# sudoku_rand_gen

$ cat src/rtl/sudoku_rand_gen.sv
// Random-source stage for the Sudoku game FSM: free-running LFSR plus a draw FSM
// that rejection-samples a setup index and two distinct swap indices A/B.
//
// state | meaning
// IDLE  | waiting for in_req
// S     | drawing the setup index
// A     | drawing swap index A
// B     | drawing swap index B (must differ from A)
// VALID | triple presented, held until in_ack
module sudoku_rand_gen #(
    parameter logic [15:0] SEED      = 16'hACE1,
    parameter int          SETUP_MAX = 15,
    parameter int          AB_MAX    = 3,
    parameter int          MAX_TRIES = 8
) (
    input  logic        in_clk,
    input  logic        in_restart_n,
    input  logic        in_req,
    input  logic        in_ack,
    input  logic        in_reseed,
    input  logic [15:0] in_seed,
    output logic        out_busy,
    output logic        out_valid,
    output logic [3:0]  out_rand_setup,
    output logic [3:0]  out_rand_A,
    output logic [3:0]  out_rand_B
);

    localparam int CNT_W = (MAX_TRIES > 1) ? $clog2(MAX_TRIES) : 1;
    localparam logic [CNT_W-1:0] LAST_TRY = CNT_W'(MAX_TRIES - 1);
    // Limits compared at 5 bits so a limit of 15 is not a constant-true compare.
    localparam logic [4:0] SETUP_LIM = 5'(SETUP_MAX);
    localparam logic [4:0] AB_LIM    = 5'(AB_MAX);

    typedef enum logic [2:0] {
        ST_IDLE  = 3'd0,
        ST_S     = 3'd1,
        ST_A     = 3'd2,
        ST_B     = 3'd3,
        ST_VALID = 3'd4
    } state_t;

    state_t           state_q, state_d;
    logic [15:0]      lfsr_q;
    logic [15:0]      lfsr_next;
    logic [CNT_W-1:0] retry_q, retry_d;
    logic [3:0]       setup_q, setup_d;
    logic [3:0]       a_q, a_d;
    logic [3:0]       b_q, b_d;
    logic [3:0]       nib;
    logic [4:0]       nib_w;
    logic             last_try;
    logic [3:0]       b_fallback;

    assign lfsr_next = {lfsr_q[14:0], lfsr_q[15] ^ lfsr_q[13] ^ lfsr_q[12] ^ lfsr_q[10]};

    // Reseed takes priority over advancing; a zero seed would lock the LFSR up.
    always_ff @(posedge in_clk or negedge in_restart_n) begin
        if (!in_restart_n) begin
            lfsr_q <= SEED;
        end else if (in_reseed) begin
            lfsr_q <= (in_seed == 16'h0000) ? SEED : in_seed;
        end else begin
            lfsr_q <= lfsr_next;
        end
    end

    assign nib        = lfsr_q[3:0];
    assign nib_w      = {1'b0, nib};
    assign last_try   = (retry_q == LAST_TRY);
    assign b_fallback = ({1'b0, a_q} < AB_LIM) ? (a_q + 4'd1) : 4'd0;

    always_ff @(posedge in_clk or negedge in_restart_n) begin
        if (!in_restart_n) begin
            state_q <= ST_IDLE;
            retry_q <= '0;
            setup_q <= '0;
            a_q     <= '0;
            b_q     <= '0;
        end else begin
            state_q <= state_d;
            retry_q <= retry_d;
            setup_q <= setup_d;
            a_q     <= a_d;
            b_q     <= b_d;
        end
    end

    always_comb begin
        state_d = state_q;
        retry_d = retry_q;
        setup_d = setup_q;
        a_d     = a_q;
        b_d     = b_q;
        case (state_q)
            ST_IDLE: begin
                if (in_req) begin
                    state_d = ST_S;
                    retry_d = '0;
                end
            end
            ST_S: begin
                if (nib_w <= SETUP_LIM) begin
                    setup_d = nib;
                    state_d = ST_A;
                    retry_d = '0;
                end else if (last_try) begin
                    setup_d = 4'd0;
                    state_d = ST_A;
                    retry_d = '0;
                end else begin
                    retry_d = retry_q + CNT_W'(1);
                end
            end
            ST_A: begin
                if (nib_w <= AB_LIM) begin
                    a_d     = nib;
                    state_d = ST_B;
                    retry_d = '0;
                end else if (last_try) begin
                    a_d     = 4'd0;
                    state_d = ST_B;
                    retry_d = '0;
                end else begin
                    retry_d = retry_q + CNT_W'(1);
                end
            end
            ST_B: begin
                if ((nib_w <= AB_LIM) && (nib != a_q)) begin
                    b_d     = nib;
                    state_d = ST_VALID;
                    retry_d = '0;
                end else if (last_try) begin
                    b_d     = b_fallback;
                    state_d = ST_VALID;
                    retry_d = '0;
                end else begin
                    retry_d = retry_q + CNT_W'(1);
                end
            end
            ST_VALID: begin
                // A coincident in_req is intentionally dropped here.
                if (in_ack) begin
                    state_d = ST_IDLE;
                end
            end
            default: begin
                state_d = ST_IDLE;
                retry_d = '0;
            end
        endcase
    end

    assign out_busy       = (state_q == ST_S) || (state_q == ST_A) || (state_q == ST_B);
    assign out_valid      = (state_q == ST_VALID);
    assign out_rand_setup = setup_q;
    assign out_rand_A     = a_q;
    assign out_rand_B     = b_q;

endmodule

$ cat config.mk
export PLATFORM = sky130hd
export DESIGN_NAME = sudoku_rand_gen
export DESIGN_NICKNAME = d
export VERILOG_FILES = /design/src/rtl/sudoku_rand_gen.sv
export SDC_FILE = /design/constraint.sdc
export NUM_CORES = 1
export LEC_CHECK = 0
export ABC_CLOCK_PERIOD_IN_PS = 3900
export CORE_MARGIN = 2
export CORE_UTILIZATION = 30
export DETAILED_ROUTE_END_ITERATION = 16
export PLACE_DENSITY_LB_ADDON = 0.08
export SLEW_MARGIN = 20
export SYNTH_ARGS = -nofsm -noshare
export SYNTH_HDL_FRONTEND = slang
export SYNTH_SLANG_ARGS = --single-unit
$ cat constraint.sdc
create_clock -name in_clk -period 3.9 [get_ports in_clk]
set_input_delay 1.17 -clock in_clk [delete_from_list [all_inputs] [get_ports in_clk]]
set_output_delay 1.17 -clock in_clk [all_outputs]
set_load 0.02 [all_outputs]
**sudoku_rand_gen: placement by cell class**

(4 px per micron) Fill, decap, tap and diode cells in grey.
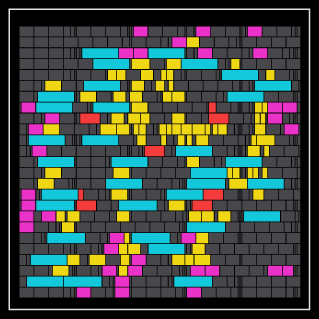
Yellow shows remaining logic cells, cells 84, share of their area 33%. Cyan shows registers, cells 34, share of their area 45%. Magenta shows remaining buffers and delay cells, cells 35, share of their area 18%. Red shows clock drivers and dummy loads, cells 8, share of their area 4.7%.
Final Cell Area: 2010 sq um
Final Core Density: 0.420
Seq/total area: 0.428
FP Rows: 25
Core Area: 4790 sq um

**sudoku_rand_gen: the metal 2 layer**

(6 px per micron) Cells faint in the background.
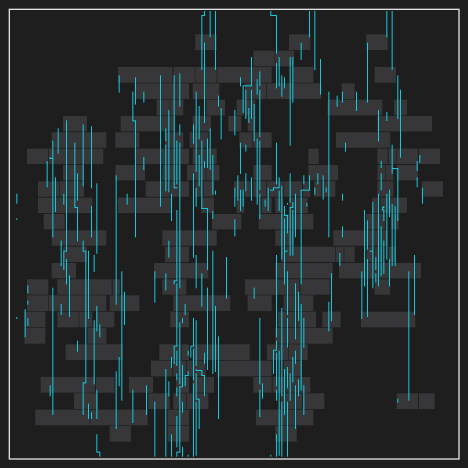
The longest straight run is 24.1 microns. The layer holds 48% of the routed length.
DRT Wirelength: 3.28 mm
global routing usage on met2: 0.206

==> impl_metrics.json <==
{
  "antenna_found_initial": 0,
  "cts_tree": "done",
  "grt.total_usage": 0.132,
  "worst_pin_slew_ns": 0.697,
  "top_layer_used": "met4",
  "reg2reg_from": "lfsr_q[2]",
  "postRouteAntennaNets": 0,
  "max_stage_delay_ns": 0.59,
  "clk_pin_slew_worst_paths_ns": 0.07,
  "slew_violations": 0,
  "status": "finished clean",
  "ctsResizeCount": 0,
  "ctsHoldBuffers": 0,
  "endpoint_kind": "primary output",
  "powerDensity_nw_per_um2": 587,
  "n_antenna_cell": 0
}
## flip-flops by register name, indices dropped and copies added, names as in the netlist
name            flops
state_q             3
lfsr_q             16
out_rand_A          4
out_rand_B          4
out_rand_setup      4
retry_q             3
## path summary, 6_finish.rpt
check / end / slack (ns) / depth (start not counted)
worst max-delay path: out_valid / 1.06 / 4
worst min register to register: lfsr_q[9] / 0.48 / 1
worst max register to register: out_rand_B[0] / 2.16 / 4
max in group asynchronous: lfsr_q[11] / 2.27 / 2
min in group asynchronous: retry_q[1] / 1.30 / 2
worst min-delay path: lfsr_q[9] / 0.48 / 1
## power groups by stage
stage	clock network, mW	logic, mW	registers [mW]
detailed placement	0	0.407	0.523
global route	0.293	0.450	0.528
finish	0.259	0.406	0.515
floorplan	0	0.208	0.547
global placement	0	0.400	0.520
CTS	0.273	0.410	0.517
## worst max-delay path, delay by kind of cell (launching register included)
| kind | cells | cell delay [ns] |
|---|---|---|
| buffers and inverters | 2 | 0.65 |
| flip-flops | 1 | 0.46 |
| AND/OR/NAND/NOR | 2 | 0.29 |

# name_detector_prog

**name_detector_prog: I/O nets highlighted**

(2 px per micron)
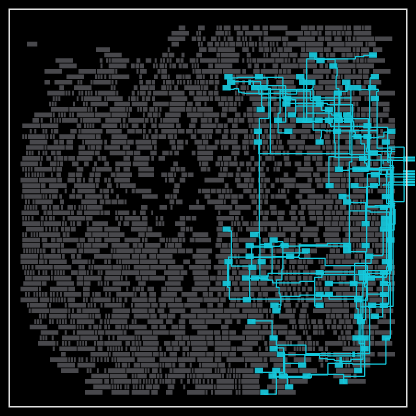
**name_detector_prog: the metal 2 layer**

(2 px per micron) Cells faint in the background.
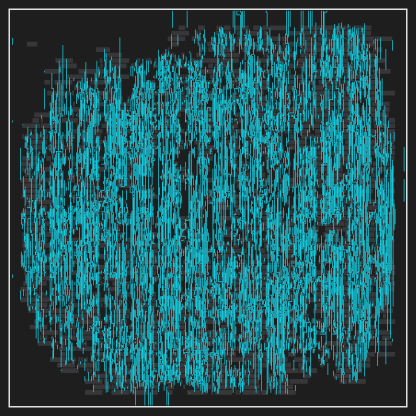
<file path="config.mk">
export PLATFORM = sky130hd
export DESIGN_NAME = name_detector_prog
export DESIGN_NICKNAME = d
export VERILOG_FILES = /design/src/rtl/name_det_pkg.sv /design/src/rtl/char_fold.sv /design/src/rtl/name_detector_prog.sv
export SDC_FILE = /design/constraint.sdc
export NUM_CORES = 1
export LEC_CHECK = 0
export CAP_MARGIN = 5
export CORE_MARGIN = 5
export CORE_UTILIZATION = 61
export CTS_CLUSTER_DIAMETER = 30
export DETAILED_ROUTE_END_ITERATION = 12
export PLACE_DENSITY = 0.87
export SLEW_MARGIN = 20
export SYNTH_ARGS = -nofsm -noshare
export SYNTH_HDL_FRONTEND = slang
export SYNTH_SLANG_ARGS = --single-unit
</file>
<file path="constraint.sdc">
create_clock -name clk -period 9.2 [get_ports clk]
set_input_delay 1.84 -clock clk [delete_from_list [all_inputs] [get_ports clk]]
set_output_delay 1.84 -clock clk [all_outputs]
set_load 0.03 [all_outputs]
</file>
<file path="src/rtl/name_det_pkg.sv">
// rtl/name_det_pkg.sv - shared constants, state encoding and ASCII case folding for the name detector
package name_det_pkg;

    // Upper-case letter bounds. Lower-case letters are the same codes with
    // bit 5 set, and that bit on its own is the blank character.
    localparam logic [7:0] CH_A     = 8'h41;
    localparam logic [7:0] CH_Z     = 8'h5A;
    localparam logic [7:0] CH_BLANK = 8'h20;

    // Armed/fill view of the detector.
    typedef enum logic [1:0] {
        ST_UNARMED = 2'd0,  // pattern length is zero
        ST_FILLING = 2'd1,  // not enough fresh characters for a full compare
        ST_HUNTING = 2'd2   // the next accepted character can complete a match
    } det_state_e;

    // Folds 'a'-'z' onto 'A'-'Z'. Only meaningful for 8-bit characters;
    // any other width is passed through untouched.
    function automatic logic [7:0] fold_char(input logic [7:0] c, input logic en,
                                             input int char_w);
        if (en && (char_w == 8) && (c >= (CH_A | CH_BLANK)) && (c <= (CH_Z | CH_BLANK)))
            return c & ~CH_BLANK;
        return c;
    endfunction

endpackage

</file>
<file path="src/rtl/char_fold.sv">
// rtl/char_fold.sv - combinational ASCII case folder with enable
// Ports:
//   i_en   : 1 = fold lower-case letters to upper case
//   i_char : character in
//   o_char : folded character out (identity when CHAR_W != 8)
module char_fold
    import name_det_pkg::*;
#(
    parameter int CHAR_W = 8
) (
    input  logic              i_en,
    input  logic [CHAR_W-1:0] i_char,
    output logic [CHAR_W-1:0] o_char
);

    generate
        if (CHAR_W == 8) begin : g_ascii
            assign o_char = fold_char(i_char, i_en, CHAR_W);
        end else begin : g_raw
            assign o_char = i_char;
        end
    endgenerate

endmodule

</file>
<file path="src/rtl/name_detector_prog.sv">
// rtl/name_detector_prog.sv - programmable streaming character-sequence detector
// Ports:
//   clk, rst (async, active low)
//   cfg_we/cfg_addr/cfg_char : pattern slot write
//   cfg_len_we/cfg_len       : active pattern length load (clamped to MAX_LEN)
//   overlap_en, case_insens  : detection modes
//   in_valid/in_char         : character stream
//   cnt_clr                  : clear of the match counter
//   match, match_cnt, armed  : registered pulse, saturating count, length nonzero
module name_detector_prog
    import name_det_pkg::*;
#(
    parameter  int CHAR_W  = 8,
    parameter  int MAX_LEN = 16,
    parameter  int CNT_W   = 8,
    localparam int LEN_W   = $clog2(MAX_LEN + 1),
    localparam int ADDR_W  = $clog2(MAX_LEN)
) (
    input  logic              clk,
    input  logic              rst,
    input  logic              cfg_we,
    input  logic [ADDR_W-1:0] cfg_addr,
    input  logic [CHAR_W-1:0] cfg_char,
    input  logic              cfg_len_we,
    input  logic [LEN_W-1:0]  cfg_len,
    input  logic              overlap_en,
    input  logic              case_insens,
    input  logic              in_valid,
    input  logic [CHAR_W-1:0] in_char,
    input  logic              cnt_clr,
    output logic              match,
    output logic [CNT_W-1:0]  match_cnt,
    output logic              armed
);

    logic [CHAR_W-1:0] r_pat  [MAX_LEN];
    logic [CHAR_W-1:0] r_hist [MAX_LEN];
    logic [LEN_W-1:0]  r_len;
    logic [LEN_W-1:0]  r_fill;
    logic              r_match;
    logic [CNT_W-1:0]  r_cnt;
    det_state_e        r_state;
    det_state_e        w_state_nxt;

    logic              w_cfg;
    logic              w_accept;
    logic              w_all_eq;
    logic              w_hit;
    logic [LEN_W-1:0]  w_len_nxt;
    logic [LEN_W-1:0]  w_fill_nxt;
    logic [CHAR_W-1:0] w_view   [MAX_LEN];
    logic [CHAR_W-1:0] w_view_f [MAX_LEN];
    logic [CHAR_W-1:0] w_pat_f  [MAX_LEN];

    // Any configuration write flushes the history and wins over the input.
    assign w_cfg    = cfg_we | cfg_len_we;
    assign w_accept = in_valid & ~w_cfg;

    // Post-shift view: slot 0 is the character arriving now, slot i the one
    // accepted i positions ago.
    assign w_view[0] = in_char;
    generate
        for (genvar gi = 1; gi < MAX_LEN; gi++) begin : g_view
            assign w_view[gi] = r_hist[gi-1];
        end
        for (genvar gi = 0; gi < MAX_LEN; gi++) begin : g_fold
            char_fold #(.CHAR_W(CHAR_W)) u_fold_view (
                .i_en(case_insens), .i_char(w_view[gi]), .o_char(w_view_f[gi]));
            char_fold #(.CHAR_W(CHAR_W)) u_fold_pat (
                .i_en(case_insens), .i_char(r_pat[gi]), .o_char(w_pat_f[gi]));
        end
    endgenerate

    // Pattern slot k lines up with the character accepted (len-1-k) ago.
    always_comb begin
        w_all_eq = 1'b1;
        for (int k = 0; k < MAX_LEN; k++) begin
            if (k < int'(r_len)) begin
                if (w_pat_f[k] != w_view_f[ADDR_W'(int'(r_len) - 1 - k)])
                    w_all_eq = 1'b0;
            end
        end
    end

    // HUNTING already encodes armed and fill+1 >= len.
    assign w_hit = w_accept & (r_state == ST_HUNTING) & w_all_eq;

    always_comb begin
        w_len_nxt = r_len;
        if (cfg_len_we)
            w_len_nxt = (cfg_len > LEN_W'(MAX_LEN)) ? LEN_W'(MAX_LEN) : cfg_len;
    end

    always_comb begin
        w_fill_nxt = r_fill;
        if (w_cfg)
            w_fill_nxt = '0;
        else if (w_accept) begin
            if (w_hit && !overlap_en)
                w_fill_nxt = '0;
            else if (r_fill != LEN_W'(MAX_LEN))
                w_fill_nxt = r_fill + LEN_W'(1);
        end
    end

    // State register.
    always_ff @(posedge clk or negedge rst) begin
        if (!rst) r_state <= ST_UNARMED;
        else      r_state <= w_state_nxt;
    end

    // Next state, derived from the length and fill that take effect this edge.
    always_comb begin
        w_state_nxt = ST_FILLING;
        if (w_len_nxt == '0)
            w_state_nxt = ST_UNARMED;
        else if ((LEN_W+1)'(w_fill_nxt) + (LEN_W+1)'(1) >= (LEN_W+1)'(w_len_nxt))
            w_state_nxt = ST_HUNTING;
    end

    // State outputs.
    always_comb begin
        armed = (r_state != ST_UNARMED);
    end

    always_ff @(posedge clk or negedge rst) begin
        if (!rst) begin
            for (int i = 0; i < MAX_LEN; i++) begin
                r_pat[i]  <= '0;
                r_hist[i] <= '0;
            end
            r_len   <= '0;
            r_fill  <= '0;
            r_match <= 1'b0;
            r_cnt   <= '0;
        end else begin
            if (cfg_we && (int'(cfg_addr) < MAX_LEN))
                r_pat[cfg_addr] <= cfg_char;
            if (w_accept) begin
                r_hist[0] <= in_char;
                for (int i = 1; i < MAX_LEN; i++)
                    r_hist[i] <= r_hist[i-1];
            end
            r_len   <= w_len_nxt;
            r_fill  <= w_fill_nxt;
            r_match <= w_hit;
            if (cnt_clr)
                r_cnt <= '0;
            else if (w_hit && (r_cnt != {CNT_W{1'b1}}))
                r_cnt <= r_cnt + CNT_W'(1);
        end
    end

    assign match     = r_match;
    assign match_cnt = r_cnt;

endmodule
</file>
==> impl_metrics.json <==
{
  "status": "finished clean",
  "coreArea_sq_um": 34700,
  "wirelength_mm": 77.3,
  "hold_slack_ns": 0.508,
  "finalInstanceArea_sq_um": 24300,
  "top_area_frac": 0.312,
  "ys_top_cells_by_count": "nand2_1, dfrtp_1, mux4_2, mux2_2, mux2i_1",
  "fin_crit_sh": 0.896,
  "switching_share": 0.385,
  "top_layer_used": "met5",
  "startpoint_type": "flop",
  "clk_pin_slew_worst_paths_ns": 0.05,
  "dieHeight_microns": 198,
  "cp_slowest_cell": "buf_4",
  "synth.most_common_cell": "nand2_1",
  "cts_tree": "done",
  "crit_cells": 22,
  "place.gp.congestion": 1.08,
  "register_area_sq_um": 6740,
  "powerDensity_nw_per_um2": 254,
  "edf_count": 0,
  "dp_hpwl_mm": 55.2,
  "fin_crit_ns": 8.25,
  "arrival_ns": 8.80,
  "fin_nets": 2211,
  "ys_top_logic_family": "multiplexers",
  "grt_pass1_vias": 19000,
  "synth_top_cell_by_area": "dfrtp_1",
  "openroad.warnings": 39
}
## Picture notes: 'I/O nets highlighted' of name_detector_prog
Cyan shows `cfg_char`, bits 8, direction input, end cells 128, wire 3,470 microns.
Port Buf Inserts: 42
Top-Level Pins: 43

## Picture notes: 'the metal 2 layer' of name_detector_prog
The longest straight run is 70.4 microns. The layer holds 42% of the routed length.

[layout make-up]
| cell class | count | area share |
|---|---|---|
| multi-input combinational | 1738 | 0.585 |
| sequential | 269 | 0.277 |
| clock buffer | 73 | 0.0662 |
| timing repair buffer | 71 | 0.0270 |
| tap | 455 | 0.0234 |
| clock inverter | 38 | 0.0176 |
| inverter | 22 | 0.00340 |
| antenna | 1 | 0.000103 |
[state kept, by name, indices dropped and copies added (netlist names)]
name and count:
match 1, r_len 5, r_hist 120, r_fill 5
r_state 2, match_cnt 8, r_pat 128
[layout by cell type (no fill, tap or decap), drive strengths merged, types with 10 or more instances in the layout]
cell type      synthesis  layout
a211oi                19      19
a21oi                 79      79
a22oi                 19      19
a2bb2oi               11      11
a31oi                 12      12
buf                   59      30
clkbuf                76      73
clkdlybuf4s50          0      41
clkinv                 2      19
dfrtp                269     269
ha                    17      17
inv                   20      26
mux2                 155     155
mux2i                141     141
mux4                 162     162
nand2                477     477
nand2b                14      14
nand3                 33      33
nand3b                22      22
nand4                 21      21
nor2                  91      91
nor2b                 10      10
nor3                  46      46
nor4                  23      23
o211ai                13      13
o21ai                 44      44
o41ai                 15      15
or3                   32      32
xnor2                 70      70
xor2                  61      61

# uart_alu_ctrl_flat

**uart_alu_ctrl_flat: the metal 2 layer**

(6 px per micron) Cells faint in the background.
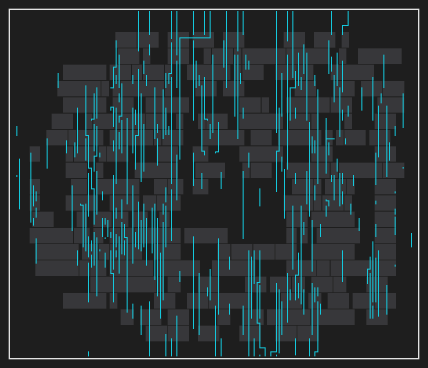
**uart_alu_ctrl_flat: routed clock nets over the placement**

(6 px per micron)
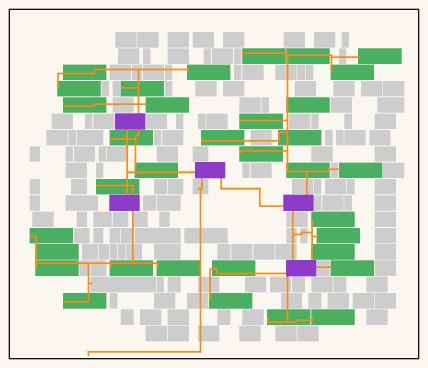
**uart_alu_ctrl_flat: I/O nets highlighted**

(6 px per micron)
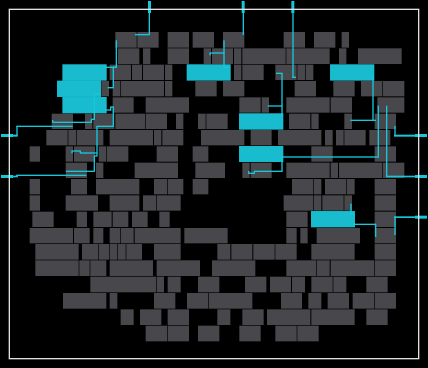
## src/rtl/uart_alu_ctrl_if.sv

```systemverilog
// Bus between uart_alu_ctrl, the UART RX/TX FIFOs and the ALU.
// master = controller side, slave = FIFO/ALU side.
interface uart_alu_ctrl_if #(
  parameter int NB_DATA = 8,
  parameter int NB_OP   = 6
);
  logic               i_uartalucntrl_fiforx_EMPTY;
  logic [NB_DATA-1:0] i_uartalucntrl_fiforx_READDATA;
  logic               o_uartalucntrl_fiforx_READ;
  logic               i_uartalucntrl_fifotx_FULL;
  logic               o_uartalucntrl_fifotx_WRITE;
  logic [NB_DATA-1:0] o_uartalucntrl_fifotx_WRITEDATA;
  logic [NB_DATA-1:0] o_uartalucntrl_alu_A;
  logic [NB_DATA-1:0] o_uartalucntrl_alu_B;
  logic [NB_OP-1:0]   o_uartalucntrl_alu_OP;
  logic [NB_DATA-1:0] i_uartalucntrl_alu_RESULT;
  logic               o_uartalucntrl_DONE;
  logic               o_uartalucntrl_TIMEOUT;

  modport master (
    input  i_uartalucntrl_fiforx_EMPTY,
    input  i_uartalucntrl_fiforx_READDATA,
    output o_uartalucntrl_fiforx_READ,
    input  i_uartalucntrl_fifotx_FULL,
    output o_uartalucntrl_fifotx_WRITE,
    output o_uartalucntrl_fifotx_WRITEDATA,
    output o_uartalucntrl_alu_A,
    output o_uartalucntrl_alu_B,
    output o_uartalucntrl_alu_OP,
    input  i_uartalucntrl_alu_RESULT,
    output o_uartalucntrl_DONE,
    output o_uartalucntrl_TIMEOUT
  );

  modport slave (
    output i_uartalucntrl_fiforx_EMPTY,
    output i_uartalucntrl_fiforx_READDATA,
    input  o_uartalucntrl_fiforx_READ,
    output i_uartalucntrl_fifotx_FULL,
    input  o_uartalucntrl_fifotx_WRITE,
    input  o_uartalucntrl_fifotx_WRITEDATA,
    input  o_uartalucntrl_alu_A,
    input  o_uartalucntrl_alu_B,
    input  o_uartalucntrl_alu_OP,
    output i_uartalucntrl_alu_RESULT,
    input  o_uartalucntrl_DONE,
    input  o_uartalucntrl_TIMEOUT
  );
endinterface

```

## src/rtl/uart_alu_ctrl.sv

```systemverilog
// UART <-> ALU sequencer: pops A, B, OP from RX, pushes result to TX.
// Optional inter-byte timeout: define UARTALUCTRL_TIMEOUT_EN.
module uart_alu_ctrl #(
  parameter int NB_UARTALUCTRL_DATA  = 8,
  parameter int NB_UARTALUCTRL_OP    = 6,
  parameter int TIMEOUT_CYCLES       = 2500000,
  parameter int NB_UARTALUCTRL_TIMER = 24
) (
  input  logic            i_clk,
  input  logic            i_reset,
  uart_alu_ctrl_if.master bus
);
  localparam int NB_D = NB_UARTALUCTRL_DATA;
  localparam int NB_O = NB_UARTALUCTRL_OP;
  localparam int NB_T = NB_UARTALUCTRL_TIMER;

  if ((64'd1 << NB_T) <= 64'(TIMEOUT_CYCLES))
  begin : g_timer_width_bad
    $error("NB_UARTALUCTRL_TIMER too narrow");
  end

  if (NB_O > NB_D) begin : g_op_width_bad
    $error("opcode wider than data byte");
  end

  typedef enum logic [3:0] {
    WAIT_A,
    POP_A,
    WAIT_B,
    POP_B,
    WAIT_OP,
    POP_OP,
    EXEC,
    SEND,
    WRITE
  } state_t;

  state_t          state;
  state_t          state_nxt;
  logic [NB_D-1:0] a_q;
  logic [NB_D-1:0] b_q;
  logic [NB_O-1:0] op_q;
  logic [NB_D-1:0] res_q;
  logic            rx_avail;
  logic            tx_room;
  logic            expire;
  logic            rd;
  logic            wr;

  assign rx_avail = ~bus.i_uartalucntrl_fiforx_EMPTY;
  assign tx_room  = ~bus.i_uartalucntrl_fifotx_FULL;

  // State register
  always_ff @(posedge i_clk) begin
    if (!i_reset) begin
      state <= WAIT_A;
    end else begin
      state <= state_nxt;
    end
  end

  // Next state and Moore strobes
  always_comb begin
    state_nxt = state;
    rd        = 1'b0;
    wr        = 1'b0;
    unique case (state)
      WAIT_A: begin
        if (rx_avail) state_nxt = POP_A;
      end
      POP_A: begin
        rd        = 1'b1;
        state_nxt = WAIT_B;
      end
      WAIT_B: begin
        if (rx_avail)    state_nxt = POP_B;
        else if (expire) state_nxt = WAIT_A;
      end
      POP_B: begin
        rd        = 1'b1;
        state_nxt = WAIT_OP;
      end
      WAIT_OP: begin
        if (rx_avail)    state_nxt = POP_OP;
        else if (expire) state_nxt = WAIT_A;
      end
      POP_OP: begin
        rd        = 1'b1;
        state_nxt = EXEC;
      end
      EXEC: begin
        state_nxt = SEND;
      end
      SEND: begin
        if (tx_room) state_nxt = WRITE;
      end
      WRITE: begin
        wr        = 1'b1;
        state_nxt = WAIT_A;
      end
      default: begin
        state_nxt = WAIT_A;
      end
    endcase
  end

  // Operand capture while the byte sits at the RX head;
  // result capture after the ALU had a full stable cycle
  always_ff @(posedge i_clk) begin
    if (!i_reset) begin
      a_q   <= '0;
      b_q   <= '0;
      op_q  <= '0;
      res_q <= '0;
    end else begin
      if (state == WAIT_A && rx_avail) begin
        a_q <= bus.i_uartalucntrl_fiforx_READDATA;
      end
      if (state == WAIT_B && rx_avail) begin
        b_q <= bus.i_uartalucntrl_fiforx_READDATA;
      end
      if (state == WAIT_OP && rx_avail) begin
        op_q <= bus.i_uartalucntrl_fiforx_READDATA[NB_O-1:0];
      end
      if (state == EXEC) begin
        res_q <= bus.i_uartalucntrl_alu_RESULT;
      end
    end
  end

`ifdef UARTALUCTRL_TIMEOUT_EN
  localparam logic [NB_T-1:0] TO_LAST =
    NB_T'(TIMEOUT_CYCLES - 1);

  logic [NB_T-1:0] timer_q;
  logic            timeout_q;
  logic            in_mid;

  assign in_mid = (state == WAIT_B) || (state == WAIT_OP);
  assign expire = in_mid && !rx_avail && (timer_q == TO_LAST);

  // Inter-byte timer; idle at zero outside WAIT_B/WAIT_OP
  always_ff @(posedge i_clk) begin
    if (!i_reset) begin
      timer_q   <= '0;
      timeout_q <= 1'b0;
    end else begin
      timeout_q <= expire;
      if (!in_mid || expire) begin
        timer_q <= '0;
      end else if (!rx_avail) begin
        timer_q <= timer_q + 1'b1;
      end
    end
  end

  assign bus.o_uartalucntrl_TIMEOUT = timeout_q;
`else
  assign expire                     = 1'b0;
  assign bus.o_uartalucntrl_TIMEOUT = 1'b0;
`endif

  assign bus.o_uartalucntrl_fiforx_READ      = rd;
  assign bus.o_uartalucntrl_fifotx_WRITE     = wr;
  assign bus.o_uartalucntrl_DONE             = wr;
  assign bus.o_uartalucntrl_fifotx_WRITEDATA = res_q;
  assign bus.o_uartalucntrl_alu_A            = a_q;
  assign bus.o_uartalucntrl_alu_B            = b_q;
  assign bus.o_uartalucntrl_alu_OP           = op_q;

endmodule

```

## src/flat_wrapper.sv

```systemverilog
// flat-port wrapper written by rule: the top's interface ports become plain ports
module uart_alu_ctrl_flat 
#(
  parameter int NB_UARTALUCTRL_DATA  = 8,
  parameter int NB_UARTALUCTRL_OP    = 6,
  parameter int TIMEOUT_CYCLES       = 2500000,
  parameter int NB_UARTALUCTRL_TIMER = 24
)
  (i_clk, i_reset, bus_i_uartalucntrl_fiforx_EMPTY, bus_i_uartalucntrl_fiforx_READDATA, bus_o_uartalucntrl_fiforx_READ, bus_i_uartalucntrl_fifotx_FULL, bus_o_uartalucntrl_fifotx_WRITE, bus_o_uartalucntrl_fifotx_WRITEDATA, bus_o_uartalucntrl_alu_A, bus_o_uartalucntrl_alu_B, bus_o_uartalucntrl_alu_OP, bus_i_uartalucntrl_alu_RESULT, bus_o_uartalucntrl_DONE, bus_o_uartalucntrl_TIMEOUT);
  uart_alu_ctrl_if #(.NB_DATA((8)), .NB_OP((6))) bus_i ();
  input  logic i_clk;
  input  logic i_reset;
  input wire logic [$bits(bus_i.i_uartalucntrl_fiforx_EMPTY)-1:0] bus_i_uartalucntrl_fiforx_EMPTY;
  input wire logic [$bits(bus_i.i_uartalucntrl_fiforx_READDATA)-1:0] bus_i_uartalucntrl_fiforx_READDATA;
  output wire logic [$bits(bus_i.o_uartalucntrl_fiforx_READ)-1:0] bus_o_uartalucntrl_fiforx_READ;
  input wire logic [$bits(bus_i.i_uartalucntrl_fifotx_FULL)-1:0] bus_i_uartalucntrl_fifotx_FULL;
  output wire logic [$bits(bus_i.o_uartalucntrl_fifotx_WRITE)-1:0] bus_o_uartalucntrl_fifotx_WRITE;
  output wire logic [$bits(bus_i.o_uartalucntrl_fifotx_WRITEDATA)-1:0] bus_o_uartalucntrl_fifotx_WRITEDATA;
  output wire logic [$bits(bus_i.o_uartalucntrl_alu_A)-1:0] bus_o_uartalucntrl_alu_A;
  output wire logic [$bits(bus_i.o_uartalucntrl_alu_B)-1:0] bus_o_uartalucntrl_alu_B;
  output wire logic [$bits(bus_i.o_uartalucntrl_alu_OP)-1:0] bus_o_uartalucntrl_alu_OP;
  input wire logic [$bits(bus_i.i_uartalucntrl_alu_RESULT)-1:0] bus_i_uartalucntrl_alu_RESULT;
  output wire logic [$bits(bus_i.o_uartalucntrl_DONE)-1:0] bus_o_uartalucntrl_DONE;
  output wire logic [$bits(bus_i.o_uartalucntrl_TIMEOUT)-1:0] bus_o_uartalucntrl_TIMEOUT;
  assign bus_i.i_uartalucntrl_fiforx_EMPTY = bus_i_uartalucntrl_fiforx_EMPTY;
  assign bus_i.i_uartalucntrl_fiforx_READDATA = bus_i_uartalucntrl_fiforx_READDATA;
  assign bus_o_uartalucntrl_fiforx_READ = bus_i.o_uartalucntrl_fiforx_READ;
  assign bus_i.i_uartalucntrl_fifotx_FULL = bus_i_uartalucntrl_fifotx_FULL;
  assign bus_o_uartalucntrl_fifotx_WRITE = bus_i.o_uartalucntrl_fifotx_WRITE;
  assign bus_o_uartalucntrl_fifotx_WRITEDATA = bus_i.o_uartalucntrl_fifotx_WRITEDATA;
  assign bus_o_uartalucntrl_alu_A = bus_i.o_uartalucntrl_alu_A;
  assign bus_o_uartalucntrl_alu_B = bus_i.o_uartalucntrl_alu_B;
  assign bus_o_uartalucntrl_alu_OP = bus_i.o_uartalucntrl_alu_OP;
  assign bus_i.i_uartalucntrl_alu_RESULT = bus_i_uartalucntrl_alu_RESULT;
  assign bus_o_uartalucntrl_DONE = bus_i.o_uartalucntrl_DONE;
  assign bus_o_uartalucntrl_TIMEOUT = bus_i.o_uartalucntrl_TIMEOUT;
  uart_alu_ctrl #(.NB_UARTALUCTRL_DATA(NB_UARTALUCTRL_DATA), .NB_UARTALUCTRL_OP(NB_UARTALUCTRL_OP), .TIMEOUT_CYCLES(TIMEOUT_CYCLES), .NB_UARTALUCTRL_TIMER(NB_UARTALUCTRL_TIMER)) u_core (.i_clk(i_clk), .i_reset(i_reset), .bus(bus_i));
endmodule
```

## config.mk

```make
export PLATFORM = sky130hd
export DESIGN_NAME = uart_alu_ctrl_flat
export DESIGN_NICKNAME = d
export VERILOG_FILES = /design/src/rtl/uart_alu_ctrl_if.sv /design/src/rtl/uart_alu_ctrl.sv /design/src/flat_wrapper.sv
export SDC_FILE = /design/constraint.sdc
export NUM_CORES = 1
export LEC_CHECK = 0
export CAP_MARGIN = 20
export CORE_AREA = 2 2 66 56
export CTS_BUF_LIST = sky130_fd_sc_hd__clkbuf_8
export DETAILED_ROUTE_END_ITERATION = 10
export DIE_AREA = 0 0 68 58
export MAX_ROUTING_LAYER = met4
export PLACE_DENSITY = 0.9
export SYNTH_ARGS = -nofsm -noshare
export SYNTH_HDL_FRONTEND = slang
export SYNTH_SLANG_ARGS = --single-unit
```

## constraint.sdc

```tcl
create_clock -name i_clk -period 1.6 [get_ports i_clk]
set_input_delay 0.32 -clock i_clk [delete_from_list [all_inputs] [get_ports i_clk]]
set_output_delay 0.32 -clock i_clk [all_outputs]
set_load 0.02 [all_outputs]
```

==> impl_metrics.json <==
{
  "dp_hpwl_mm": 2.14,
  "dieHeight_microns": 58,
  "grt_pass1_vias": 1106,
  "cts_setup_buffers": 0,
  "n_antenna_cell": 0,
  "fin_nets": 212,
  "status": "finished clean",
  "arrival_ns": 1.25,
  "die_area_sq_um": 3940,
  "vias_per_cell": 4.74,
  "ys_top_cells_by_area": "dfxtp_1, mux2i_1, nand2_1",
  "final-clk-cell-share": 0.0531,
  "fmaxAchievable_mhz": 638,
  "rsz0062_at_grt": "false",
  "largest_cell_class": "sequential cells",
  "grt_use_met3": 0.0447
}
Notes on 'the metal 2 layer' of uart_alu_ctrl_flat above:
The longest straight run is 20.2 microns. The layer carries 1,400 microns of wire. 181 nets have wire on it. The wires run mostly vertical. The layer holds 48% of the routed length.
vias: 1,113
global routing usage on met2: 0.269

Notes on 'routed clock nets over the placement' of uart_alu_ctrl_flat above:
Green shows flip-flops, count 34. Purple shows clock-net drivers, count 5. Orange shows clock wires, length 380 microns.
Position of the flops: all over the die. There are 6 routed clock nets.
clock power share: 0.398
clk latency of the worst-skew pair: 0.28 ns
Power Clock: 0.751 mW
Clock Skew: 0.00547 ns

Notes on 'I/O nets highlighted' of uart_alu_ctrl_flat above:
Cyan shows `bus_o_uartalucntrl_alu_A`, bits 8, direction output, end cells 8, wire 193 microns.
Port Buf Inserts: 52
Top-Level Pins: 54

## state kept, by name, summed over array words and instances (netlist names)
register and flops:
u_core.bus.o_uartalucntrl_alu_OP 6, u_core.bus.o_uartalucntrl_alu_A 8, u_core.state 4, u_core.bus.o_uartalucntrl_fifotx_WRITEDATA 8
u_core.bus.o_uartalucntrl_alu_B 8
## routing by layer
layer  up-vias  part of all wire
met4         0            0.0093
met2        36              0.48
met5         -                 0
met1       513              0.45
li1        562                 -
met3         2             0.054
## what timing repair did
action,CTS,global route
cloned,0,0
hold buffers,0,0
resized,6,8
endpoints found under the setup margin,3,4
## logic make-up (layout without fill, tap and decap cells)
| group | count (synthesis) | count (layout) | share of synthesized area |
|---|---|---|---|
| multiplexers | 30 | 30 | 0.217 |
| AND/OR/NAND/NOR | 57 | 57 | 0.218 |
| AND-OR/OR-AND | 4 | 4 | 0.0154 |
| buffers and inverters | 11 | 67 | 0.0560 |
| other | 1 | 1 | 0.00271 |
| flip-flops | 34 | 34 | 0.491 |
## power breakdown
| group | total, mW | switching (mW) | internal [mW] |
|---|---|---|---|
| registers | 0.888 | 0.0151 | 0.873 |
| clock network | 0.751 | 0.293 | 0.458 |
| logic | 0.246 | 0.114 | 0.132 |

# pc_fetch_ctrl

**pc_fetch_ctrl: clock routing**

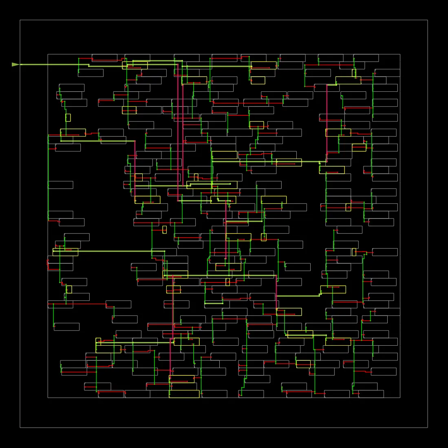
**pc_fetch_ctrl: placement by cell class**

(2 px per micron) Fill, decap, tap and diode cells in grey.
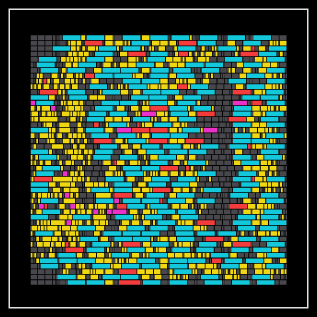
**config.mk**
```make
export PLATFORM = sky130hd
export DESIGN_NAME = pc_fetch_ctrl
export DESIGN_NICKNAME = d
export VERILOG_FILES = /design/src/rtl/pc_fetch_ctrl_pkg.sv /design/src/rtl/fetch_fifo.sv /design/src/rtl/pc_fetch_ctrl.sv
export SDC_FILE = /design/constraint.sdc
export NUM_CORES = 1
export LEC_CHECK = 0
export CAP_MARGIN = 20
export CORE_MARGIN = 10
export CORE_UTILIZATION = 64
export CTS_CLUSTER_SIZE = 20
export DETAILED_ROUTE_END_ITERATION = 8
export DONT_BUFFER_PORTS = 1
export PLACE_DENSITY = 0.8
export SLEW_MARGIN = 10
export SYNTH_ARGS = -nofsm -noshare
export SYNTH_HDL_FRONTEND = slang
export SYNTH_SLANG_ARGS = --single-unit
export TNS_END_PERCENT = 50
```
**constraint.sdc**
```tcl
create_clock -name clk -period 3.9 [get_ports clk]
set_input_delay 0.975 -clock clk [delete_from_list [all_inputs] [get_ports clk]]
set_output_delay 0.975 -clock clk [all_outputs]
set_load 0.02 [all_outputs]
```
**src/rtl/pc_fetch_ctrl_pkg.sv**
```systemverilog
// Shared fetch types, constants and the PC increment helper.
// Build option FETCH_PREFETCH_EN raises the outstanding-entry capacity from one to two.
package defs;

    typedef enum logic {
        RUN   = 1'b0,
        FLUSH = 1'b1
    } fetch_state_t;

    localparam logic [31:0] PC_STEP       = 32'd4;
    localparam int          FETCH_CAP_MAX = 2;
    localparam logic [32:0] MEM_SIZE      = 33'h1_0000_0000;

`ifdef FETCH_PREFETCH_EN
    localparam int FETCH_CAP = FETCH_CAP_MAX;
`else
    localparam int FETCH_CAP = 1;
`endif

    // Sequential fetch wraps around the top of the byte address space.
    function automatic logic [31:0] next_pc(input logic [31:0] pc);
        logic [32:0] sum;
        sum = {1'b0, pc} + {1'b0, PC_STEP};
        return 32'(sum % MEM_SIZE);
    endfunction

endpackage

```
**src/rtl/fetch_fifo.sv**
```systemverilog
// Small shift-style FIFO (depth 1 or 2) with same-cycle push+pop and a synchronous clear.
// Used for both the request-address FIFO and the response buffer of pc_fetch_ctrl.
module fetch_fifo #(
    parameter int WIDTH = 32,
    parameter int DEPTH = 2
) (
    input  logic             clk,
    input  logic             rst_n,
    input  logic             clear,
    input  logic             push,
    input  logic [WIDTH-1:0] wdata,
    input  logic             pop,
    output logic [WIDTH-1:0] rdata,
    output logic             full,
    output logic             empty,
    output logic [1:0]       count
);

    logic [WIDTH-1:0] slot0;
    logic [WIDTH-1:0] slot1;
    logic             do_push;
    logic             do_pop;
    logic [1:0]       wr_idx;

    assign empty   = (count == 2'd0);
    assign full    = (count == 2'(DEPTH));
    assign do_pop  = pop && !empty;
    assign do_push = push && (!full || do_pop);
    assign wr_idx  = count - {1'b0, do_pop};
    assign rdata   = slot0;

    always_ff @(posedge clk or negedge rst_n) begin
        if (!rst_n) begin
            // NOTE: storage is reset because the head word drives outputs that must read zero in reset.
            slot0 <= '0;
            slot1 <= '0;
            count <= '0;
        end else if (clear) begin
            count <= '0;
        end else begin
            if (do_push && wr_idx == 2'd0) begin
                slot0 <= wdata;
            end else if (do_pop) begin
                slot0 <= slot1;
            end
            if (do_push && wr_idx == 2'd1) begin
                slot1 <= wdata;
            end
            count <= count + {1'b0, do_push} - {1'b0, do_pop};
        end
    end

endmodule

```
**src/rtl/pc_fetch_ctrl.sv**
```systemverilog
// Instruction fetch controller: issues PC requests, pairs in-order responses with their address,
// buffers them for decode and flushes on redirect. FETCH_PREFETCH_EN enables two-deep prefetch.
module pc_fetch_ctrl
    import defs::*;
#(
    parameter logic [31:0] RESET_PC = 32'h0000_0010
) (
    input  logic        clk,
    input  logic        rst_n,
    output logic        req_valid,
    input  logic        req_ready,
    output logic [31:0] req_addr,
    input  logic        rsp_valid,
    input  logic [31:0] rsp_data,
    output logic        inst_valid,
    input  logic        inst_ready,
    output logic [31:0] inst_data,
    output logic [31:0] inst_pc,
    input  logic        redirect_valid,
    input  logic [31:0] redirect_pc
);

    fetch_state_t state;
    logic [31:0]  pc;
    logic [1:0]   kill_cnt;
    logic         live;
    logic         af_full, af_empty, rb_full, rb_empty;
    logic [1:0]   af_count, rb_count;
    logic [31:0]  af_addr;
    logic [63:0]  rb_head;
    logic         accept, pop, keep_rsp;
    logic [1:0]   occ_after_pop, kill_load;

    // Occupancy already credits the slot decode frees this cycle, so fetch keeps pace with decode.
    assign pop           = !rb_empty && inst_ready;
    assign occ_after_pop = af_count + rb_count - {1'b0, pop};
    assign req_valid     = live && (state == RUN) && (occ_after_pop < 2'(FETCH_CAP));
    assign req_addr      = pc;
    assign accept        = req_valid && req_ready;
    assign keep_rsp      = rsp_valid && (state == RUN) && !redirect_valid;
    assign kill_load     = kill_cnt + af_count + {1'b0, accept} - {1'b0, rsp_valid};
    assign inst_valid    = !rb_empty;
    assign inst_pc       = rb_head[63:32];
    assign inst_data     = rb_head[31:0];

    fetch_fifo #(.WIDTH(32), .DEPTH(FETCH_CAP)) u_addr_fifo (
        .clk   (clk),
        .rst_n (rst_n),
        .clear (redirect_valid),
        .push  (accept),
        .wdata (pc),
        .pop   (keep_rsp),
        .rdata (af_addr),
        .full  (af_full),
        .empty (af_empty),
        .count (af_count)
    );

    fetch_fifo #(.WIDTH(64), .DEPTH(FETCH_CAP)) u_rsp_buf (
        .clk   (clk),
        .rst_n (rst_n),
        .clear (redirect_valid),
        .push  (keep_rsp),
        .wdata ({af_addr, rsp_data}),
        .pop   (pop),
        .rdata (rb_head),
        .full  (rb_full),
        .empty (rb_empty),
        .count (rb_count)
    );

    always_ff @(posedge clk or negedge rst_n) begin
        if (!rst_n) begin
            state    <= RUN;
            pc       <= RESET_PC;
            kill_cnt <= '0;
            live     <= 1'b0;
        end else begin
            // NOTE: sequential state uses non-blocking assignments so all flops see pre-edge values.
            live <= 1'b1;
            if (redirect_valid) begin
                pc       <= redirect_pc;
                kill_cnt <= kill_load;
                state    <= (kill_load != 2'd0) ? FLUSH : RUN;
            end else begin
                if (accept) begin
                    pc <= next_pc(pc);
                end
                if (state == FLUSH && rsp_valid) begin
                    kill_cnt <= kill_cnt - 2'd1;
                    if (kill_cnt == 2'd1) begin
                        state <= RUN;
                    end
                end
            end
        end
    end

    a_rsp_has_owner: assert property (@(posedge clk) disable iff (!rst_n)
        rsp_valid |-> (kill_cnt != 2'd0 || !af_empty));
    a_no_addr_overflow: assert property (@(posedge clk) disable iff (!rst_n)
        !(accept && af_full));
    a_no_buf_overflow: assert property (@(posedge clk) disable iff (!rst_n)
        !(keep_rsp && rb_full && !pop));

endmodule
```
==> impl_metrics.json <==
{
  "layout.cells.most_common": "dfrtp_1",
  "startpoint_type": "flop",
  "syn_area_sq_um": 10600,
  "cp-startpoint": "u_rsp_buf.count[0]",
  "io_pins": 168,
  "hold_slack_ns": 0.171,
  "p_total_mw": 9.10,
  "p_leak_nw": 4.96,
  "die_area_sq_um": 22000,
  "grt_max_degree": 233,
  "crit_fanout": 4,
  "ys_top_cells_by_count": "dfrtp_1, nor2_1, mux2_2, nand2_1, a21oi_1",
  "ys_sh_simple": 0.119,
  "first_pass_iters": 5,
  "combPwrFrac": 0.252,
  "fin_nets": 979,
  "fmaxAchievable_mhz": 266,
  "synth_async_sr_flop_share": 1.00,
  "status": "finished clean",
  "p_seq_frac": 0.503,
  "cts_made_buffers": 24,
  "ys_types": 58,
  "vias_per_cell": 6.20,
  "syn-num-nets": 998,
  "cp_slowest_cell": "dfrtp_1",
  "p_int_mw": 5.87,
  "ys_cells": 917,
  "critPathCapture": "req_valid",
  "top_area_frac": 0.547,
  "fin_crit_sh": 0.964,
  "drive_gt1_frac": 0.216,
  "cts_tree": "done",
  "die_width_microns": 148,
  "cp_top_family": "simple AND/OR/NAND/NOR gates",
  "coreArea_sq_um": 16100
}
## Picture notes: 'clock routing' of pc_fetch_ctrl
CTS sink cnt: 232
clk latency of the worst-skew pair: 0.50 ns
Power Clock: 2.23 mW
Clock Skew: 0.00864 ns
Flops: 232

## Picture notes: 'placement by cell class' of pc_fetch_ctrl
Magenta shows remaining buffers and delay cells, cells 15, share of their area 1.6%. Red shows clock drivers and dummy loads, cells 43, share of their area 7.0%. Cyan shows registers, cells 232, share of their area 51%. Yellow shows remaining logic cells, cells 625, share of their area 40%.

layer usage:
layer | routed length (microns) | part of all wire | global-route usage | up-vias
met2 | 11000 | 0.47 | 0.333 | 265
met1 | 9860 | 0.42 | 0.271 | 3495
met4 | 433 | 0.018 | 0.0580 | 0
met3 | 2320 | 0.098 | 0.0637 | 40
li1 | - | - | - | 3208
met5 | 0 | 0 | 0 | -
per-stage QoR:
| step | cells | cell area (sq um) | setup slack, ns |
|---|---|---|---|
| 6_report | 1131 | 11600 | 0.140 |
| 5_1_grt | 1131 | 11600 | 0.000864 |
| 4_1_cts | 1131 | 11500 | 0.00674 |
| 3_5_place_dp | 1088 | 10700 | -0.00734 |
| 3_3_place_gp | 1088 | 10700 | 0.0745 |
| 2_1_floorplan | 917 | 10600 | 0.0742 |
cell type report:
class,count,area (sq um)
multi-input cells,617,4480
clock buffers,36,727
inverters,8,30.0
flip-flops and latches,232,5810
repair buffers,15,175
clock inverters,7,62.6
well taps,216,270
fillers,1089,4510
what timing repair did:
action                                  CTS  global route
endpoints found under the setup margin    1             1
resized                                   2             1
pin swaps                                 0             0

# wash_cycle_sequencer_flat

**wash_cycle_sequencer_flat: clock routing**

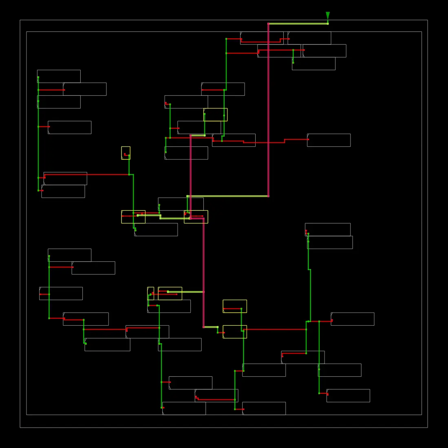
**wash_cycle_sequencer_flat: I/O nets highlighted**

(4 px per micron)
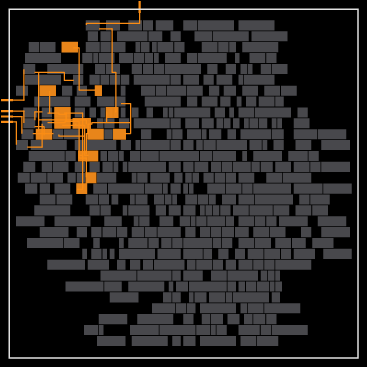
File: config.mk
export PLATFORM = sky130hd
export DESIGN_NAME = wash_cycle_sequencer_flat
export DESIGN_NICKNAME = d
export VERILOG_FILES = /design/src/rtl/wash_cycle_sequencer_if.sv /design/src/rtl/wash_cycle_sequencer.sv /design/src/flat_wrapper.sv
export SDC_FILE = /design/constraint.sdc
export NUM_CORES = 1
export LEC_CHECK = 0
export CAP_MARGIN = 20
export CORE_MARGIN = 1
export CORE_UTILIZATION = 35
export CTS_CLUSTER_SIZE = 12
export DETAILED_ROUTE_END_ITERATION = 8
export PLACE_DENSITY = 0.66
export SLEW_MARGIN = 20
export SYNTH_ARGS = -nofsm -noshare
export SYNTH_HDL_FRONTEND = slang
export SYNTH_SLANG_ARGS = --single-unit
File: constraint.sdc
create_clock -name clk -period 1.7 [get_ports clk]
set_input_delay 0.425 -clock clk [delete_from_list [all_inputs] [get_ports clk]]
set_output_delay 0.425 -clock clk [all_outputs]
set_load 0.05 [all_outputs]
File: src/rtl/wash_cycle_sequencer_if.sv
// Preset/control inputs and phase/actuator outputs of the wash cycle sequencer.
// The master side presents a preset and requests; the slave side runs the cycle.
interface wash_cycle_sequencer_if;
   logic       start;
   logic       abort;
   logic [4:0] wash;
   logic [4:0] rinse;
   logic [4:0] spin;
   logic [4:0] cloth;
   logic [2:0] phase;
   logic [4:0] remaining;
   logic       busy;
   logic       done;
   logic       fill_valve;
   logic       motor_low;
   logic       motor_high;
   logic       drain_pump;

   modport master (
      output start, abort, wash, rinse, spin, cloth,
      input  phase, remaining, busy, done,
      input  fill_valve, motor_low, motor_high, drain_pump
   );

   modport slave (
      input  start, abort, wash, rinse, spin, cloth,
      output phase, remaining, busy, done,
      output fill_valve, motor_low, motor_high, drain_pump
   );
endinterface

File: src/rtl/wash_cycle_sequencer.sv
// Latches a preset on start and steps FILL/WASH/RINSE/SPIN for the programmed
// number of time units each, skipping zero-length phases, then pulses DONE.
module wash_cycle_sequencer #(
   parameter int TICK_DIV = 1000,
   parameter int CNT_W    = 10
) (
   input  logic                  clk,
   input  logic                  rst,
   wash_cycle_sequencer_if.slave bus
);

   typedef enum logic [2:0] {
      S_IDLE  = 3'd0,
      S_FILL  = 3'd1,
      S_WASH  = 3'd2,
      S_RINSE = 3'd3,
      S_SPIN  = 3'd4,
      S_DONE  = 3'd5
   } phase_t;

   localparam logic [CNT_W-1:0] TICK_LAST = CNT_W'(TICK_DIV - 1);

   phase_t           state_q,     state_d;
   logic [4:0]       remaining_q, remaining_d;
   logic [CNT_W-1:0] presc_q,     presc_d;
   logic [4:0]       wash_q,      wash_d;
   logic [4:0]       rinse_q,     rinse_d;
   logic [4:0]       spin_q,      spin_d;
   logic [4:0]       cloth_q,     cloth_d;

   logic             tick;
   phase_t           nxt_phase;

   // First phase strictly after cur (in FILL, WASH, RINSE, SPIN order) with a
   // nonzero duration; DONE when nothing is left.
   function automatic phase_t next_phase(input phase_t cur, input logic [4:0] c,
                                         input logic [4:0] w, input logic [4:0] r,
                                         input logic [4:0] s);
      phase_t nxt;
      logic   after_idle;
      logic   after_fill;
      logic   after_wash;
      logic   after_rinse;
      after_idle  = (cur == S_IDLE);
      after_fill  = after_idle | (cur == S_FILL);
      after_wash  = after_fill | (cur == S_WASH);
      after_rinse = after_wash | (cur == S_RINSE);
      nxt = S_DONE;
      if (after_idle && c != 5'd0) begin
         nxt = S_FILL;
      end else if (after_fill && w != 5'd0) begin
         nxt = S_WASH;
      end else if (after_wash && r != 5'd0) begin
         nxt = S_RINSE;
      end else if (after_rinse && s != 5'd0) begin
         nxt = S_SPIN;
      end
      return nxt;
   endfunction

   function automatic logic [4:0] duration_of(input phase_t ph, input logic [4:0] c,
                                              input logic [4:0] w, input logic [4:0] r,
                                              input logic [4:0] s);
      logic [4:0] d;
      d = 5'd0;
      case (ph)
         S_FILL:  d = c;
         S_WASH:  d = w;
         S_RINSE: d = r;
         S_SPIN:  d = s;
         default: d = 5'd0;
      endcase
      return d;
   endfunction

   assign tick = (presc_q == TICK_LAST);

   always_ff @(posedge clk or posedge rst) begin
      if (rst) begin
         state_q     <= S_IDLE;
         remaining_q <= 5'd0;
         presc_q     <= '0;
         wash_q      <= 5'd0;
         rinse_q     <= 5'd0;
         spin_q      <= 5'd0;
         cloth_q     <= 5'd0;
      end else begin
         state_q     <= state_d;
         remaining_q <= remaining_d;
         presc_q     <= presc_d;
         wash_q      <= wash_d;
         rinse_q     <= rinse_d;
         spin_q      <= spin_d;
         cloth_q     <= cloth_d;
      end
   end

   always_comb begin
      state_d     = state_q;
      remaining_d = remaining_q;
      presc_d     = presc_q;
      wash_d      = wash_q;
      rinse_d     = rinse_q;
      spin_d      = spin_q;
      cloth_d     = cloth_q;
      nxt_phase   = S_DONE;

      case (state_q)
         S_IDLE: begin
            if (bus.start && !bus.abort) begin
               // Decide the first phase from the live inputs, since the latch
               // only becomes visible after this edge.
               wash_d      = bus.wash;
               rinse_d     = bus.rinse;
               spin_d      = bus.spin;
               cloth_d     = bus.cloth;
               nxt_phase   = next_phase(S_IDLE, bus.cloth, bus.wash, bus.rinse, bus.spin);
               state_d     = nxt_phase;
               remaining_d = duration_of(nxt_phase, bus.cloth, bus.wash, bus.rinse, bus.spin);
               presc_d     = '0;
            end
         end

         S_FILL, S_WASH, S_RINSE, S_SPIN: begin
            if (bus.abort) begin
               state_d     = S_IDLE;
               remaining_d = 5'd0;
               presc_d     = '0;
            end else if (tick) begin
               presc_d = '0;
               if (remaining_q == 5'd1) begin
                  nxt_phase   = next_phase(state_q, cloth_q, wash_q, rinse_q, spin_q);
                  state_d     = nxt_phase;
                  remaining_d = duration_of(nxt_phase, cloth_q, wash_q, rinse_q, spin_q);
               end else begin
                  remaining_d = remaining_q - 5'd1;
               end
            end else begin
               presc_d = presc_q + CNT_W'(1);
            end
         end

         default: begin
            state_d     = S_IDLE;
            remaining_d = 5'd0;
            presc_d     = '0;
         end
      endcase
   end

   assign bus.phase      = state_q;
   assign bus.remaining  = remaining_q;
   assign bus.busy       = (state_q == S_FILL) || (state_q == S_WASH) ||
                           (state_q == S_RINSE) || (state_q == S_SPIN);
   assign bus.done       = (state_q == S_DONE);
   assign bus.fill_valve = (state_q == S_FILL);
   assign bus.motor_low  = (state_q == S_WASH) || (state_q == S_RINSE);
   assign bus.motor_high = (state_q == S_SPIN);
   assign bus.drain_pump = (state_q == S_RINSE) || (state_q == S_SPIN);

endmodule

File: src/flat_wrapper.sv
// flat-port wrapper written by rule: the top's interface ports become plain ports
module wash_cycle_sequencer_flat 
#(
   parameter int TICK_DIV = 1000,
   parameter int CNT_W    = 10
)
  (clk, rst, bus_start, bus_abort, bus_wash, bus_rinse, bus_spin, bus_cloth, bus_phase, bus_remaining, bus_busy, bus_done, bus_fill_valve, bus_motor_low, bus_motor_high, bus_drain_pump);
  wash_cycle_sequencer_if bus_i ();
  input  logic clk;
  input  logic rst;
  input wire logic [$bits(bus_i.start)-1:0] bus_start;
  input wire logic [$bits(bus_i.abort)-1:0] bus_abort;
  input wire logic [$bits(bus_i.wash)-1:0] bus_wash;
  input wire logic [$bits(bus_i.rinse)-1:0] bus_rinse;
  input wire logic [$bits(bus_i.spin)-1:0] bus_spin;
  input wire logic [$bits(bus_i.cloth)-1:0] bus_cloth;
  output wire logic [$bits(bus_i.phase)-1:0] bus_phase;
  output wire logic [$bits(bus_i.remaining)-1:0] bus_remaining;
  output wire logic [$bits(bus_i.busy)-1:0] bus_busy;
  output wire logic [$bits(bus_i.done)-1:0] bus_done;
  output wire logic [$bits(bus_i.fill_valve)-1:0] bus_fill_valve;
  output wire logic [$bits(bus_i.motor_low)-1:0] bus_motor_low;
  output wire logic [$bits(bus_i.motor_high)-1:0] bus_motor_high;
  output wire logic [$bits(bus_i.drain_pump)-1:0] bus_drain_pump;
  assign bus_i.start = bus_start;
  assign bus_i.abort = bus_abort;
  assign bus_i.wash = bus_wash;
  assign bus_i.rinse = bus_rinse;
  assign bus_i.spin = bus_spin;
  assign bus_i.cloth = bus_cloth;
  assign bus_phase = bus_i.phase;
  assign bus_remaining = bus_i.remaining;
  assign bus_busy = bus_i.busy;
  assign bus_done = bus_i.done;
  assign bus_fill_valve = bus_i.fill_valve;
  assign bus_motor_low = bus_i.motor_low;
  assign bus_motor_high = bus_i.motor_high;
  assign bus_drain_pump = bus_i.drain_pump;
  wash_cycle_sequencer #(.TICK_DIV(TICK_DIV), .CNT_W(CNT_W)) u_core (.clk(clk), .rst(rst), .bus(bus_i));
endmodule
==> impl_metrics.json <==
{
  "fin_ws_ns": -0.330,
  "violations": "setup timing",
  "antenna_found_initial": 0,
  "setup_viol": 24,
  "edf_count": 0,
  "grt_use_met3": 0.0257,
  "cp-startpoint": "u_core.rinse_q[4]",
  "flop_cell": "dfrtp_1",
  "ys_top_logic_family": "simple AND/OR/NAND/NOR gates",
  "htree_num_levels": 2,
  "crit_fanout": 5,
  "status": "finished with violations",
  "vias_per_cell": 5.36,
  "wirelength_mm": 8.45,
  "grt_pass1_vias": 2814
}
## Picture notes: 'clock routing' of wash_cycle_sequencer_flat
CTS sink cnt: 38
Power Clock: 0.658 mW
CTS Buf Count: 5

## Picture notes: 'I/O nets highlighted' of wash_cycle_sequencer_flat
Orange shows `bus_cloth`, bits 5, direction input, end cells 15, wire 267 microns.

## stage by stage
| stage | power, mW | hold slack, ns | TNS, ns | worst slack (ns) |
|---|---|---|---|---|
| after floorplan | 3.91 | 0.486 | -1.18 | -0.144 |
| after global placement | 5.85 | 0.521 | -10.86 | -0.529 |
| after detailed placement | 5.93 | 0.532 | -10.54 | -0.564 |
| after CTS | 7.11 | 0.481 | -2.65 | -0.281 |
| after global routing | 7.93 | 0.528 | -4.95 | -0.372 |
| final | 7.54 | 0.475 | -3.72 | -0.330 |
## sequential cells by signal, indices dropped and copies added (netlist names)
register,cells
u_core.bus.phase,3
u_core.bus.remaining,5
u_core.cloth_q,5
u_core.presc_q,10
u_core.rinse_q,5
u_core.spin_q,5
u_core.wash_q,5
## cells in the mapped netlist, types with 6 or more instances
cell,count,share of area
a21oi_1,7,0.014
a22oi_1,7,0.021
a31oi_1,7,0.017
clkbuf_1,6,0.0089
dfrtp_1,38,0.38
inv_1,15,0.022
mux2_2,17,0.076
nand2_1,20,0.030
nand2b_1,6,0.015
nor2_1,29,0.043
nor3_1,7,0.014
o21ai_0,12,0.024
o21ai_1,6,0.012
o31ai_1,7,0.021

# audio_frame_feeder

**audio_frame_feeder: routed clock nets over the placement**

(2 px per micron)
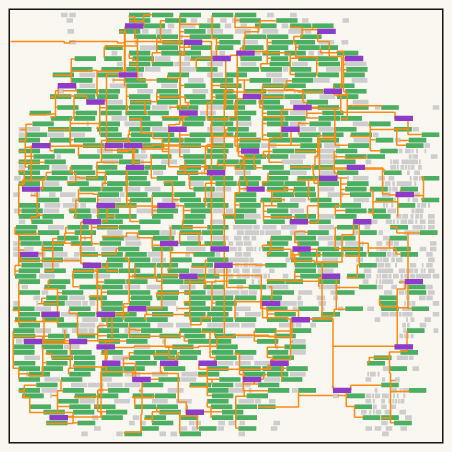
**audio_frame_feeder: the metal 2 layer**

(2 px per micron) Cells faint in the background.
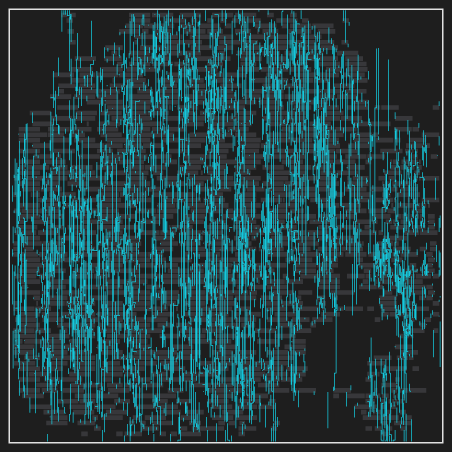
$ cat src/rtl/audio_pkg.sv
// Shared audio definitions: sample width, the 48 kHz frame period at
// 100 MHz, and the stereo pair type that both this feeder and the
// transmitter wrapper exchange.
package audio_pkg;

  localparam int SAMPLE_W         = 16;
  localparam int FRAME_CYCLES_48K = 2083;
  localparam int CNT_W            = 16;

  // One stereo sample pair as it travels through the audio path.
  typedef struct packed {
    logic signed [SAMPLE_W-1:0] left;
    logic signed [SAMPLE_W-1:0] right;
  } stereo_t;

  // Digital silence, emitted whenever a frame finds no buffered pair.
  localparam stereo_t SILENCE = '{left: '0, right: '0};

  // Counter increment that sticks at all-ones instead of wrapping.
  function automatic logic [CNT_W-1:0] sat_inc(input logic [CNT_W-1:0] v);
    return (v == '1) ? v : v + 1'b1;
  endfunction

endpackage

$ cat src/rtl/stereo_sample_fifo.sv
// Synchronous FIFO of stereo pairs. Full/empty are decoded from the
// occupancy register rather than from pointer comparison, so the
// pointers are plain modulo-DEPTH indices. Pushes into a full FIFO and
// pops from an empty one are ignored, which means a same-cycle push and
// pop on an empty FIFO never falls through: the pop sees empty.
module stereo_sample_fifo
  import audio_pkg::*;
#(
  parameter  int DEPTH     = 16,
  parameter  int AFULL_LVL = 12,
  localparam int AW        = $clog2(DEPTH),
  localparam int LW        = AW + 1
) (
  input  logic          clk,
  input  logic          reset_n,
  input  logic          push_i,
  input  stereo_t       wdata_i,
  input  logic          pop_i,
  output stereo_t       rdata_o,
  output logic [LW-1:0] level_o,
  output logic          full_o,
  output logic          empty_o,
  output logic          almost_full_o
);

  stereo_t       mem_q [DEPTH];
  logic [AW-1:0] wr_ptr_q, rd_ptr_q;
  logic [LW-1:0] level_q, level_d;
  logic          almost_full_q;
  logic          push_ok, pop_ok;

  assign full_o  = (level_q == LW'(DEPTH));
  assign empty_o = (level_q == '0);

  // Requests are only honoured when they cannot corrupt the occupancy.
  assign push_ok = push_i && !full_o;
  assign pop_ok  = pop_i  && !empty_o;

  // Head of the queue is always visible; the consumer decides when to take it.
  assign rdata_o       = mem_q[rd_ptr_q];
  assign level_o       = level_q;
  assign almost_full_o = almost_full_q;

  // Next occupancy from the accepted push/pop pair.
  always_comb begin
    // NOTE: default assignment first so every path drives level_d and no latch is inferred.
    level_d = level_q;
    unique case ({push_ok, pop_ok})
      2'b10:   level_d = level_q + 1'b1;
      2'b01:   level_d = level_q - 1'b1;
      default: level_d = level_q;
    endcase
  end

  // Storage write at the tail.
  // NOTE: the array carries no reset; stale entries are unreachable because level gates every read.
  always_ff @(posedge clk) begin
    if (push_ok) begin
      mem_q[wr_ptr_q] <= wdata_i;
    end
  end

  // Pointers, occupancy and the registered almost-full flag.
  // NOTE: non-blocking assignments so every register samples pre-edge values.
  always_ff @(posedge clk or negedge reset_n) begin
    if (!reset_n) begin
      wr_ptr_q      <= '0;
      rd_ptr_q      <= '0;
      level_q       <= '0;
      almost_full_q <= 1'b0;
    end else begin
      if (push_ok) begin
        wr_ptr_q <= wr_ptr_q + 1'b1;
      end
      if (pop_ok) begin
        rd_ptr_q <= rd_ptr_q + 1'b1;
      end
      level_q       <= level_d;
      almost_full_q <= (level_d >= LW'(AFULL_LVL));
    end
  end

endmodule

$ cat src/rtl/audio_frame_feeder.sv
// Stereo sample buffer and frame-rate pacer feeding the I2S transmitter.
// Pairs arrive through a ready/valid handshake into a small FIFO; the
// pacer releases exactly one pair per frame as a single-cycle valid_out
// pulse, substituting silence and counting an underrun when the FIFO is
// empty at frame time.
module audio_frame_feeder
  import audio_pkg::*;
#(
  parameter int DEPTH        = 16,
  parameter int FRAME_CYCLES = FRAME_CYCLES_48K,
  parameter int AFULL_LVL    = 12
) (
  input  logic                       clk,
  input  logic                       reset_n,
  input  logic                       enable,
  input  logic                       in_valid,
  output logic                       in_ready,
  input  logic signed [SAMPLE_W-1:0] in_left,
  input  logic signed [SAMPLE_W-1:0] in_right,
  output logic signed [SAMPLE_W-1:0] sample_L,
  output logic signed [SAMPLE_W-1:0] sample_R,
  output logic                       valid_out,
  output logic [$clog2(DEPTH):0]     level,
  output logic                       almost_full,
  output logic [CNT_W-1:0]           underrun_cnt
);

  localparam int LW = $clog2(DEPTH) + 1;

  logic [CNT_W-1:0] frame_cnt_q, frame_cnt_d;
  logic             tick;

  stereo_t          fifo_rdata;
  logic             fifo_full, fifo_empty;
  logic [LW-1:0]    fifo_level;
  logic             fifo_afull;
  logic             push, pop;

  stereo_t          sample_q;
  logic             valid_q;
  logic [CNT_W-1:0] underrun_q;

  // Frame boundary: the last cycle of each FRAME_CYCLES-long frame.
  assign tick = enable && (frame_cnt_q == CNT_W'(FRAME_CYCLES - 1));

  // Handshake and frame-time pop; an empty FIFO at tick time is an underrun.
  assign in_ready = !fifo_full;
  assign push     = in_valid && in_ready;
  assign pop      = tick && !fifo_empty;

  // Frame counter: held at zero while paused so a resume starts a fresh frame.
  always_comb begin
    frame_cnt_d = frame_cnt_q;
    if (!enable) begin
      frame_cnt_d = '0;
    end else if (tick) begin
      frame_cnt_d = '0;
    end else begin
      frame_cnt_d = frame_cnt_q + 1'b1;
    end
  end

  // Pacer state register.
  always_ff @(posedge clk or negedge reset_n) begin
    if (!reset_n) begin
      frame_cnt_q <= '0;
    end else begin
      frame_cnt_q <= frame_cnt_d;
    end
  end

  stereo_sample_fifo #(
    .DEPTH     (DEPTH),
    .AFULL_LVL (AFULL_LVL)
  ) u_fifo (
    .clk           (clk),
    .reset_n       (reset_n),
    .push_i        (push),
    .wdata_i       ('{left: in_left, right: in_right}),
    .pop_i         (pop),
    .rdata_o       (fifo_rdata),
    .level_o       (fifo_level),
    .full_o        (fifo_full),
    .empty_o       (fifo_empty),
    .almost_full_o (fifo_afull)
  );

  // Output pair, frame strobe and underrun count all move together on tick.
  always_ff @(posedge clk or negedge reset_n) begin
    if (!reset_n) begin
      sample_q   <= SILENCE;
      valid_q    <= 1'b0;
      underrun_q <= '0;
    end else begin
      valid_q <= tick;
      if (tick) begin
        if (fifo_empty) begin
          sample_q   <= SILENCE;
          underrun_q <= sat_inc(underrun_q);
        end else begin
          sample_q <= fifo_rdata;
        end
      end
    end
  end

  assign sample_L     = sample_q.left;
  assign sample_R     = sample_q.right;
  assign valid_out    = valid_q;
  assign level        = fifo_level;
  assign almost_full  = fifo_afull;
  assign underrun_cnt = underrun_q;

endmodule

$ cat config.mk
export PLATFORM = sky130hd
export DESIGN_NAME = audio_frame_feeder
export DESIGN_NICKNAME = d
export VERILOG_FILES = /design/src/rtl/audio_pkg.sv /design/src/rtl/stereo_sample_fifo.sv /design/src/rtl/audio_frame_feeder.sv
export SDC_FILE = /design/constraint.sdc
export NUM_CORES = 1
export LEC_CHECK = 0
export CORE_UTILIZATION = 50
export DETAILED_ROUTE_END_ITERATION = 7
export GPL_ROUTABILITY_DRIVEN = 0
export PLACE_DENSITY = 0.68
export SLEW_MARGIN = 40
export SYNTH_ARGS = -nofsm -noshare
export SYNTH_HDL_FRONTEND = slang
export SYNTH_SLANG_ARGS = --single-unit
$ cat constraint.sdc
create_clock -name clk -period 5.1 [get_ports clk]
set_input_delay 1.02 -clock clk [delete_from_list [all_inputs] [get_ports clk]]
set_output_delay 1.02 -clock clk [all_outputs]
set_load 0.03 [all_outputs]
==> impl_metrics.json <==
{
  "flop-count": 591,
  "powerDensity_nw_per_um2": 422,
  "aoi_share": 0.0190,
  "p_leak_nw": 8.67,
  "antenna_found_initial": 0,
  "dp_cells": 1704,
  "clk_pin_slew_worst_paths_ns": 0.06,
  "final_layout_top_logic_cells": "edfxtp_1, mux4_2, clkdlybuf4s50_1, dfrtp_1, clkbuf_16",
  "ys_seq_frac": 0.757,
  "area_delta_synth_final_pct": 17.2,
  "comb_area_share": 0.199,
  "ir_drop_mv": 0.376,
  "final-clk-cell-share": 0.0749,
  "crit_fanout": 14,
  "cts_num_sinks": 591,
  "die_area_sq_um": 46700,
  "finalInstanceArea_sq_um": 26800,
  "yosys_area_sq_um": 22900,
  "grt_pass1_vias": 10900,
  "clockBufferDepth": 3,
  "first_iter_violations": 1134,
  "cts_made_buffers": 59,
  "arrival_ns": 3.77,
  "status": "finished clean",
  "buffers": 124,
  "vias_per_cell": 5.95,
  "dp_hpwl_mm": 28.9,
  "routedWlPerCell_microns": 26.0,
  "preCtsSetupSlack_ns": 1.24,
  "tapCellCount": 600,
  "cp_slowest_cell": "a21boi_2"
}
About 'routed clock nets over the placement' of audio_frame_feeder:
Orange shows clock wires, length 6,700 microns. Purple shows clock-net drivers, count 59. Green shows flip-flops, count 591.
There are 60 routed clock nets.

About 'the metal 2 layer' of audio_frame_feeder:
The wires run mostly vertical. The layer carries 22.6 mm of wire. The longest straight run is 115 microns. 1,117 nets have wire on it. The layer holds 48% of the routed length.
global routing usage on met2: 0.319
vias: 10.8k

layer usage:
layer  routed length, microns  vias to the layer above
met4                      887                        0
met5                        0                        -
li1                         -                     4580
met1                    20600                     5749
met2                    22600                      393
met3                     3120                       71
cell usage after synthesis (3+ instances only):
library cell / instances / area share
edfxtp_1: 512 / 0.67
mux4_2: 160 / 0.16
dfrtp_1: 79 / 0.086
nor2_1: 42 / 0.0069
a22o_1: 32 / 0.012
clkbuf_1: 22 / 0.0036
nand2_1: 21 / 0.0034
xnor2_1: 19 / 0.0073
xor2_1: 18 / 0.0069
buf_6: 12 / 0.0059
buf_2: 10 / 0.0022
ha_1: 10 / 0.0055
nand3_1: 10 / 0.0022
inv_1: 9 / 0.0015
buf_1: 8 / 0.0013
nand4_1: 7 / 0.0019
nor3_1: 7 / 0.0015
and3_1: 6 / 0.0016
a31oi_1: 4 / 0.0011
nand4b_1: 4 / 0.0015
a21oi_1: 3 / 0.00066
and4_1: 3 / 0.0011
mux2_2: 3 / 0.0015
nand2b_1: 3 / 0.00082
power breakdown:
group	internal (mW)	switching, mW	total, mW
registers	5.72	0.174	5.90
logic	0.350	0.628	0.978
clock network	2.63	1.82	4.45

# seq_detector_param

**seq_detector_param: routed clock nets over the placement**

(12 px per micron)
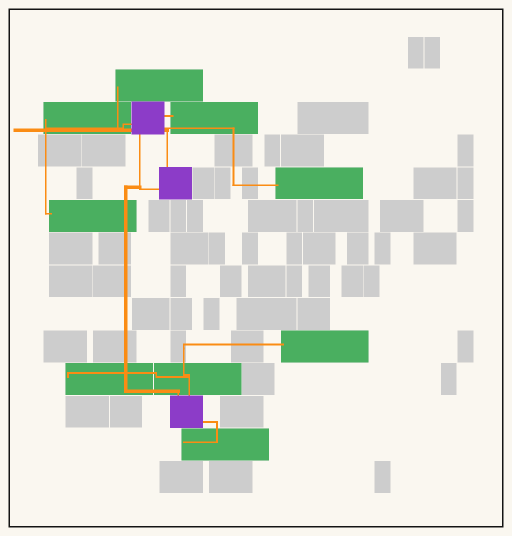
**seq_detector_param: the metal 2 layer**

(12 px per micron) Cells faint in the background.
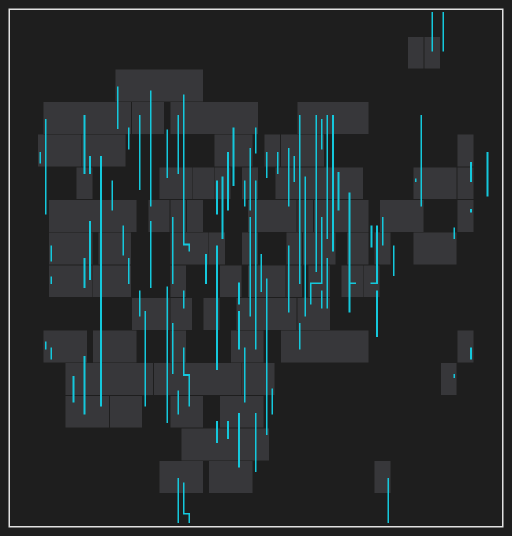
==> src/rtl/seq_det_pkg.sv <==
// Shared constants and helpers for the serial pattern detector.
// Holds default pattern, overlap mode codes and the fill-width function.
package seq_det_pkg;

  localparam int PAT_W_MAX = 16;

  localparam logic [3:0] PAT_INIT_DEF = 4'b1011;

  localparam logic MODE_NONOVL = 1'b0;
  localparam logic MODE_OVL    = 1'b1;

  // Width needed to hold a fill count of 0..n-1 (at least one bit).
  function automatic int fill_w(input int n);
    return (n <= 2) ? 1 : $clog2(n);
  endfunction

endpackage

==> src/rtl/sat_counter.sv <==
// Saturating up-counter with synchronous reset and clear (clear wins).
// Ports: clk, rst, clr, inc, q[W].
module sat_counter #(
  parameter int W = 8
) (
  input  logic         clk,
  input  logic         rst,
  input  logic         clr,
  input  logic         inc,
  output logic [W-1:0] q
);

  always_ff @(posedge clk) begin
    if (rst || clr) begin
      q <= '0;
    end else if (inc && (q != {W{1'b1}})) begin
      q <= q + 1'b1;
    end
  end

endmodule

==> src/rtl/seq_detector_param.sv <==
// Serial pattern detector with Mealy match flag and optional match counter.
// Ports: clk, rst, d, d_en, overlap, pat_load, pat_in, cnt_clr, out, match_cnt.
// Counter built only when SEQ_DETECTOR_COUNT_EN is defined.
module seq_detector_param
  import seq_det_pkg::*;
#(
  parameter int               PAT_W    = 4,
  parameter logic [PAT_W-1:0] PAT_INIT = PAT_W'(PAT_INIT_DEF),
  parameter int               CNT_W    = 8
) (
  input  logic             clk,
  input  logic             rst,
  input  logic             d,
  input  logic             d_en,
  input  logic             overlap,
  input  logic             pat_load,
  input  logic [PAT_W-1:0] pat_in,
  input  logic             cnt_clr,
  output logic             out,
  output logic [CNT_W-1:0] match_cnt
);

  localparam int FW = fill_w(PAT_W);
  localparam int HW = PAT_W - 1;
  localparam logic [FW-1:0] FILL_MAX = FW'(PAT_W - 1);

  logic [PAT_W-1:0] pat_q;
  logic [HW-1:0]    hist_q;
  logic [FW-1:0]    fill_q;
  logic             hit;

  // fill_q counts valid history bits; a match needs a full history.
  assign hit = (fill_q == FILL_MAX) && ({hist_q, d} == pat_q);
  assign out = d_en & ~rst & ~pat_load & hit;

  always_ff @(posedge clk) begin
    if (rst) begin
      pat_q  <= PAT_INIT;
      hist_q <= '0;
      fill_q <= '0;
    end else if (pat_load) begin
      pat_q  <= pat_in;
      fill_q <= '0;
    end else if (d_en) begin
      // Truncating cast drops the oldest bit.
      hist_q <= HW'({hist_q, d});
      if (out && (overlap != MODE_OVL)) begin
        fill_q <= '0;
      end else if (fill_q != FILL_MAX) begin
        fill_q <= fill_q + 1'b1;
      end
    end
  end

`ifdef SEQ_DETECTOR_COUNT_EN
  sat_counter #(
    .W(CNT_W)
  ) u_cnt (
    .clk (clk),
    .rst (rst),
    .clr (cnt_clr),
    .inc (out),
    .q   (match_cnt)
  );
`else
  logic unused_cnt_clr;
  assign unused_cnt_clr = cnt_clr;
  assign match_cnt      = '0;
`endif

endmodule
==> config.mk <==
export PLATFORM = sky130hd
export DESIGN_NAME = seq_detector_param
export DESIGN_NICKNAME = d
export VERILOG_FILES = /design/src/rtl/seq_det_pkg.sv /design/src/rtl/sat_counter.sv /design/src/rtl/seq_detector_param.sv
export SDC_FILE = /design/constraint.sdc
export NUM_CORES = 1
export LEC_CHECK = 0
export CAP_MARGIN = 20
export CORE_AREA = 2 2 39 41
export CTS_CLUSTER_DIAMETER = 40
export DETAILED_ROUTE_END_ITERATION = 6
export DIE_AREA = 0 0 41 43
export PLACE_DENSITY = 0.73
export SLEW_MARGIN = 0
export SYNTH_ARGS = -nofsm -noshare
export SYNTH_HDL_FRONTEND = slang
export SYNTH_SLANG_ARGS = --single-unit
==> constraint.sdc <==
create_clock -name clk -period 3.9 [get_ports clk]
set_clock_uncertainty 0.2 [all_clocks]
set_input_delay 0.585 -clock clk [delete_from_list [all_inputs] [get_ports clk]]
set_output_delay 0.585 -clock clk [all_outputs]
set_load 0.01 [all_outputs]
==> impl_metrics.json <==
{
  "vias_per_cell": 4.65,
  "cp-startpoint": "rst",
  "n_antenna_cell": 0,
  "drc": 0,
  "xor_share": 0.0667,
  "holdPathStages": 2,
  "dieHeight_microns": 43,
  "reg_top3": "pat_q: 4 flops, hist_q: 3 flops, fill_q: 2 flops",
  "ys_sh_simple": 0.212,
  "fin_nets": 85,
  "status": "finished clean",
  "crit_type": "primary input to primary output",
  "cp.required_ns": 3.12,
  "drv_cap": 0,
  "powerDensity_nw_per_um2": 321,
  "grt_pass1_wl_mm": 1.39
}
About 'routed clock nets over the placement' of seq_detector_param:
Green shows flip-flops, count 9. Orange shows clock wires, length 118 microns. Purple shows clock-net drivers, count 3.
There are 4 routed clock nets.
Power Clock: 0.0707 mW
clock power share: 0.349

About 'the metal 2 layer' of seq_detector_param:
The layer holds 49% of the routed length. The layer carries 402 microns of wire.

area by class of cell:
type	count	area share
clock buffer	4	0.0417
inverter	2	0.0119
multi-input combinational	46	0.458
sequential	9	0.286
tap	16	0.0317
timing repair buffer	11	0.171
metal layers:
| layer | track usage | up-vias | part of all wire |
|---|---|---|---|
| met5 | 0 | - | 0 |
| met4 | 0.0600 | 0 | 0.021 |
| met3 | 0.0314 | 2 | 0.075 |
| met2 | 0.166 | 16 | 0.49 |
| met1 | 0.149 | 181 | 0.41 |
| li1 | - | 210 | - |
metrics by stage:
| stage | std cells | hold slack [ns] | instance area [sq um] | setup slack [ns] | total power, mW |
|---|---|---|---|---|---|
| after floorplan | 67 | 0.238 | 552 | 1.67 | 0.127 |
| after global placement | 84 | 0.252 | 604 | 0.812 | 0.133 |
| after detailed placement | 84 | 0.256 | 604 | 0.791 | 0.134 |
| after CTS | 88 | 0.264 | 631 | 0.791 | 0.205 |
| after global routing | 88 | 0.285 | 631 | 0.718 | 0.217 |
| final | 88 | 0.265 | 631 | 0.790 | 0.202 |
worst max-delay path, stage by stage:
cell	delay, ns
clkdlybuf4s50_1	0.57
or3_4	0.47
nor3_1	0.14
clkdlybuf4s50_1	0.56

# adc_serial_readout_flat

`src/rtl/adc_serial_readout_if.sv`:
```
// Word stream from the ADC readout engine toward the PCIe FIFO.
// The engine drives the master side; the consumer drives data_ready.
interface adc_serial_readout_if #(
  parameter int N_CH     = 16,
  parameter int SAMPLE_W = 16
);
  localparam int CH_W = (N_CH > 1) ? $clog2(N_CH) : 1;

  logic [SAMPLE_W-1:0] data_out;
  logic [CH_W-1:0]     ch_id;
  logic                data_valid;
  logic                data_ready;

  modport master (output data_out, output ch_id, output data_valid, input data_ready);
  modport slave  (input data_out, input ch_id, input data_valid, output data_ready);
endinterface

```
`src/rtl/adc_serial_readout.sv`:
```
// Multi-lane serial ADC readout: CNV/SCK generation, parallel SDO
// deserialisation, per-channel word streaming, free-run or TLU-triggered.
module adc_serial_readout #(
  parameter int N_CH       = 16,
  parameter int SAMPLE_W   = 16,
  parameter int CNV_CYCLES = 4,
  parameter int SCK_HALF   = 2,
  parameter int PERIOD     = 200
) (
  input  logic              clk,
  input  logic              rst_n,
  input  logic              start,
  input  logic              trig_mode,
  input  logic              trigger,
  input  logic              clr,
  output logic              busy,
  output logic              cnv,
  output logic              sck,
  input  logic [N_CH-1:0]   sdo,
  output logic [15:0]       frame_cnt,
  output logic [7:0]        missed_trig,
  output logic              overflow,
  adc_serial_readout_if.master rd
);

  localparam int CH_W    = (N_CH > 1) ? $clog2(N_CH) : 1;
  localparam int CNT_MAX = (CNV_CYCLES > 2*SCK_HALF) ? CNV_CYCLES : 2*SCK_HALF;
  localparam int CNT_W   = $clog2(CNT_MAX + 1);
  localparam int BIT_W   = $clog2(SAMPLE_W + 1);
  localparam int PER_W   = $clog2(PERIOD + 1);

  typedef enum logic [2:0] {IDLE, CONV, SHIFT, OUT, WAIT} state_t;

  state_t              state_q, state_d;
  logic [CNT_W-1:0]    cnt_q, cnt_d;
  logic [BIT_W-1:0]    bit_q, bit_d;
  logic [CH_W-1:0]     ch_q, ch_d;
  logic [PER_W-1:0]    period_q, period_d;
  logic                mode_q, mode_d;
  logic                busy_q, busy_d;
  logic                cnv_q, cnv_d;
  logic                sck_q, sck_d;
  logic                valid_q, valid_d;
  logic                overflow_q, overflow_d;
  logic [SAMPLE_W-1:0] data_q, data_d;
  logic [15:0]         frame_q, frame_d;
  logic [7:0]          missed_q, missed_d;
  logic [SAMPLE_W-1:0] shreg_q [N_CH];
  logic [SAMPLE_W-1:0] shreg_d [N_CH];
  logic                capture;
  logic                period_zero;

  always_comb begin
    state_d     = state_q;
    cnt_d       = cnt_q;
    bit_d       = bit_q;
    ch_d        = ch_q;
    mode_d      = mode_q;
    busy_d      = busy_q;
    valid_d     = valid_q;
    data_d      = data_q;
    frame_d     = frame_q;
    overflow_d  = overflow_q;
    missed_d    = missed_q;
    capture     = 1'b0;
    period_zero = (period_q == '0);
    period_d    = period_zero ? PER_W'(PERIOD - 1) : period_q - 1'b1;

    unique case (state_q)
      IDLE: begin
        cnt_d = '0;
        bit_d = '0;
        ch_d  = '0;
        if (start && !trig_mode) begin
          state_d  = CONV;
          mode_d   = 1'b0;
          period_d = PER_W'(PERIOD - 1);
        end else if (start && trig_mode && trigger) begin
          state_d = CONV;
          mode_d  = 1'b1;
          busy_d  = 1'b1;
        end
      end
      CONV: begin
        if (cnt_q == CNT_W'(CNV_CYCLES - 1)) begin
          state_d = SHIFT;
          cnt_d   = '0;
        end else begin
          cnt_d = cnt_q + 1'b1;
        end
      end
      SHIFT: begin
        // Last cycle of each high phase: sck falls on this edge and lanes are sampled.
        if (cnt_q == CNT_W'(2*SCK_HALF - 1)) begin
          capture = 1'b1;
          cnt_d   = '0;
          if (bit_q == BIT_W'(SAMPLE_W - 1)) begin
            state_d = OUT;
            bit_d   = '0;
          end else begin
            bit_d = bit_q + 1'b1;
          end
        end else begin
          cnt_d = cnt_q + 1'b1;
        end
      end
      OUT: begin
        if (!valid_q) begin
          valid_d = 1'b1;
          ch_d    = '0;
          data_d  = shreg_q[0];
        end else if (rd.data_ready) begin
          if (ch_q == CH_W'(N_CH - 1)) begin
            valid_d = 1'b0;
            state_d = WAIT;
            frame_d = frame_q + 16'd1;
            busy_d  = 1'b0;
          end else begin
            ch_d   = ch_q + 1'b1;
            data_d = shreg_q[ch_d];
          end
        end
      end
      WAIT: begin
        if (mode_q || !start) begin
          state_d = IDLE;
        end else if (period_zero) begin
          state_d = CONV;
        end
      end
      default: state_d = IDLE;
    endcase

    // A period boundary that lands inside an active frame is dropped, not queued.
    if (!mode_q && period_zero && (state_q inside {CONV, SHIFT, OUT})) begin
      overflow_d = 1'b1;
    end
    if (clr) begin
      overflow_d = 1'b0;
      missed_d   = '0;
    end else if (trigger && busy_q && (missed_q != 8'hFF)) begin
      missed_d = missed_q + 8'd1;
    end

    cnv_d = (state_d == CONV);
    sck_d = (state_d == SHIFT) && (cnt_d >= CNT_W'(SCK_HALF));
  end

  always_comb begin
    for (int k = 0; k < N_CH; k++) begin
      shreg_d[k] = capture ? {shreg_q[k][SAMPLE_W-2:0], sdo[k]} : shreg_q[k];
    end
  end

  always_ff @(posedge clk or negedge rst_n) begin
    if (!rst_n) begin
      state_q    <= IDLE;
      cnt_q      <= '0;
      bit_q      <= '0;
      ch_q       <= '0;
      period_q   <= '0;
      mode_q     <= 1'b0;
      busy_q     <= 1'b0;
      cnv_q      <= 1'b0;
      sck_q      <= 1'b0;
      valid_q    <= 1'b0;
      overflow_q <= 1'b0;
      data_q     <= '0;
      frame_q    <= '0;
      missed_q   <= '0;
      for (int k = 0; k < N_CH; k++) shreg_q[k] <= '0;
    end else begin
      state_q    <= state_d;
      cnt_q      <= cnt_d;
      bit_q      <= bit_d;
      ch_q       <= ch_d;
      period_q   <= period_d;
      mode_q     <= mode_d;
      busy_q     <= busy_d;
      cnv_q      <= cnv_d;
      sck_q      <= sck_d;
      valid_q    <= valid_d;
      overflow_q <= overflow_d;
      data_q     <= data_d;
      frame_q    <= frame_d;
      missed_q   <= missed_d;
      for (int k = 0; k < N_CH; k++) shreg_q[k] <= shreg_d[k];
    end
  end

  assign busy          = busy_q;
  assign cnv           = cnv_q;
  assign sck           = sck_q;
  assign frame_cnt     = frame_q;
  assign missed_trig   = missed_q;
  assign overflow      = overflow_q;
  assign rd.data_out   = data_q;
  assign rd.ch_id      = ch_q;
  assign rd.data_valid = valid_q;

endmodule

```
`src/flat_wrapper.sv`:
```
// flat-port wrapper written by rule: the top's interface ports become plain ports
module adc_serial_readout_flat 
#(
  parameter int N_CH       = 16,
  parameter int SAMPLE_W   = 16,
  parameter int CNV_CYCLES = 4,
  parameter int SCK_HALF   = 2,
  parameter int PERIOD     = 200
)
  (clk, rst_n, start, trig_mode, trigger, clr, busy, cnv, sck, sdo, frame_cnt, missed_trig, overflow, rd_data_out, rd_ch_id, rd_data_valid, rd_data_ready);
  adc_serial_readout_if #(.N_CH(N_CH), .SAMPLE_W(SAMPLE_W)) rd_i ();
  input  logic clk;
  input  logic rst_n;
  input  logic start;
  input  logic trig_mode;
  input  logic trigger;
  input  logic clr;
  output logic busy;
  output logic cnv;
  output logic sck;
  input  logic [N_CH-1:0] sdo;
  output logic [15:0] frame_cnt;
  output logic [7:0] missed_trig;
  output logic overflow;
  output wire logic [$bits(rd_i.data_out)-1:0] rd_data_out;
  output wire logic [$bits(rd_i.ch_id)-1:0] rd_ch_id;
  output wire logic [$bits(rd_i.data_valid)-1:0] rd_data_valid;
  input wire logic [$bits(rd_i.data_ready)-1:0] rd_data_ready;
  assign rd_data_out = rd_i.data_out;
  assign rd_ch_id = rd_i.ch_id;
  assign rd_data_valid = rd_i.data_valid;
  assign rd_i.data_ready = rd_data_ready;
  adc_serial_readout #(.N_CH(N_CH), .SAMPLE_W(SAMPLE_W), .CNV_CYCLES(CNV_CYCLES), .SCK_HALF(SCK_HALF), .PERIOD(PERIOD)) u_core (.clk(clk), .rst_n(rst_n), .start(start), .trig_mode(trig_mode), .trigger(trigger), .clr(clr), .busy(busy), .cnv(cnv), .sck(sck), .sdo(sdo), .frame_cnt(frame_cnt), .missed_trig(missed_trig), .overflow(overflow), .rd(rd_i));
endmodule
```
`config.mk`:
```
export PLATFORM = sky130hd
export DESIGN_NAME = adc_serial_readout_flat
export DESIGN_NICKNAME = d
export VERILOG_FILES = /design/src/rtl/adc_serial_readout_if.sv /design/src/rtl/adc_serial_readout.sv /design/src/flat_wrapper.sv
export SDC_FILE = /design/constraint.sdc
export NUM_CORES = 1
export LEC_CHECK = 0
export ABC_CLOCK_PERIOD_IN_PS = 2029
export CAP_MARGIN = 0
export CORE_MARGIN = 2
export CORE_UTILIZATION = 37
export CTS_CLUSTER_SIZE = 10
export DETAILED_ROUTE_END_ITERATION = 7
export PLACE_DENSITY = 0.57
export SYNTH_ARGS = -nofsm -noshare
export SYNTH_HDL_FRONTEND = slang
export SYNTH_SLANG_ARGS = --single-unit
```
`constraint.sdc`:
```
create_clock -name clk -period 2.03 [get_ports clk]
set_input_delay 0.203 -clock clk [delete_from_list [all_inputs] [get_ports clk]]
set_output_delay 0.203 -clock clk [all_outputs]
set_load 0.05 [all_outputs]
```
**adc_serial_readout_flat: routed clock nets over the placement**

(2 px per micron)
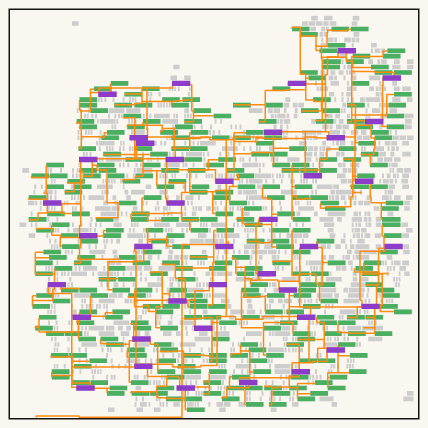
Purple shows clock-net drivers, count 39. Orange shows clock wires, length 4,450 microns. Green shows flip-flops, count 325.
There are 40 routed clock nets. Position of the flops: all over the die.
Power Clock: 6.17 mW
clk latency of the worst-skew pair: 0.54 ns

**adc_serial_readout_flat: I/O nets highlighted**

(2 px per micron)
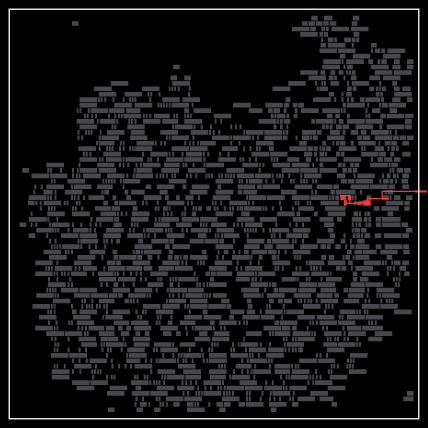
Red shows `rd_data_ready`, bits 1, direction input, end cells 4, wire 57.0 microns.

**adc_serial_readout_flat: clock routing**

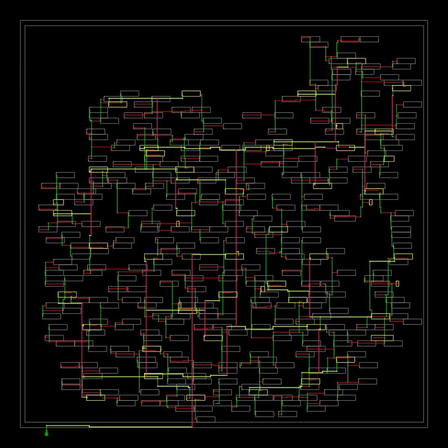
CLK BUF: 46
CTS Buf Count: 39
Flops: 325
Clock Skew: 0.0176 ns
CTS sink cnt: 325

==> impl_metrics.json <==
{
  "status": "finished with violations",
  "violations": "setup timing",
  "use_met1": 0.255,
  "fillers": 3822,
  "p_comb_mw": 9.76,
  "setup_viol": 7,
  "die_width_microns": 204,
  "comb_area_share": 0.356,
  "grt_max_degree": 81,
  "fin_crit_sh": 1.02,
  "grt_use_met3": 0.0322,
  "fin_ws_ns": -0.0369,
  "synth_flops": 325,
  "p_int_mw": 15.7,
  "io_pins": 72,
  "grt.total_usage": 0.176,
  "dr_wl_met3_mm": 1.52,
  "ir_drop_mv": 0.694,
  "buffers": 150,
  "busiest_layer": "met2",
  "finalSetupTns_ns": -0.163,
  "edf_count": 0,
  "final_layout_top_logic_cells": "nand2_1, dfrtp_1, mux4_2, clkdlybuf4s50_1, buf_4",
  "clockBufferDepth": 3,
  "fin_crit_ns": 2.07,
  "cp_slowest_cell": "dfrtp_4",
  "slew_violations": 0,
  "rr_endpoint": "u_core.rd.data_out[1]"
}
## registers in the layout, indices dropped and copies added, names as in the netlist
register              count
u_core.bit_q              5
u_core.busy               1
u_core.cnt_q              3
u_core.cnv                1
u_core.frame_cnt         16
u_core.missed_trig        8
u_core.mode_q             1
u_core.overflow           1
u_core.period_q           8
u_core.rd.ch_id           4
u_core.rd.data_out       16
u_core.rd.data_valid      1
u_core.sck                1
u_core.shreg_q          256
u_core.state_q            3
## synthesized netlist by cell type, types with 6 or more instances
cell type  instances
dfrtp_1          325
ha_1               6
o21ai_0           11
clkbuf_1          44
mux4_2            64
a22o_1             9
and3_1             6
buf_2             33
nor2_1            32
o22ai_1            6
nand2_1          801
xor2_1            10
nor3_1             6
a21oi_1            7
o22ai_2           10
xnor2_1           17
a22oi_1           16
a211oi_1          15
o31ai_1           17
nand3_1           15
nor2b_1           21
## worst register-to-register path, cell delays in order (launching register included)
cell and delay (ns):
dfrtp_4 0.54, ha_4 0.20, and2_4 0.13, or2_4 0.24, a2111o_1 0.40, buf_12 0.21
o22ai_1 0.15, o31ai_1 0.09

# u8dbg_target_flat

**u8dbg_target_flat: placement by cell class**

(4 px per micron) Fill, decap, tap and diode cells in grey.
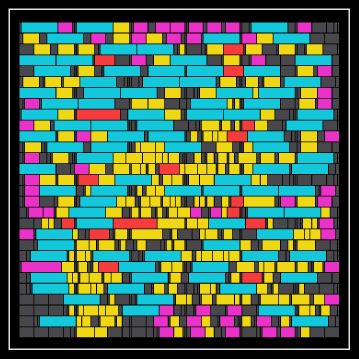
**u8dbg_target_flat: routed clock nets over the placement**

(6 px per micron)
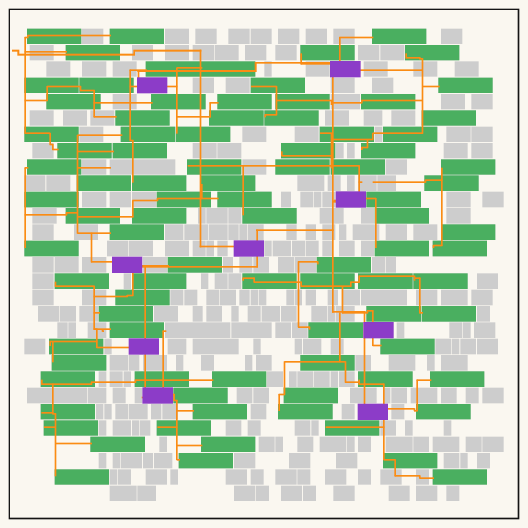
==> src/rtl/u8dbg_target_pkg.sv <==
// Shared definitions for the nX-U8 debug link target: state encoding and
// frame geometry used by the target datapath and its bus interface.
package u8dbg_target_pkg;

   localparam int   CMD_BITS  = 8;
   localparam int   DATA_BITS = 16;
   localparam int   ADDR_BITS = CMD_BITS - 1;
   localparam logic DIR_READ  = 1'b1;

   typedef enum logic [2:0] {
      IDLE  = 3'd0,
      CMD   = 3'd1,
      RLOAD = 3'd2,
      READ  = 3'd3,
      WRITE = 3'd4
   } state_t;

endpackage

==> src/rtl/u8dbg_target_if.sv <==
// Pin and register-file side signals of the debug target. The slave modport
// is the target's view; the master modport is the host/register-file view.
interface u8dbg_target_if;
   import u8dbg_target_pkg::*;

   logic                 dbg_clk;
   logic                 dbg_sdata_in;
   logic                 dbg_sdata_out;
   logic                 dbg_sdata_oe;
   logic [ADDR_BITS-1:0] reg_addr;
   logic                 rd_stb;
   logic [DATA_BITS-1:0] rd_data;
   logic                 wr_stb;
   logic [DATA_BITS-1:0] wr_data;
   logic                 busy;
   logic                 timeout_err;

   modport slave (
      input  dbg_clk, dbg_sdata_in, rd_data,
      output dbg_sdata_out, dbg_sdata_oe, reg_addr, rd_stb, wr_stb, wr_data,
             busy, timeout_err
   );

   modport master (
      output dbg_clk, dbg_sdata_in, rd_data,
      input  dbg_sdata_out, dbg_sdata_oe, reg_addr, rd_stb, wr_stb, wr_data,
             busy, timeout_err
   );

endinterface

==> src/rtl/u8dbg_edge_sync.sv <==
// Synchronises an asynchronous input into clk and flags its rising and
// falling transitions as single-cycle strobes.
module u8dbg_edge_sync #(
   parameter int SYNC_STAGES = 2
) (
   input  logic clk,
   input  logic rst,
   input  logic d,
   output logic rise,
   output logic fall
);

   logic [SYNC_STAGES-1:0] sync_q;
   logic                   prev;
   logic                   synced;

   assign synced = sync_q[SYNC_STAGES-1];

   // Synchroniser chain plus one-cycle-delayed copy for edge detection.
   always_ff @(posedge clk or posedge rst) begin
      if (rst) begin
         sync_q <= '0;
         prev   <= 1'b0;
      end else begin
         sync_q <= {sync_q[SYNC_STAGES-2:0], d};
         prev   <= synced;
      end
   end

   assign rise = synced & ~prev;
   assign fall = ~synced & prev;

endmodule

==> src/rtl/u8dbg_target.sv <==
// nX-U8 debug link target: decodes {reg[6:0], dir} from the host, then either
// shifts 16 bits of register data out (dir=1) or captures 16 bits (dir=0).
//
// state | meaning
// IDLE  | link quiet, waiting for the host's first falling edge
// CMD   | shifting in the 8 command bits on dbg_clk rises
// RLOAD | one cycle while the register file answers rd_stb
// READ  | driving data on falls, counting host samples on rises
// WRITE | shifting in 16 write data bits on rises
module u8dbg_target
   import u8dbg_target_pkg::*;
#(
   parameter int SYNC_STAGES = 2,
   parameter int TIMEOUT     = 1024,
   parameter int TMO_W       = 11
) (
   input logic           clk,
   input logic           rst,
   u8dbg_target_if.slave bus
);

   state_t                 state;
   state_t                 state_nxt;
   logic                   clk_rise;
   logic                   clk_fall;
   logic                   dbg_edge;
   logic [SYNC_STAGES-1:0] sd_sync;
   logic                   sdata;
   logic [4:0]             bit_cnt;
   logic [CMD_BITS-2:0]    cmd_sr;
   logic [CMD_BITS-1:0]    cmd_new;
   logic [DATA_BITS-1:0]   tx_sr;
   logic [DATA_BITS-2:0]   wr_sr;
   logic [TMO_W-1:0]       tmo_cnt;
   logic                   cmd_done;
   logic                   data_done;
   logic                   tmo_hit;
   logic [ADDR_BITS-1:0]   reg_addr_q;
   logic                   rd_stb_q;
   logic                   wr_stb_q;
   logic [DATA_BITS-1:0]   wr_data_q;
   logic                   oe_q;
   logic                   sdata_out_q;
   logic                   tmo_err_q;

   u8dbg_edge_sync #(.SYNC_STAGES(SYNC_STAGES)) u_clk_sync (
      .clk  (clk),
      .rst  (rst),
      .d    (bus.dbg_clk),
      .rise (clk_rise),
      .fall (clk_fall)
   );

   // Plain synchroniser for sdata; it is only ever sampled on a dbg_clk rise.
   always_ff @(posedge clk or posedge rst) begin
      if (rst) sd_sync <= '0;
      else     sd_sync <= {sd_sync[SYNC_STAGES-2:0], bus.dbg_sdata_in};
   end

   assign sdata    = sd_sync[SYNC_STAGES-1];
   assign dbg_edge = clk_rise | clk_fall;
   assign cmd_new  = {cmd_sr, sdata};

   // State register.
   always_ff @(posedge clk or posedge rst) begin
      if (rst) state <= IDLE;
      else     state <= state_nxt;
   end

   // Next-state decode, terminal counts and timeout detection.
   always_comb begin
      state_nxt = state;
      cmd_done  = (state == CMD) && clk_rise && (bit_cnt == 5'(CMD_BITS - 1));
      data_done = ((state == READ) || (state == WRITE)) && clk_rise &&
                  (bit_cnt == 5'(DATA_BITS - 1));
      tmo_hit   = (state != IDLE) && !dbg_edge && (tmo_cnt == TMO_W'(TIMEOUT - 1));
      case (state)
         IDLE:    if (clk_fall) state_nxt = CMD;
         CMD:     if (cmd_done) state_nxt = (cmd_new[0] == DIR_READ) ? RLOAD : WRITE;
         RLOAD:   state_nxt = READ;
         READ:    if (data_done) state_nxt = IDLE;
         WRITE:   if (data_done) state_nxt = IDLE;
         default: state_nxt = IDLE;
      endcase
      if (tmo_hit) state_nxt = IDLE;
   end

   // Inactivity counter: runs only inside a transaction, cleared by any edge.
   always_ff @(posedge clk or posedge rst) begin
      if (rst)                              tmo_cnt <= '0;
      else if ((state == IDLE) || dbg_edge) tmo_cnt <= '0;
      else                                  tmo_cnt <= tmo_cnt + TMO_W'(1);
   end

   // Shift registers, bit counter, strobes and pad drive.
   always_ff @(posedge clk or posedge rst) begin
      if (rst) begin
         bit_cnt     <= '0;
         cmd_sr      <= '0;
         tx_sr       <= '0;
         wr_sr       <= '0;
         reg_addr_q  <= '0;
         rd_stb_q    <= 1'b0;
         wr_stb_q    <= 1'b0;
         wr_data_q   <= '0;
         oe_q        <= 1'b0;
         sdata_out_q <= 1'b0;
         tmo_err_q   <= 1'b0;
      end else begin
         rd_stb_q  <= 1'b0;
         wr_stb_q  <= 1'b0;
         tmo_err_q <= 1'b0;
         if (tmo_hit) begin
            tmo_err_q <= 1'b1;
            oe_q      <= 1'b0;
            bit_cnt   <= '0;
         end else begin
            case (state)
               IDLE: bit_cnt <= '0;
               CMD: begin
                  if (clk_rise) begin
                     cmd_sr <= cmd_new[CMD_BITS-2:0];
                     if (cmd_done) begin
                        reg_addr_q <= cmd_new[CMD_BITS-1:1];
                        rd_stb_q   <= (cmd_new[0] == DIR_READ);
                        bit_cnt    <= '0;
                     end else begin
                        bit_cnt <= bit_cnt + 5'd1;
                     end
                  end
               end
               RLOAD: tx_sr <= bus.rd_data;
               READ: begin
                  if (clk_fall) begin
                     oe_q        <= 1'b1;
                     sdata_out_q <= tx_sr[DATA_BITS-1];
                     tx_sr       <= {tx_sr[DATA_BITS-2:0], 1'b0};
                  end
                  if (clk_rise) begin
                     if (data_done) begin
                        oe_q    <= 1'b0;
                        bit_cnt <= '0;
                     end else begin
                        bit_cnt <= bit_cnt + 5'd1;
                     end
                  end
               end
               WRITE: begin
                  if (clk_rise) begin
                     wr_sr <= {wr_sr[DATA_BITS-3:0], sdata};
                     if (data_done) begin
                        wr_data_q <= {wr_sr, sdata};
                        wr_stb_q  <= 1'b1;
                        bit_cnt   <= '0;
                     end else begin
                        bit_cnt <= bit_cnt + 5'd1;
                     end
                  end
               end
               default: bit_cnt <= '0;
            endcase
         end
      end
   end

   assign bus.dbg_sdata_out = sdata_out_q;
   assign bus.dbg_sdata_oe  = oe_q;
   assign bus.reg_addr      = reg_addr_q;
   assign bus.rd_stb        = rd_stb_q;
   assign bus.wr_stb        = wr_stb_q;
   assign bus.wr_data       = wr_data_q;
   assign bus.busy          = (state != IDLE);
   assign bus.timeout_err   = tmo_err_q;

endmodule
==> src/flat_wrapper.sv <==
// flat-port wrapper written by rule: the top's interface ports become plain ports
module u8dbg_target_flat import u8dbg_target_pkg::*;
#(
   parameter int SYNC_STAGES = 2,
   parameter int TIMEOUT     = 1024,
   parameter int TMO_W       = 11
)
  (clk, rst, bus_dbg_clk, bus_dbg_sdata_in, bus_rd_data, bus_dbg_sdata_out, bus_dbg_sdata_oe, bus_reg_addr, bus_rd_stb, bus_wr_stb, bus_wr_data, bus_busy, bus_timeout_err);
  u8dbg_target_if bus_i ();
  input logic clk;
  input logic rst;
  input wire logic [$bits(bus_i.dbg_clk)-1:0] bus_dbg_clk;
  input wire logic [$bits(bus_i.dbg_sdata_in)-1:0] bus_dbg_sdata_in;
  input wire logic [$bits(bus_i.rd_data)-1:0] bus_rd_data;
  output wire logic [$bits(bus_i.dbg_sdata_out)-1:0] bus_dbg_sdata_out;
  output wire logic [$bits(bus_i.dbg_sdata_oe)-1:0] bus_dbg_sdata_oe;
  output wire logic [$bits(bus_i.reg_addr)-1:0] bus_reg_addr;
  output wire logic [$bits(bus_i.rd_stb)-1:0] bus_rd_stb;
  output wire logic [$bits(bus_i.wr_stb)-1:0] bus_wr_stb;
  output wire logic [$bits(bus_i.wr_data)-1:0] bus_wr_data;
  output wire logic [$bits(bus_i.busy)-1:0] bus_busy;
  output wire logic [$bits(bus_i.timeout_err)-1:0] bus_timeout_err;
  assign bus_i.dbg_clk = bus_dbg_clk;
  assign bus_i.dbg_sdata_in = bus_dbg_sdata_in;
  assign bus_i.rd_data = bus_rd_data;
  assign bus_dbg_sdata_out = bus_i.dbg_sdata_out;
  assign bus_dbg_sdata_oe = bus_i.dbg_sdata_oe;
  assign bus_reg_addr = bus_i.reg_addr;
  assign bus_rd_stb = bus_i.rd_stb;
  assign bus_wr_stb = bus_i.wr_stb;
  assign bus_wr_data = bus_i.wr_data;
  assign bus_busy = bus_i.busy;
  assign bus_timeout_err = bus_i.timeout_err;
  u8dbg_target #(.SYNC_STAGES(SYNC_STAGES), .TIMEOUT(TIMEOUT), .TMO_W(TMO_W)) u_core (.clk(clk), .rst(rst), .bus(bus_i));
endmodule
==> config.mk <==
export PLATFORM = sky130hd
export DESIGN_NAME = u8dbg_target_flat
export DESIGN_NICKNAME = d
export VERILOG_FILES = /design/src/rtl/u8dbg_target_pkg.sv /design/src/rtl/u8dbg_target_if.sv /design/src/rtl/u8dbg_edge_sync.sv /design/src/rtl/u8dbg_target.sv /design/src/flat_wrapper.sv
export SDC_FILE = /design/constraint.sdc
export NUM_CORES = 1
export LEC_CHECK = 0
export CAP_MARGIN = 20
export CORE_MARGIN = 2
export CORE_UTILIZATION = 62
export CTS_BUF_LIST = sky130_fd_sc_hd__clkbuf_2 sky130_fd_sc_hd__clkbuf_4 sky130_fd_sc_hd__clkbuf_8
export DETAILED_ROUTE_END_ITERATION = 10
export PLACE_DENSITY_LB_ADDON = 0.15
export SYNTH_ARGS = -nofsm -noshare
export SYNTH_HDL_FRONTEND = slang
export SYNTH_HIERARCHICAL = 1
export SYNTH_SLANG_ARGS = --single-unit
==> constraint.sdc <==
create_clock -name clk -period 8.3 [get_ports clk]
set_input_delay 1.66 -clock clk [delete_from_list [all_inputs] [get_ports clk]]
set_output_delay 1.66 -clock clk [all_outputs]
set_load 0.01 [all_outputs]
==> impl_metrics.json <==
{
  "synth_flops": 90,
  "status": "finished clean",
  "crit_fanout": 13,
  "clockBufferCount": 10,
  "buf_share": 0.111,
  "ys_cells": 327,
  "fin_crit_ns": 3.49,
  "final_layout_top_logic_cells": "dfrtp_1, clkdlybuf4s50_1, mux2_2, nor2_1",
  "io_pins": 49,
  "whs_endpoint": "u_core/sd_sync[1]",
  "ys_seq_frac": 0.559,
  "ctsHoldBuffers": 0,
  "finalSetupTns_ns": 0,
  "layout.area.comb_sq_um": 1640,
  "yosys_area_sq_um": 4030,
  "register_area_sq_um": 2250,
  "instances_no_fill": 454,
  "dp_hpwl_mm": 4.47,
  "worst_pin_slew_ns": 0.915,
  "grt_pass1_wl_mm": 12.5
}
## Picture notes: 'placement by cell class' of u8dbg_target_flat
Cyan shows registers, cells 90, share of their area 48%. Magenta shows remaining buffers and delay cells, cells 52, share of their area 11%. Red shows clock drivers and dummy loads, cells 16, share of their area 5.0%. Yellow shows remaining logic cells, cells 219, share of their area 36%.
Final Core Density: 0.758
FP Rows: 29
Final Cell Area: 4780 sq um

## Picture notes: 'routed clock nets over the placement' of u8dbg_target_flat
Orange shows clock wires, length 991 microns. Green shows flip-flops, count 90. Purple shows clock-net drivers, count 9.
Position of the flops: all over the die.

[metrics by stage]
stage                     area, sq um  power, mW  utilization
after global placement           4510      0.907        0.714
after floorplan                  4030      0.841            -
after global routing             4780       1.35        0.758
after detailed placement         4510      0.923        0.714
final                            4780       1.27        0.758
after CTS                        4740       1.26        0.751
[kinds of logic (layout without fill, tap and decap cells)]
group	count (synthesis)	count (layout)
compound gates	49	49
buf+inv	27	77
mux	48	48
fa+ha+maj	3	3
xor+xnor	8	8
simple gates	102	102
flops	90	90
[critical path, cell delays in order, from the launching register on]
cell	delay, ns
dfrtp_1	0.53
nor3_1	0.35
inv_1	0.11
clkdlybuf4s50_1	0.49
[layer usage]
metal | track usage | vias up | share of wire
met5 | 0 | - | 0
met4 | 0.0736 | 0 | 0.014
met3 | 0.0492 | 11 | 0.037
met2 | 0.339 | 54 | 0.48
met1 | 0.314 | 1321 | 0.47
li1 | - | 1250 | -
[power by group through the flow]
stage                     Combinational (mW)  Sequential [mW]  Clock (mW)
after floorplan                        0.273            0.568           0
after global placement                 0.320            0.587           0
after detailed placement               0.331            0.592           0
after CTS                              0.333            0.583       0.347
after global routing                   0.381            0.598       0.366
final                                  0.341            0.584       0.340

# pipe_stage_skid

===== config.mk =====
export PLATFORM = sky130hd
export DESIGN_NAME = pipe_stage_skid
export DESIGN_NICKNAME = d
export VERILOG_FILES = /design/src/rtl/cpu_types_pkg.sv /design/src/rtl/pipe_stage_skid.sv
export SDC_FILE = /design/constraint.sdc
export NUM_CORES = 1
export LEC_CHECK = 0
export ABC_AREA = 1
export ABC_CLOCK_PERIOD_IN_PS = 6060
export CAP_MARGIN = 0
export CORE_ASPECT_RATIO = 2
export CORE_MARGIN = 2
export CORE_UTILIZATION = 41
export CTS_CLUSTER_DIAMETER = 200
export DETAILED_ROUTE_END_ITERATION = 8
export PLACE_DENSITY = 0.68
export RECOVER_POWER = 25
export SYNTH_ARGS = -nofsm -noshare
export SYNTH_HDL_FRONTEND = slang
export SYNTH_SLANG_ARGS = --single-unit

===== constraint.sdc =====
create_clock -name CLK -period 6.06 [get_ports CLK]
set_input_delay 1.515 -clock CLK [delete_from_list [all_inputs] [get_ports CLK]]
set_output_delay 1.515 -clock CLK [all_outputs]
set_load 0.005 [all_outputs]

===== src/rtl/cpu_types_pkg.sv =====
// Shared CPU pipeline types: pipeline-stage occupancy states for the elastic stage register.
package cpu_types_pkg;

  typedef enum logic [1:0] {
    EMPTY = 2'd0,
    ONE   = 2'd1,
    FULL  = 2'd2
  } pipe_state_t;

endpackage


===== src/rtl/pipe_stage_skid.sv =====
// Elastic pipeline stage register with a two-entry skid buffer, registered in_ready,
// synchronous flush and a saturating stall-cycle counter.
module pipe_stage_skid
  import cpu_types_pkg::*;
#(
  parameter int unsigned          DATA_W = 32,
  parameter logic [DATA_W-1:0]    BUBBLE = '0,
  parameter int unsigned          CNT_W  = 16
) (
  input  logic              CLK,
  input  logic              nRST,
  input  logic              flush,
  input  logic              in_valid,
  output logic              in_ready,
  input  logic [DATA_W-1:0] in_data,
  output logic              out_valid,
  input  logic              out_ready,
  output logic [DATA_W-1:0] out_data,
  output logic [1:0]        occupancy,
  output logic [CNT_W-1:0]  stall_cnt,
  input  logic              stall_clr
);

  logic [DATA_W-1:0] main_q, main_d;
  logic [DATA_W-1:0] skid_q, skid_d;
  logic              main_vld_q, main_vld_d;
  logic              skid_vld_q, skid_vld_d;
  logic              rdy_q, rdy_d;
  logic [CNT_W-1:0]  cnt_q, cnt_d;
  pipe_state_t       state, state_d;
  logic              push, pop;

  // skid is only ever filled behind a valid main, so skid valid alone means FULL
  always_comb begin
    if (skid_vld_q) begin
      state = FULL;
    end else if (main_vld_q) begin
      state = ONE;
    end else begin
      state = EMPTY;
    end
  end

  assign push = in_valid & rdy_q;
  assign pop  = main_vld_q & out_ready;

  always_comb begin
    state_d = state;
    main_d  = main_q;
    skid_d  = skid_q;
    if (flush) begin
      state_d = EMPTY;
    end else begin
      unique case (state)
        EMPTY: begin
          if (push) begin
            state_d = ONE;
            main_d  = in_data;
          end
        end
        ONE: begin
          if (push && !pop) begin
            state_d = FULL;
            skid_d  = in_data;
          end else if (pop && !push) begin
            state_d = EMPTY;
          end else if (push && pop) begin
            main_d = in_data;
          end
        end
        FULL: begin
          if (pop) begin
            state_d = ONE;
            main_d  = skid_q;
          end
        end
        default: state_d = EMPTY;
      endcase
    end
    main_vld_d = (state_d != EMPTY);
    skid_vld_d = (state_d == FULL);
    rdy_d      = (state_d != FULL);
  end

  always_comb begin
    cnt_d = cnt_q;
    if (stall_clr) begin
      cnt_d = '0;
    end else if (main_vld_q && !out_ready && (cnt_q != {CNT_W{1'b1}})) begin
      cnt_d = cnt_q + CNT_W'(1);
    end
  end

  always_ff @(posedge CLK) begin
    if (!nRST) begin
      main_vld_q <= 1'b0;
      skid_vld_q <= 1'b0;
      rdy_q      <= 1'b1;
      cnt_q      <= '0;
    end else begin
      main_vld_q <= main_vld_d;
      skid_vld_q <= skid_vld_d;
      rdy_q      <= rdy_d;
      cnt_q      <= cnt_d;
    end
  end

  // Payload registers carry no reset; their valid bits qualify them.
  always_ff @(posedge CLK) begin
    main_q <= main_d;
    skid_q <= skid_d;
  end

  assign in_ready  = rdy_q;
  assign out_valid = main_vld_q;
  assign out_data  = main_vld_q ? main_q : BUBBLE;
  assign occupancy = {skid_vld_q, main_vld_q & ~skid_vld_q};
  assign stall_cnt = cnt_q;

endmodule


==> impl_metrics.json <==
{
  "status": "finished clean",
  "critPathCapture": "out_data[13]",
  "clockBufferDepth": 2,
  "dp_cells": 578,
  "rows": 48,
  "first_pass_iters": 5,
  "routedWlPerCell_microns": 12.7,
  "yosys_area_sq_um": 3670,
  "dr_wl_met3_microns": 326,
  "p_total_mw": 1.24,
  "n_antenna_cell": 0,
  "mux_share": 0,
  "ys_cells": 401,
  "busiest_layer": "met2",
  "holdPathStages": 2,
  "vias_per_cell": 4.74,
  "reg2reg_depth": 4,
  "whs_endpoint": "stall_cnt[3]",
  "setup_viol": 0,
  "postRouteAntennaNets": 0,
  "p_seq_frac": 0.512,
  "p_clk_frac": 0.427,
  "initCoreUtil": 0.424,
  "slew_violations": 0,
  "finalInstanceArea_sq_um": 4930,
  "grt_pass1_wl_mm": 12.6,
  "final_layout_top_logic_cells": "nand2_1, edfxtp_1, clkdlybuf4s50_1, inv_1, dlygate4sd3_1",
  "ys_types": 25,
  "syn_area_sq_um": 3670,
  "wl_met2_mm": 4.43
}
==> cells in the mapped netlist <==
cell type and count:
o21ai_0 4, nand3b_1 2, nor2_2 1, nand2_1 177
buf_2 2, xor2_1 5, nand3_1 11, inv_1 48
ha_1 1, xnor2_1 1, nand2_4 1, clkbuf_1 10
clkinv_1 1, nor2_4 4, nor3_1 2, nor2_1 23
edfxtp_1 64, o21ai_4 1, dfxtp_1 19, a211oi_1 1
inv_2 2, buf_4 1, buf_6 2, a21oi_1 14
nand4_1 4
==> final cells by class <==
cell class / count / area (sq um) / share of cell area
clock inverter: 7 / 67.6 / 0.0137
timing repair buffer: 92 / 913 / 0.185
multi-input combinational: 252 / 1110 / 0.225
inverter: 51 / 191 / 0.0388
clock buffer: 9 / 225 / 0.0456
sequential: 83 / 2300 / 0.467
tap: 100 / 125 / 0.0254
==> per-stage QoR <==
stage                      util  setup WS (ns)
after floorplan               -           1.76
after global placement    0.537           2.60
after detailed placement  0.537           2.57
after CTS                 0.571           2.45
after global routing      0.571           2.31
final                     0.571           2.51
==> sequential cells by signal, summed over array words and instances, names as in the netlist <==
signal      count
in_ready        1
main_q         32
out_valid       1
skid_q         32
skid_vld_q      1
stall_cnt      16
**pipe_stage_skid: clock routing**

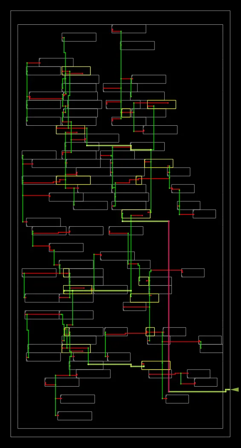
clk latency of the worst-skew pair: 0.33 ns
Flops: 83
CTS Buf Count: 9
Power Clock: 0.529 mW


# emulador_de_teclado

==> src/rtl/emulador_de_teclado.sv <==
// Matrix keypad emulator: presses one key on a 4x4 active-low matrix with
// modelled contact bounce, a programmable hold time and a release gap.
//
// state      | meaning
// IDLE       | contact open, waiting for a command
// BOUNCE_ON  | contact chatter on press, ends closed for even BOUNCE_P
// HOLD       | contact stably closed for the latched hold time
// BOUNCE_OFF | contact chatter on release, first cycle still closed
// GAP        | contact open, minimum release time before next command
module emulador_de_teclado #(
    parameter int BOUNCE_P = 8,
    parameter int GAP_P    = 4
) (
    input  logic        clk,
    input  logic        rst,
    input  logic [3:0]  lin_matriz,
    output logic [3:0]  col_matriz,
    input  logic [3:0]  cmd_key,
    input  logic [15:0] cmd_hold,
    input  logic        cmd_valid,
    output logic        cmd_ready,
    output logic        busy,
    output logic        done
);

    typedef enum logic [2:0] {
        IDLE,
        BOUNCE_ON,
        HOLD,
        BOUNCE_OFF,
        GAP
    } state_t;

    localparam logic [15:0] BOUNCE_LD = (BOUNCE_P > 0) ? 16'(BOUNCE_P - 1) : 16'd0;
    localparam logic [15:0] GAP_LD    = 16'(GAP_P - 1);

    state_t      state_q, state_d;
    logic [15:0] cnt_q, cnt_d;
    logic [15:0] hold_q, hold_d;
    logic [3:0]  key_q, key_d;
    logic        done_q, done_d;
    logic        contact;
    logic [1:0]  row_sel, col_sel;
    logic        last;

    assign last = (cnt_q == 16'd0);

    always_ff @(posedge clk or negedge rst) begin
        if (!rst) begin
            state_q <= IDLE;
            cnt_q   <= 16'd0;
            hold_q  <= 16'd0;
            key_q   <= 4'd0;
            done_q  <= 1'b0;
        end else begin
            state_q <= state_d;
            cnt_q   <= cnt_d;
            hold_q  <= hold_d;
            key_q   <= key_d;
            done_q  <= done_d;
        end
    end

    // Counter holds (cycles remaining - 1); a state exits when it reads zero.
    always_comb begin
        state_d = state_q;
        cnt_d   = cnt_q;
        hold_d  = hold_q;
        key_d   = key_q;
        done_d  = 1'b0;
        contact = 1'b0;
        case (state_q)
            IDLE: begin
                if (cmd_valid) begin
                    key_d  = cmd_key;
                    hold_d = (cmd_hold == 16'd0) ? 16'd0 : 16'(cmd_hold - 16'd1);
                    if (BOUNCE_P == 0) begin
                        state_d = HOLD;
                        cnt_d   = hold_d;
                    end else begin
                        state_d = BOUNCE_ON;
                        cnt_d   = BOUNCE_LD;
                    end
                end
            end
            BOUNCE_ON: begin
                // Cycle index parity is LD[0] ^ cnt[0]; closed on odd indices.
                contact = BOUNCE_LD[0] ^ cnt_q[0];
                if (last) begin
                    state_d = HOLD;
                    cnt_d   = hold_q;
                end else begin
                    cnt_d = cnt_q - 16'd1;
                end
            end
            HOLD: begin
                contact = 1'b1;
                if (last) begin
                    if (BOUNCE_P == 0) begin
                        state_d = GAP;
                        cnt_d   = GAP_LD;
                    end else begin
                        state_d = BOUNCE_OFF;
                        cnt_d   = BOUNCE_LD;
                    end
                end else begin
                    cnt_d = cnt_q - 16'd1;
                end
            end
            BOUNCE_OFF: begin
                contact = ~(BOUNCE_LD[0] ^ cnt_q[0]);
                if (last) begin
                    state_d = GAP;
                    cnt_d   = GAP_LD;
                end else begin
                    cnt_d = cnt_q - 16'd1;
                end
            end
            GAP: begin
                if (last) begin
                    state_d = IDLE;
                    done_d  = 1'b1;
                end else begin
                    cnt_d = cnt_q - 16'd1;
                end
            end
            default: state_d = IDLE;
        endcase
    end

    always_comb begin
        row_sel = 2'd0;
        col_sel = 2'd0;
        case (key_q)
            4'h1: begin row_sel = 2'd0; col_sel = 2'd0; end
            4'h2: begin row_sel = 2'd0; col_sel = 2'd1; end
            4'h3: begin row_sel = 2'd0; col_sel = 2'd2; end
            4'hA: begin row_sel = 2'd0; col_sel = 2'd3; end
            4'h4: begin row_sel = 2'd1; col_sel = 2'd0; end
            4'h5: begin row_sel = 2'd1; col_sel = 2'd1; end
            4'h6: begin row_sel = 2'd1; col_sel = 2'd2; end
            4'hB: begin row_sel = 2'd1; col_sel = 2'd3; end
            4'h7: begin row_sel = 2'd2; col_sel = 2'd0; end
            4'h8: begin row_sel = 2'd2; col_sel = 2'd1; end
            4'h9: begin row_sel = 2'd2; col_sel = 2'd2; end
            4'hC: begin row_sel = 2'd2; col_sel = 2'd3; end
            4'hF: begin row_sel = 2'd3; col_sel = 2'd0; end
            4'h0: begin row_sel = 2'd3; col_sel = 2'd1; end
            4'hE: begin row_sel = 2'd3; col_sel = 2'd2; end
            default: begin row_sel = 2'd3; col_sel = 2'd3; end
        endcase
    end

    assign col_matriz = (contact && !lin_matriz[row_sel]) ? ~(4'b0001 << col_sel) : 4'b1111;
    assign cmd_ready  = (state_q == IDLE);
    assign busy       = (state_q != IDLE);
    assign done       = done_q;

endmodule

==> config.mk <==
export PLATFORM = sky130hd
export DESIGN_NAME = emulador_de_teclado
export DESIGN_NICKNAME = d
export VERILOG_FILES = /design/src/rtl/emulador_de_teclado.sv
export SDC_FILE = /design/constraint.sdc
export NUM_CORES = 1
export LEC_CHECK = 0
export CAP_MARGIN = 25
export CORE_ASPECT_RATIO = 1.1
export CORE_MARGIN = 4
export CORE_UTILIZATION = 55
export DETAILED_ROUTE_END_ITERATION = 10
export PLACE_DENSITY = 0.79
export SYNTH_ARGS = -nofsm -noshare
export SYNTH_HDL_FRONTEND = slang
export SYNTH_SLANG_ARGS = --single-unit
export TNS_END_PERCENT = 10
==> constraint.sdc <==
create_clock -name clk -period 3 [get_ports clk]
set_input_delay 0.9 -clock clk [delete_from_list [all_inputs] [get_ports clk]]
set_output_delay 0.9 -clock clk [all_outputs]
set_load 0.005 [all_outputs]
==> impl_metrics.json <==
{
  "grt_pass1_wl_mm": 10.4,
  "coreArea_sq_um": 4410,
  "fin_crit_sh": 0.979,
  "hold_viol": 0,
  "clk_pin_slew_worst_paths_ns": 0.07,
  "grt_pass1_vias": 2314,
  "status": "finished clean",
  "ys_top_cells_by_count": "dfrtp_1, nand2_1, o21ai_0, nor2_1, a21oi_1",
  "yosys_area_sq_um": 2570,
  "p_total_mw": 1.22,
  "finalSetupTns_ns": 0,
  "p_leak_nw": 1.33,
  "htree_num_levels": 2,
  "synth_flops": 40,
  "ctsHoldBuffers": 0
}
report_power, final:
group	total (mW)	switching [mW]	internal, mW
combinational	0.0830	0.0367	0.0463
sequential	0.539	0	0.539
clock	0.600	0.184	0.416
metal layers:
metal / part of all wire / global-route usage / wire, microns / vias to the layer above
met4: 0.017 / 0.0793 / 103 / 0
met2: 0.50 / 0.393 / 3060 / 77
met5: 0 / 0 / 0 / -
met3: 0.060 / 0.0453 / 367 / 10
li1: - / - / - / 1173
met1: 0.42 / 0.277 / 2570 / 1132
timing repair:
item                                    in CTS  in global routing
pin swaps                                    6                  2
endpoints found under the setup margin       4                  6
resized                                     30                  4
setup buffers                                1                  0
state kept, by name, indices dropped and copies added (netlist names):
| name | cells |
|---|---|
| done | 1 |
| key_q | 4 |
| state_q | 3 |
| cnt_q | 16 |
| hold_q | 16 |
logic make-up (layout without fill, tap and decap cells):
logic type | Yosys count | count (layout) | synth area share
AND-OR/OR-AND | 84 | 84 | 0.227
AND/OR/NAND/NOR | 115 | 115 | 0.238
buffers and inverters | 29 | 77 | 0.0536
multiplexers | 6 | 6 | 0.0258
XOR/XNOR | 15 | 15 | 0.0511
adder cells (fa/ha/maj) | 3 | 3 | 0.0146
flip-flops | 40 | 40 | 0.390
**emulador_de_teclado: clock routing**

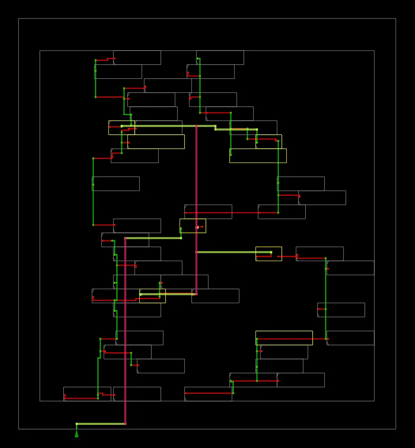
CTS sink cnt: 40
Clock Skew: 0.00497 ns
clk latency of the worst-skew pair: 0.30 ns

**emulador_de_teclado: routed clock nets over the placement**

(6 px per micron)
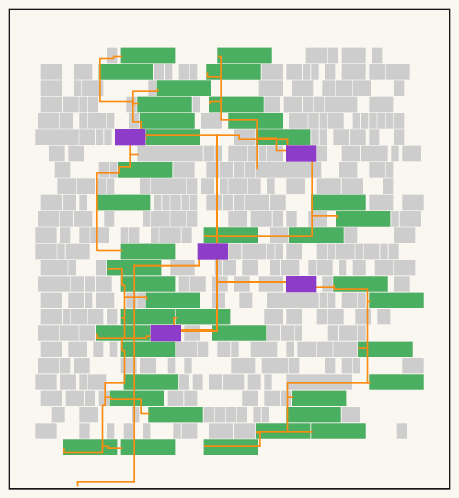
Purple shows clock-net drivers, count 5. Orange shows clock wires, length 455 microns. Green shows flip-flops, count 40.
There are 6 routed clock nets.



==> layout pictures side by side <==
Clock routing.
(a)
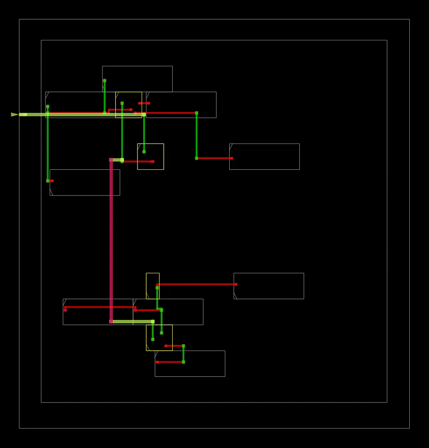
(b)
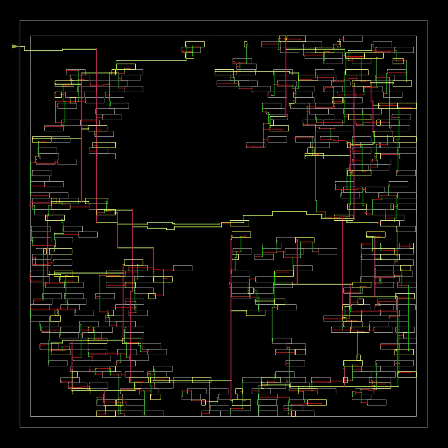
(c)
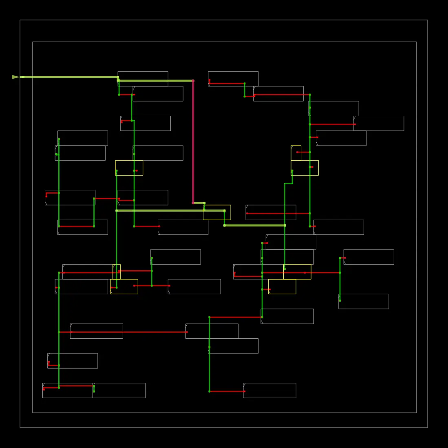
(d)
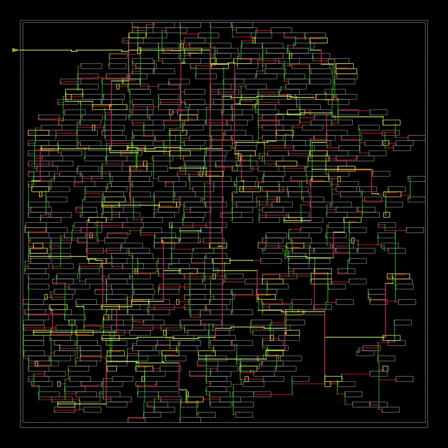
(e)
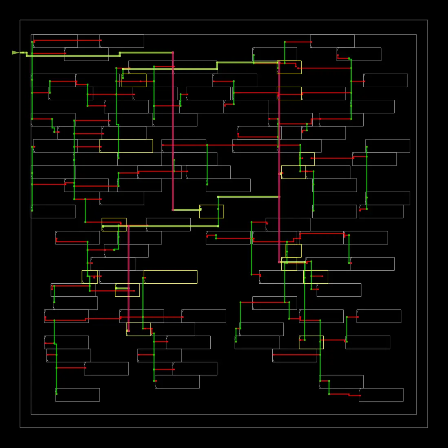
(f)
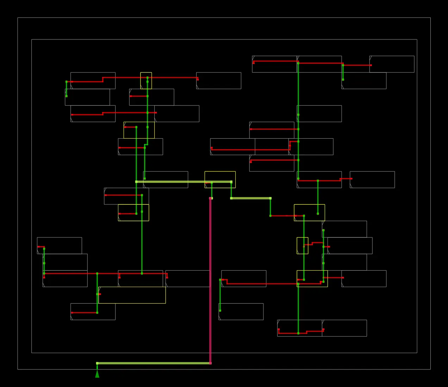
- fewest sequential cells: (a)
- uart_alu_ctrl_flat = (f)
- audio_frame_feeder = (d)
- u8dbg_target_flat = (e)
- sudoku_rand_gen = (c)
- name_detector_prog = (b)
- seq_detector_param = (a)


==> notes/layouts.md <==
Pictures saved along the way, in no particular order.

I/O nets highlighted.
shot_01.png
(4 px per micron)
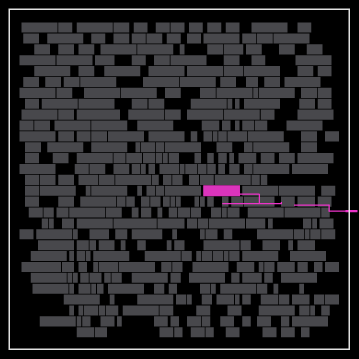
shot_02.png
(4 px per micron)
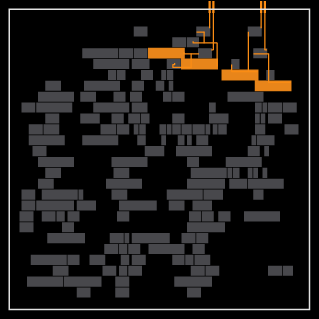
shot_03.png
(4 px per micron)
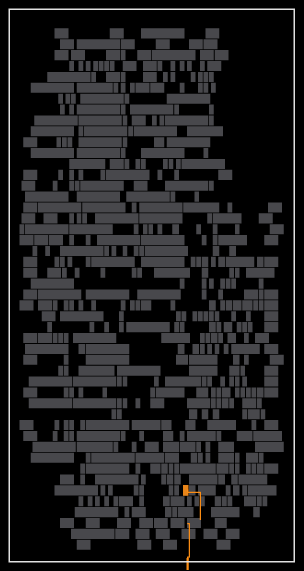
shot_04.png
(2 px per micron)
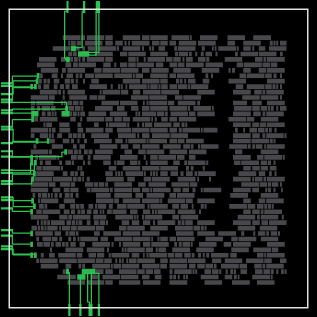
shot_05.png
(4 px per micron)
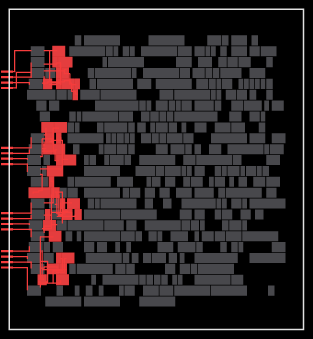
shot_06.png
(1.5 px per micron)
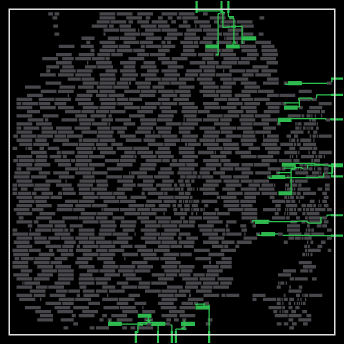
| from | picture |
|---|---|
| pipe_stage_skid | shot_03.png |
| emulador_de_teclado | shot_05.png |
| audio_frame_feeder | shot_06.png |
| sudoku_rand_gen | shot_02.png |
| u8dbg_target_flat | shot_01.png |
| pc_fetch_ctrl | shot_04.png |
Of these, fewest cells: shot_02.png
Of these, most cells: shot_06.png

Key to shot_04.png:
Green shows `redirect_pc`, bits 32, direction input, end cells 32, wire 583 microns.

Power and IR drop assume default switching activity.
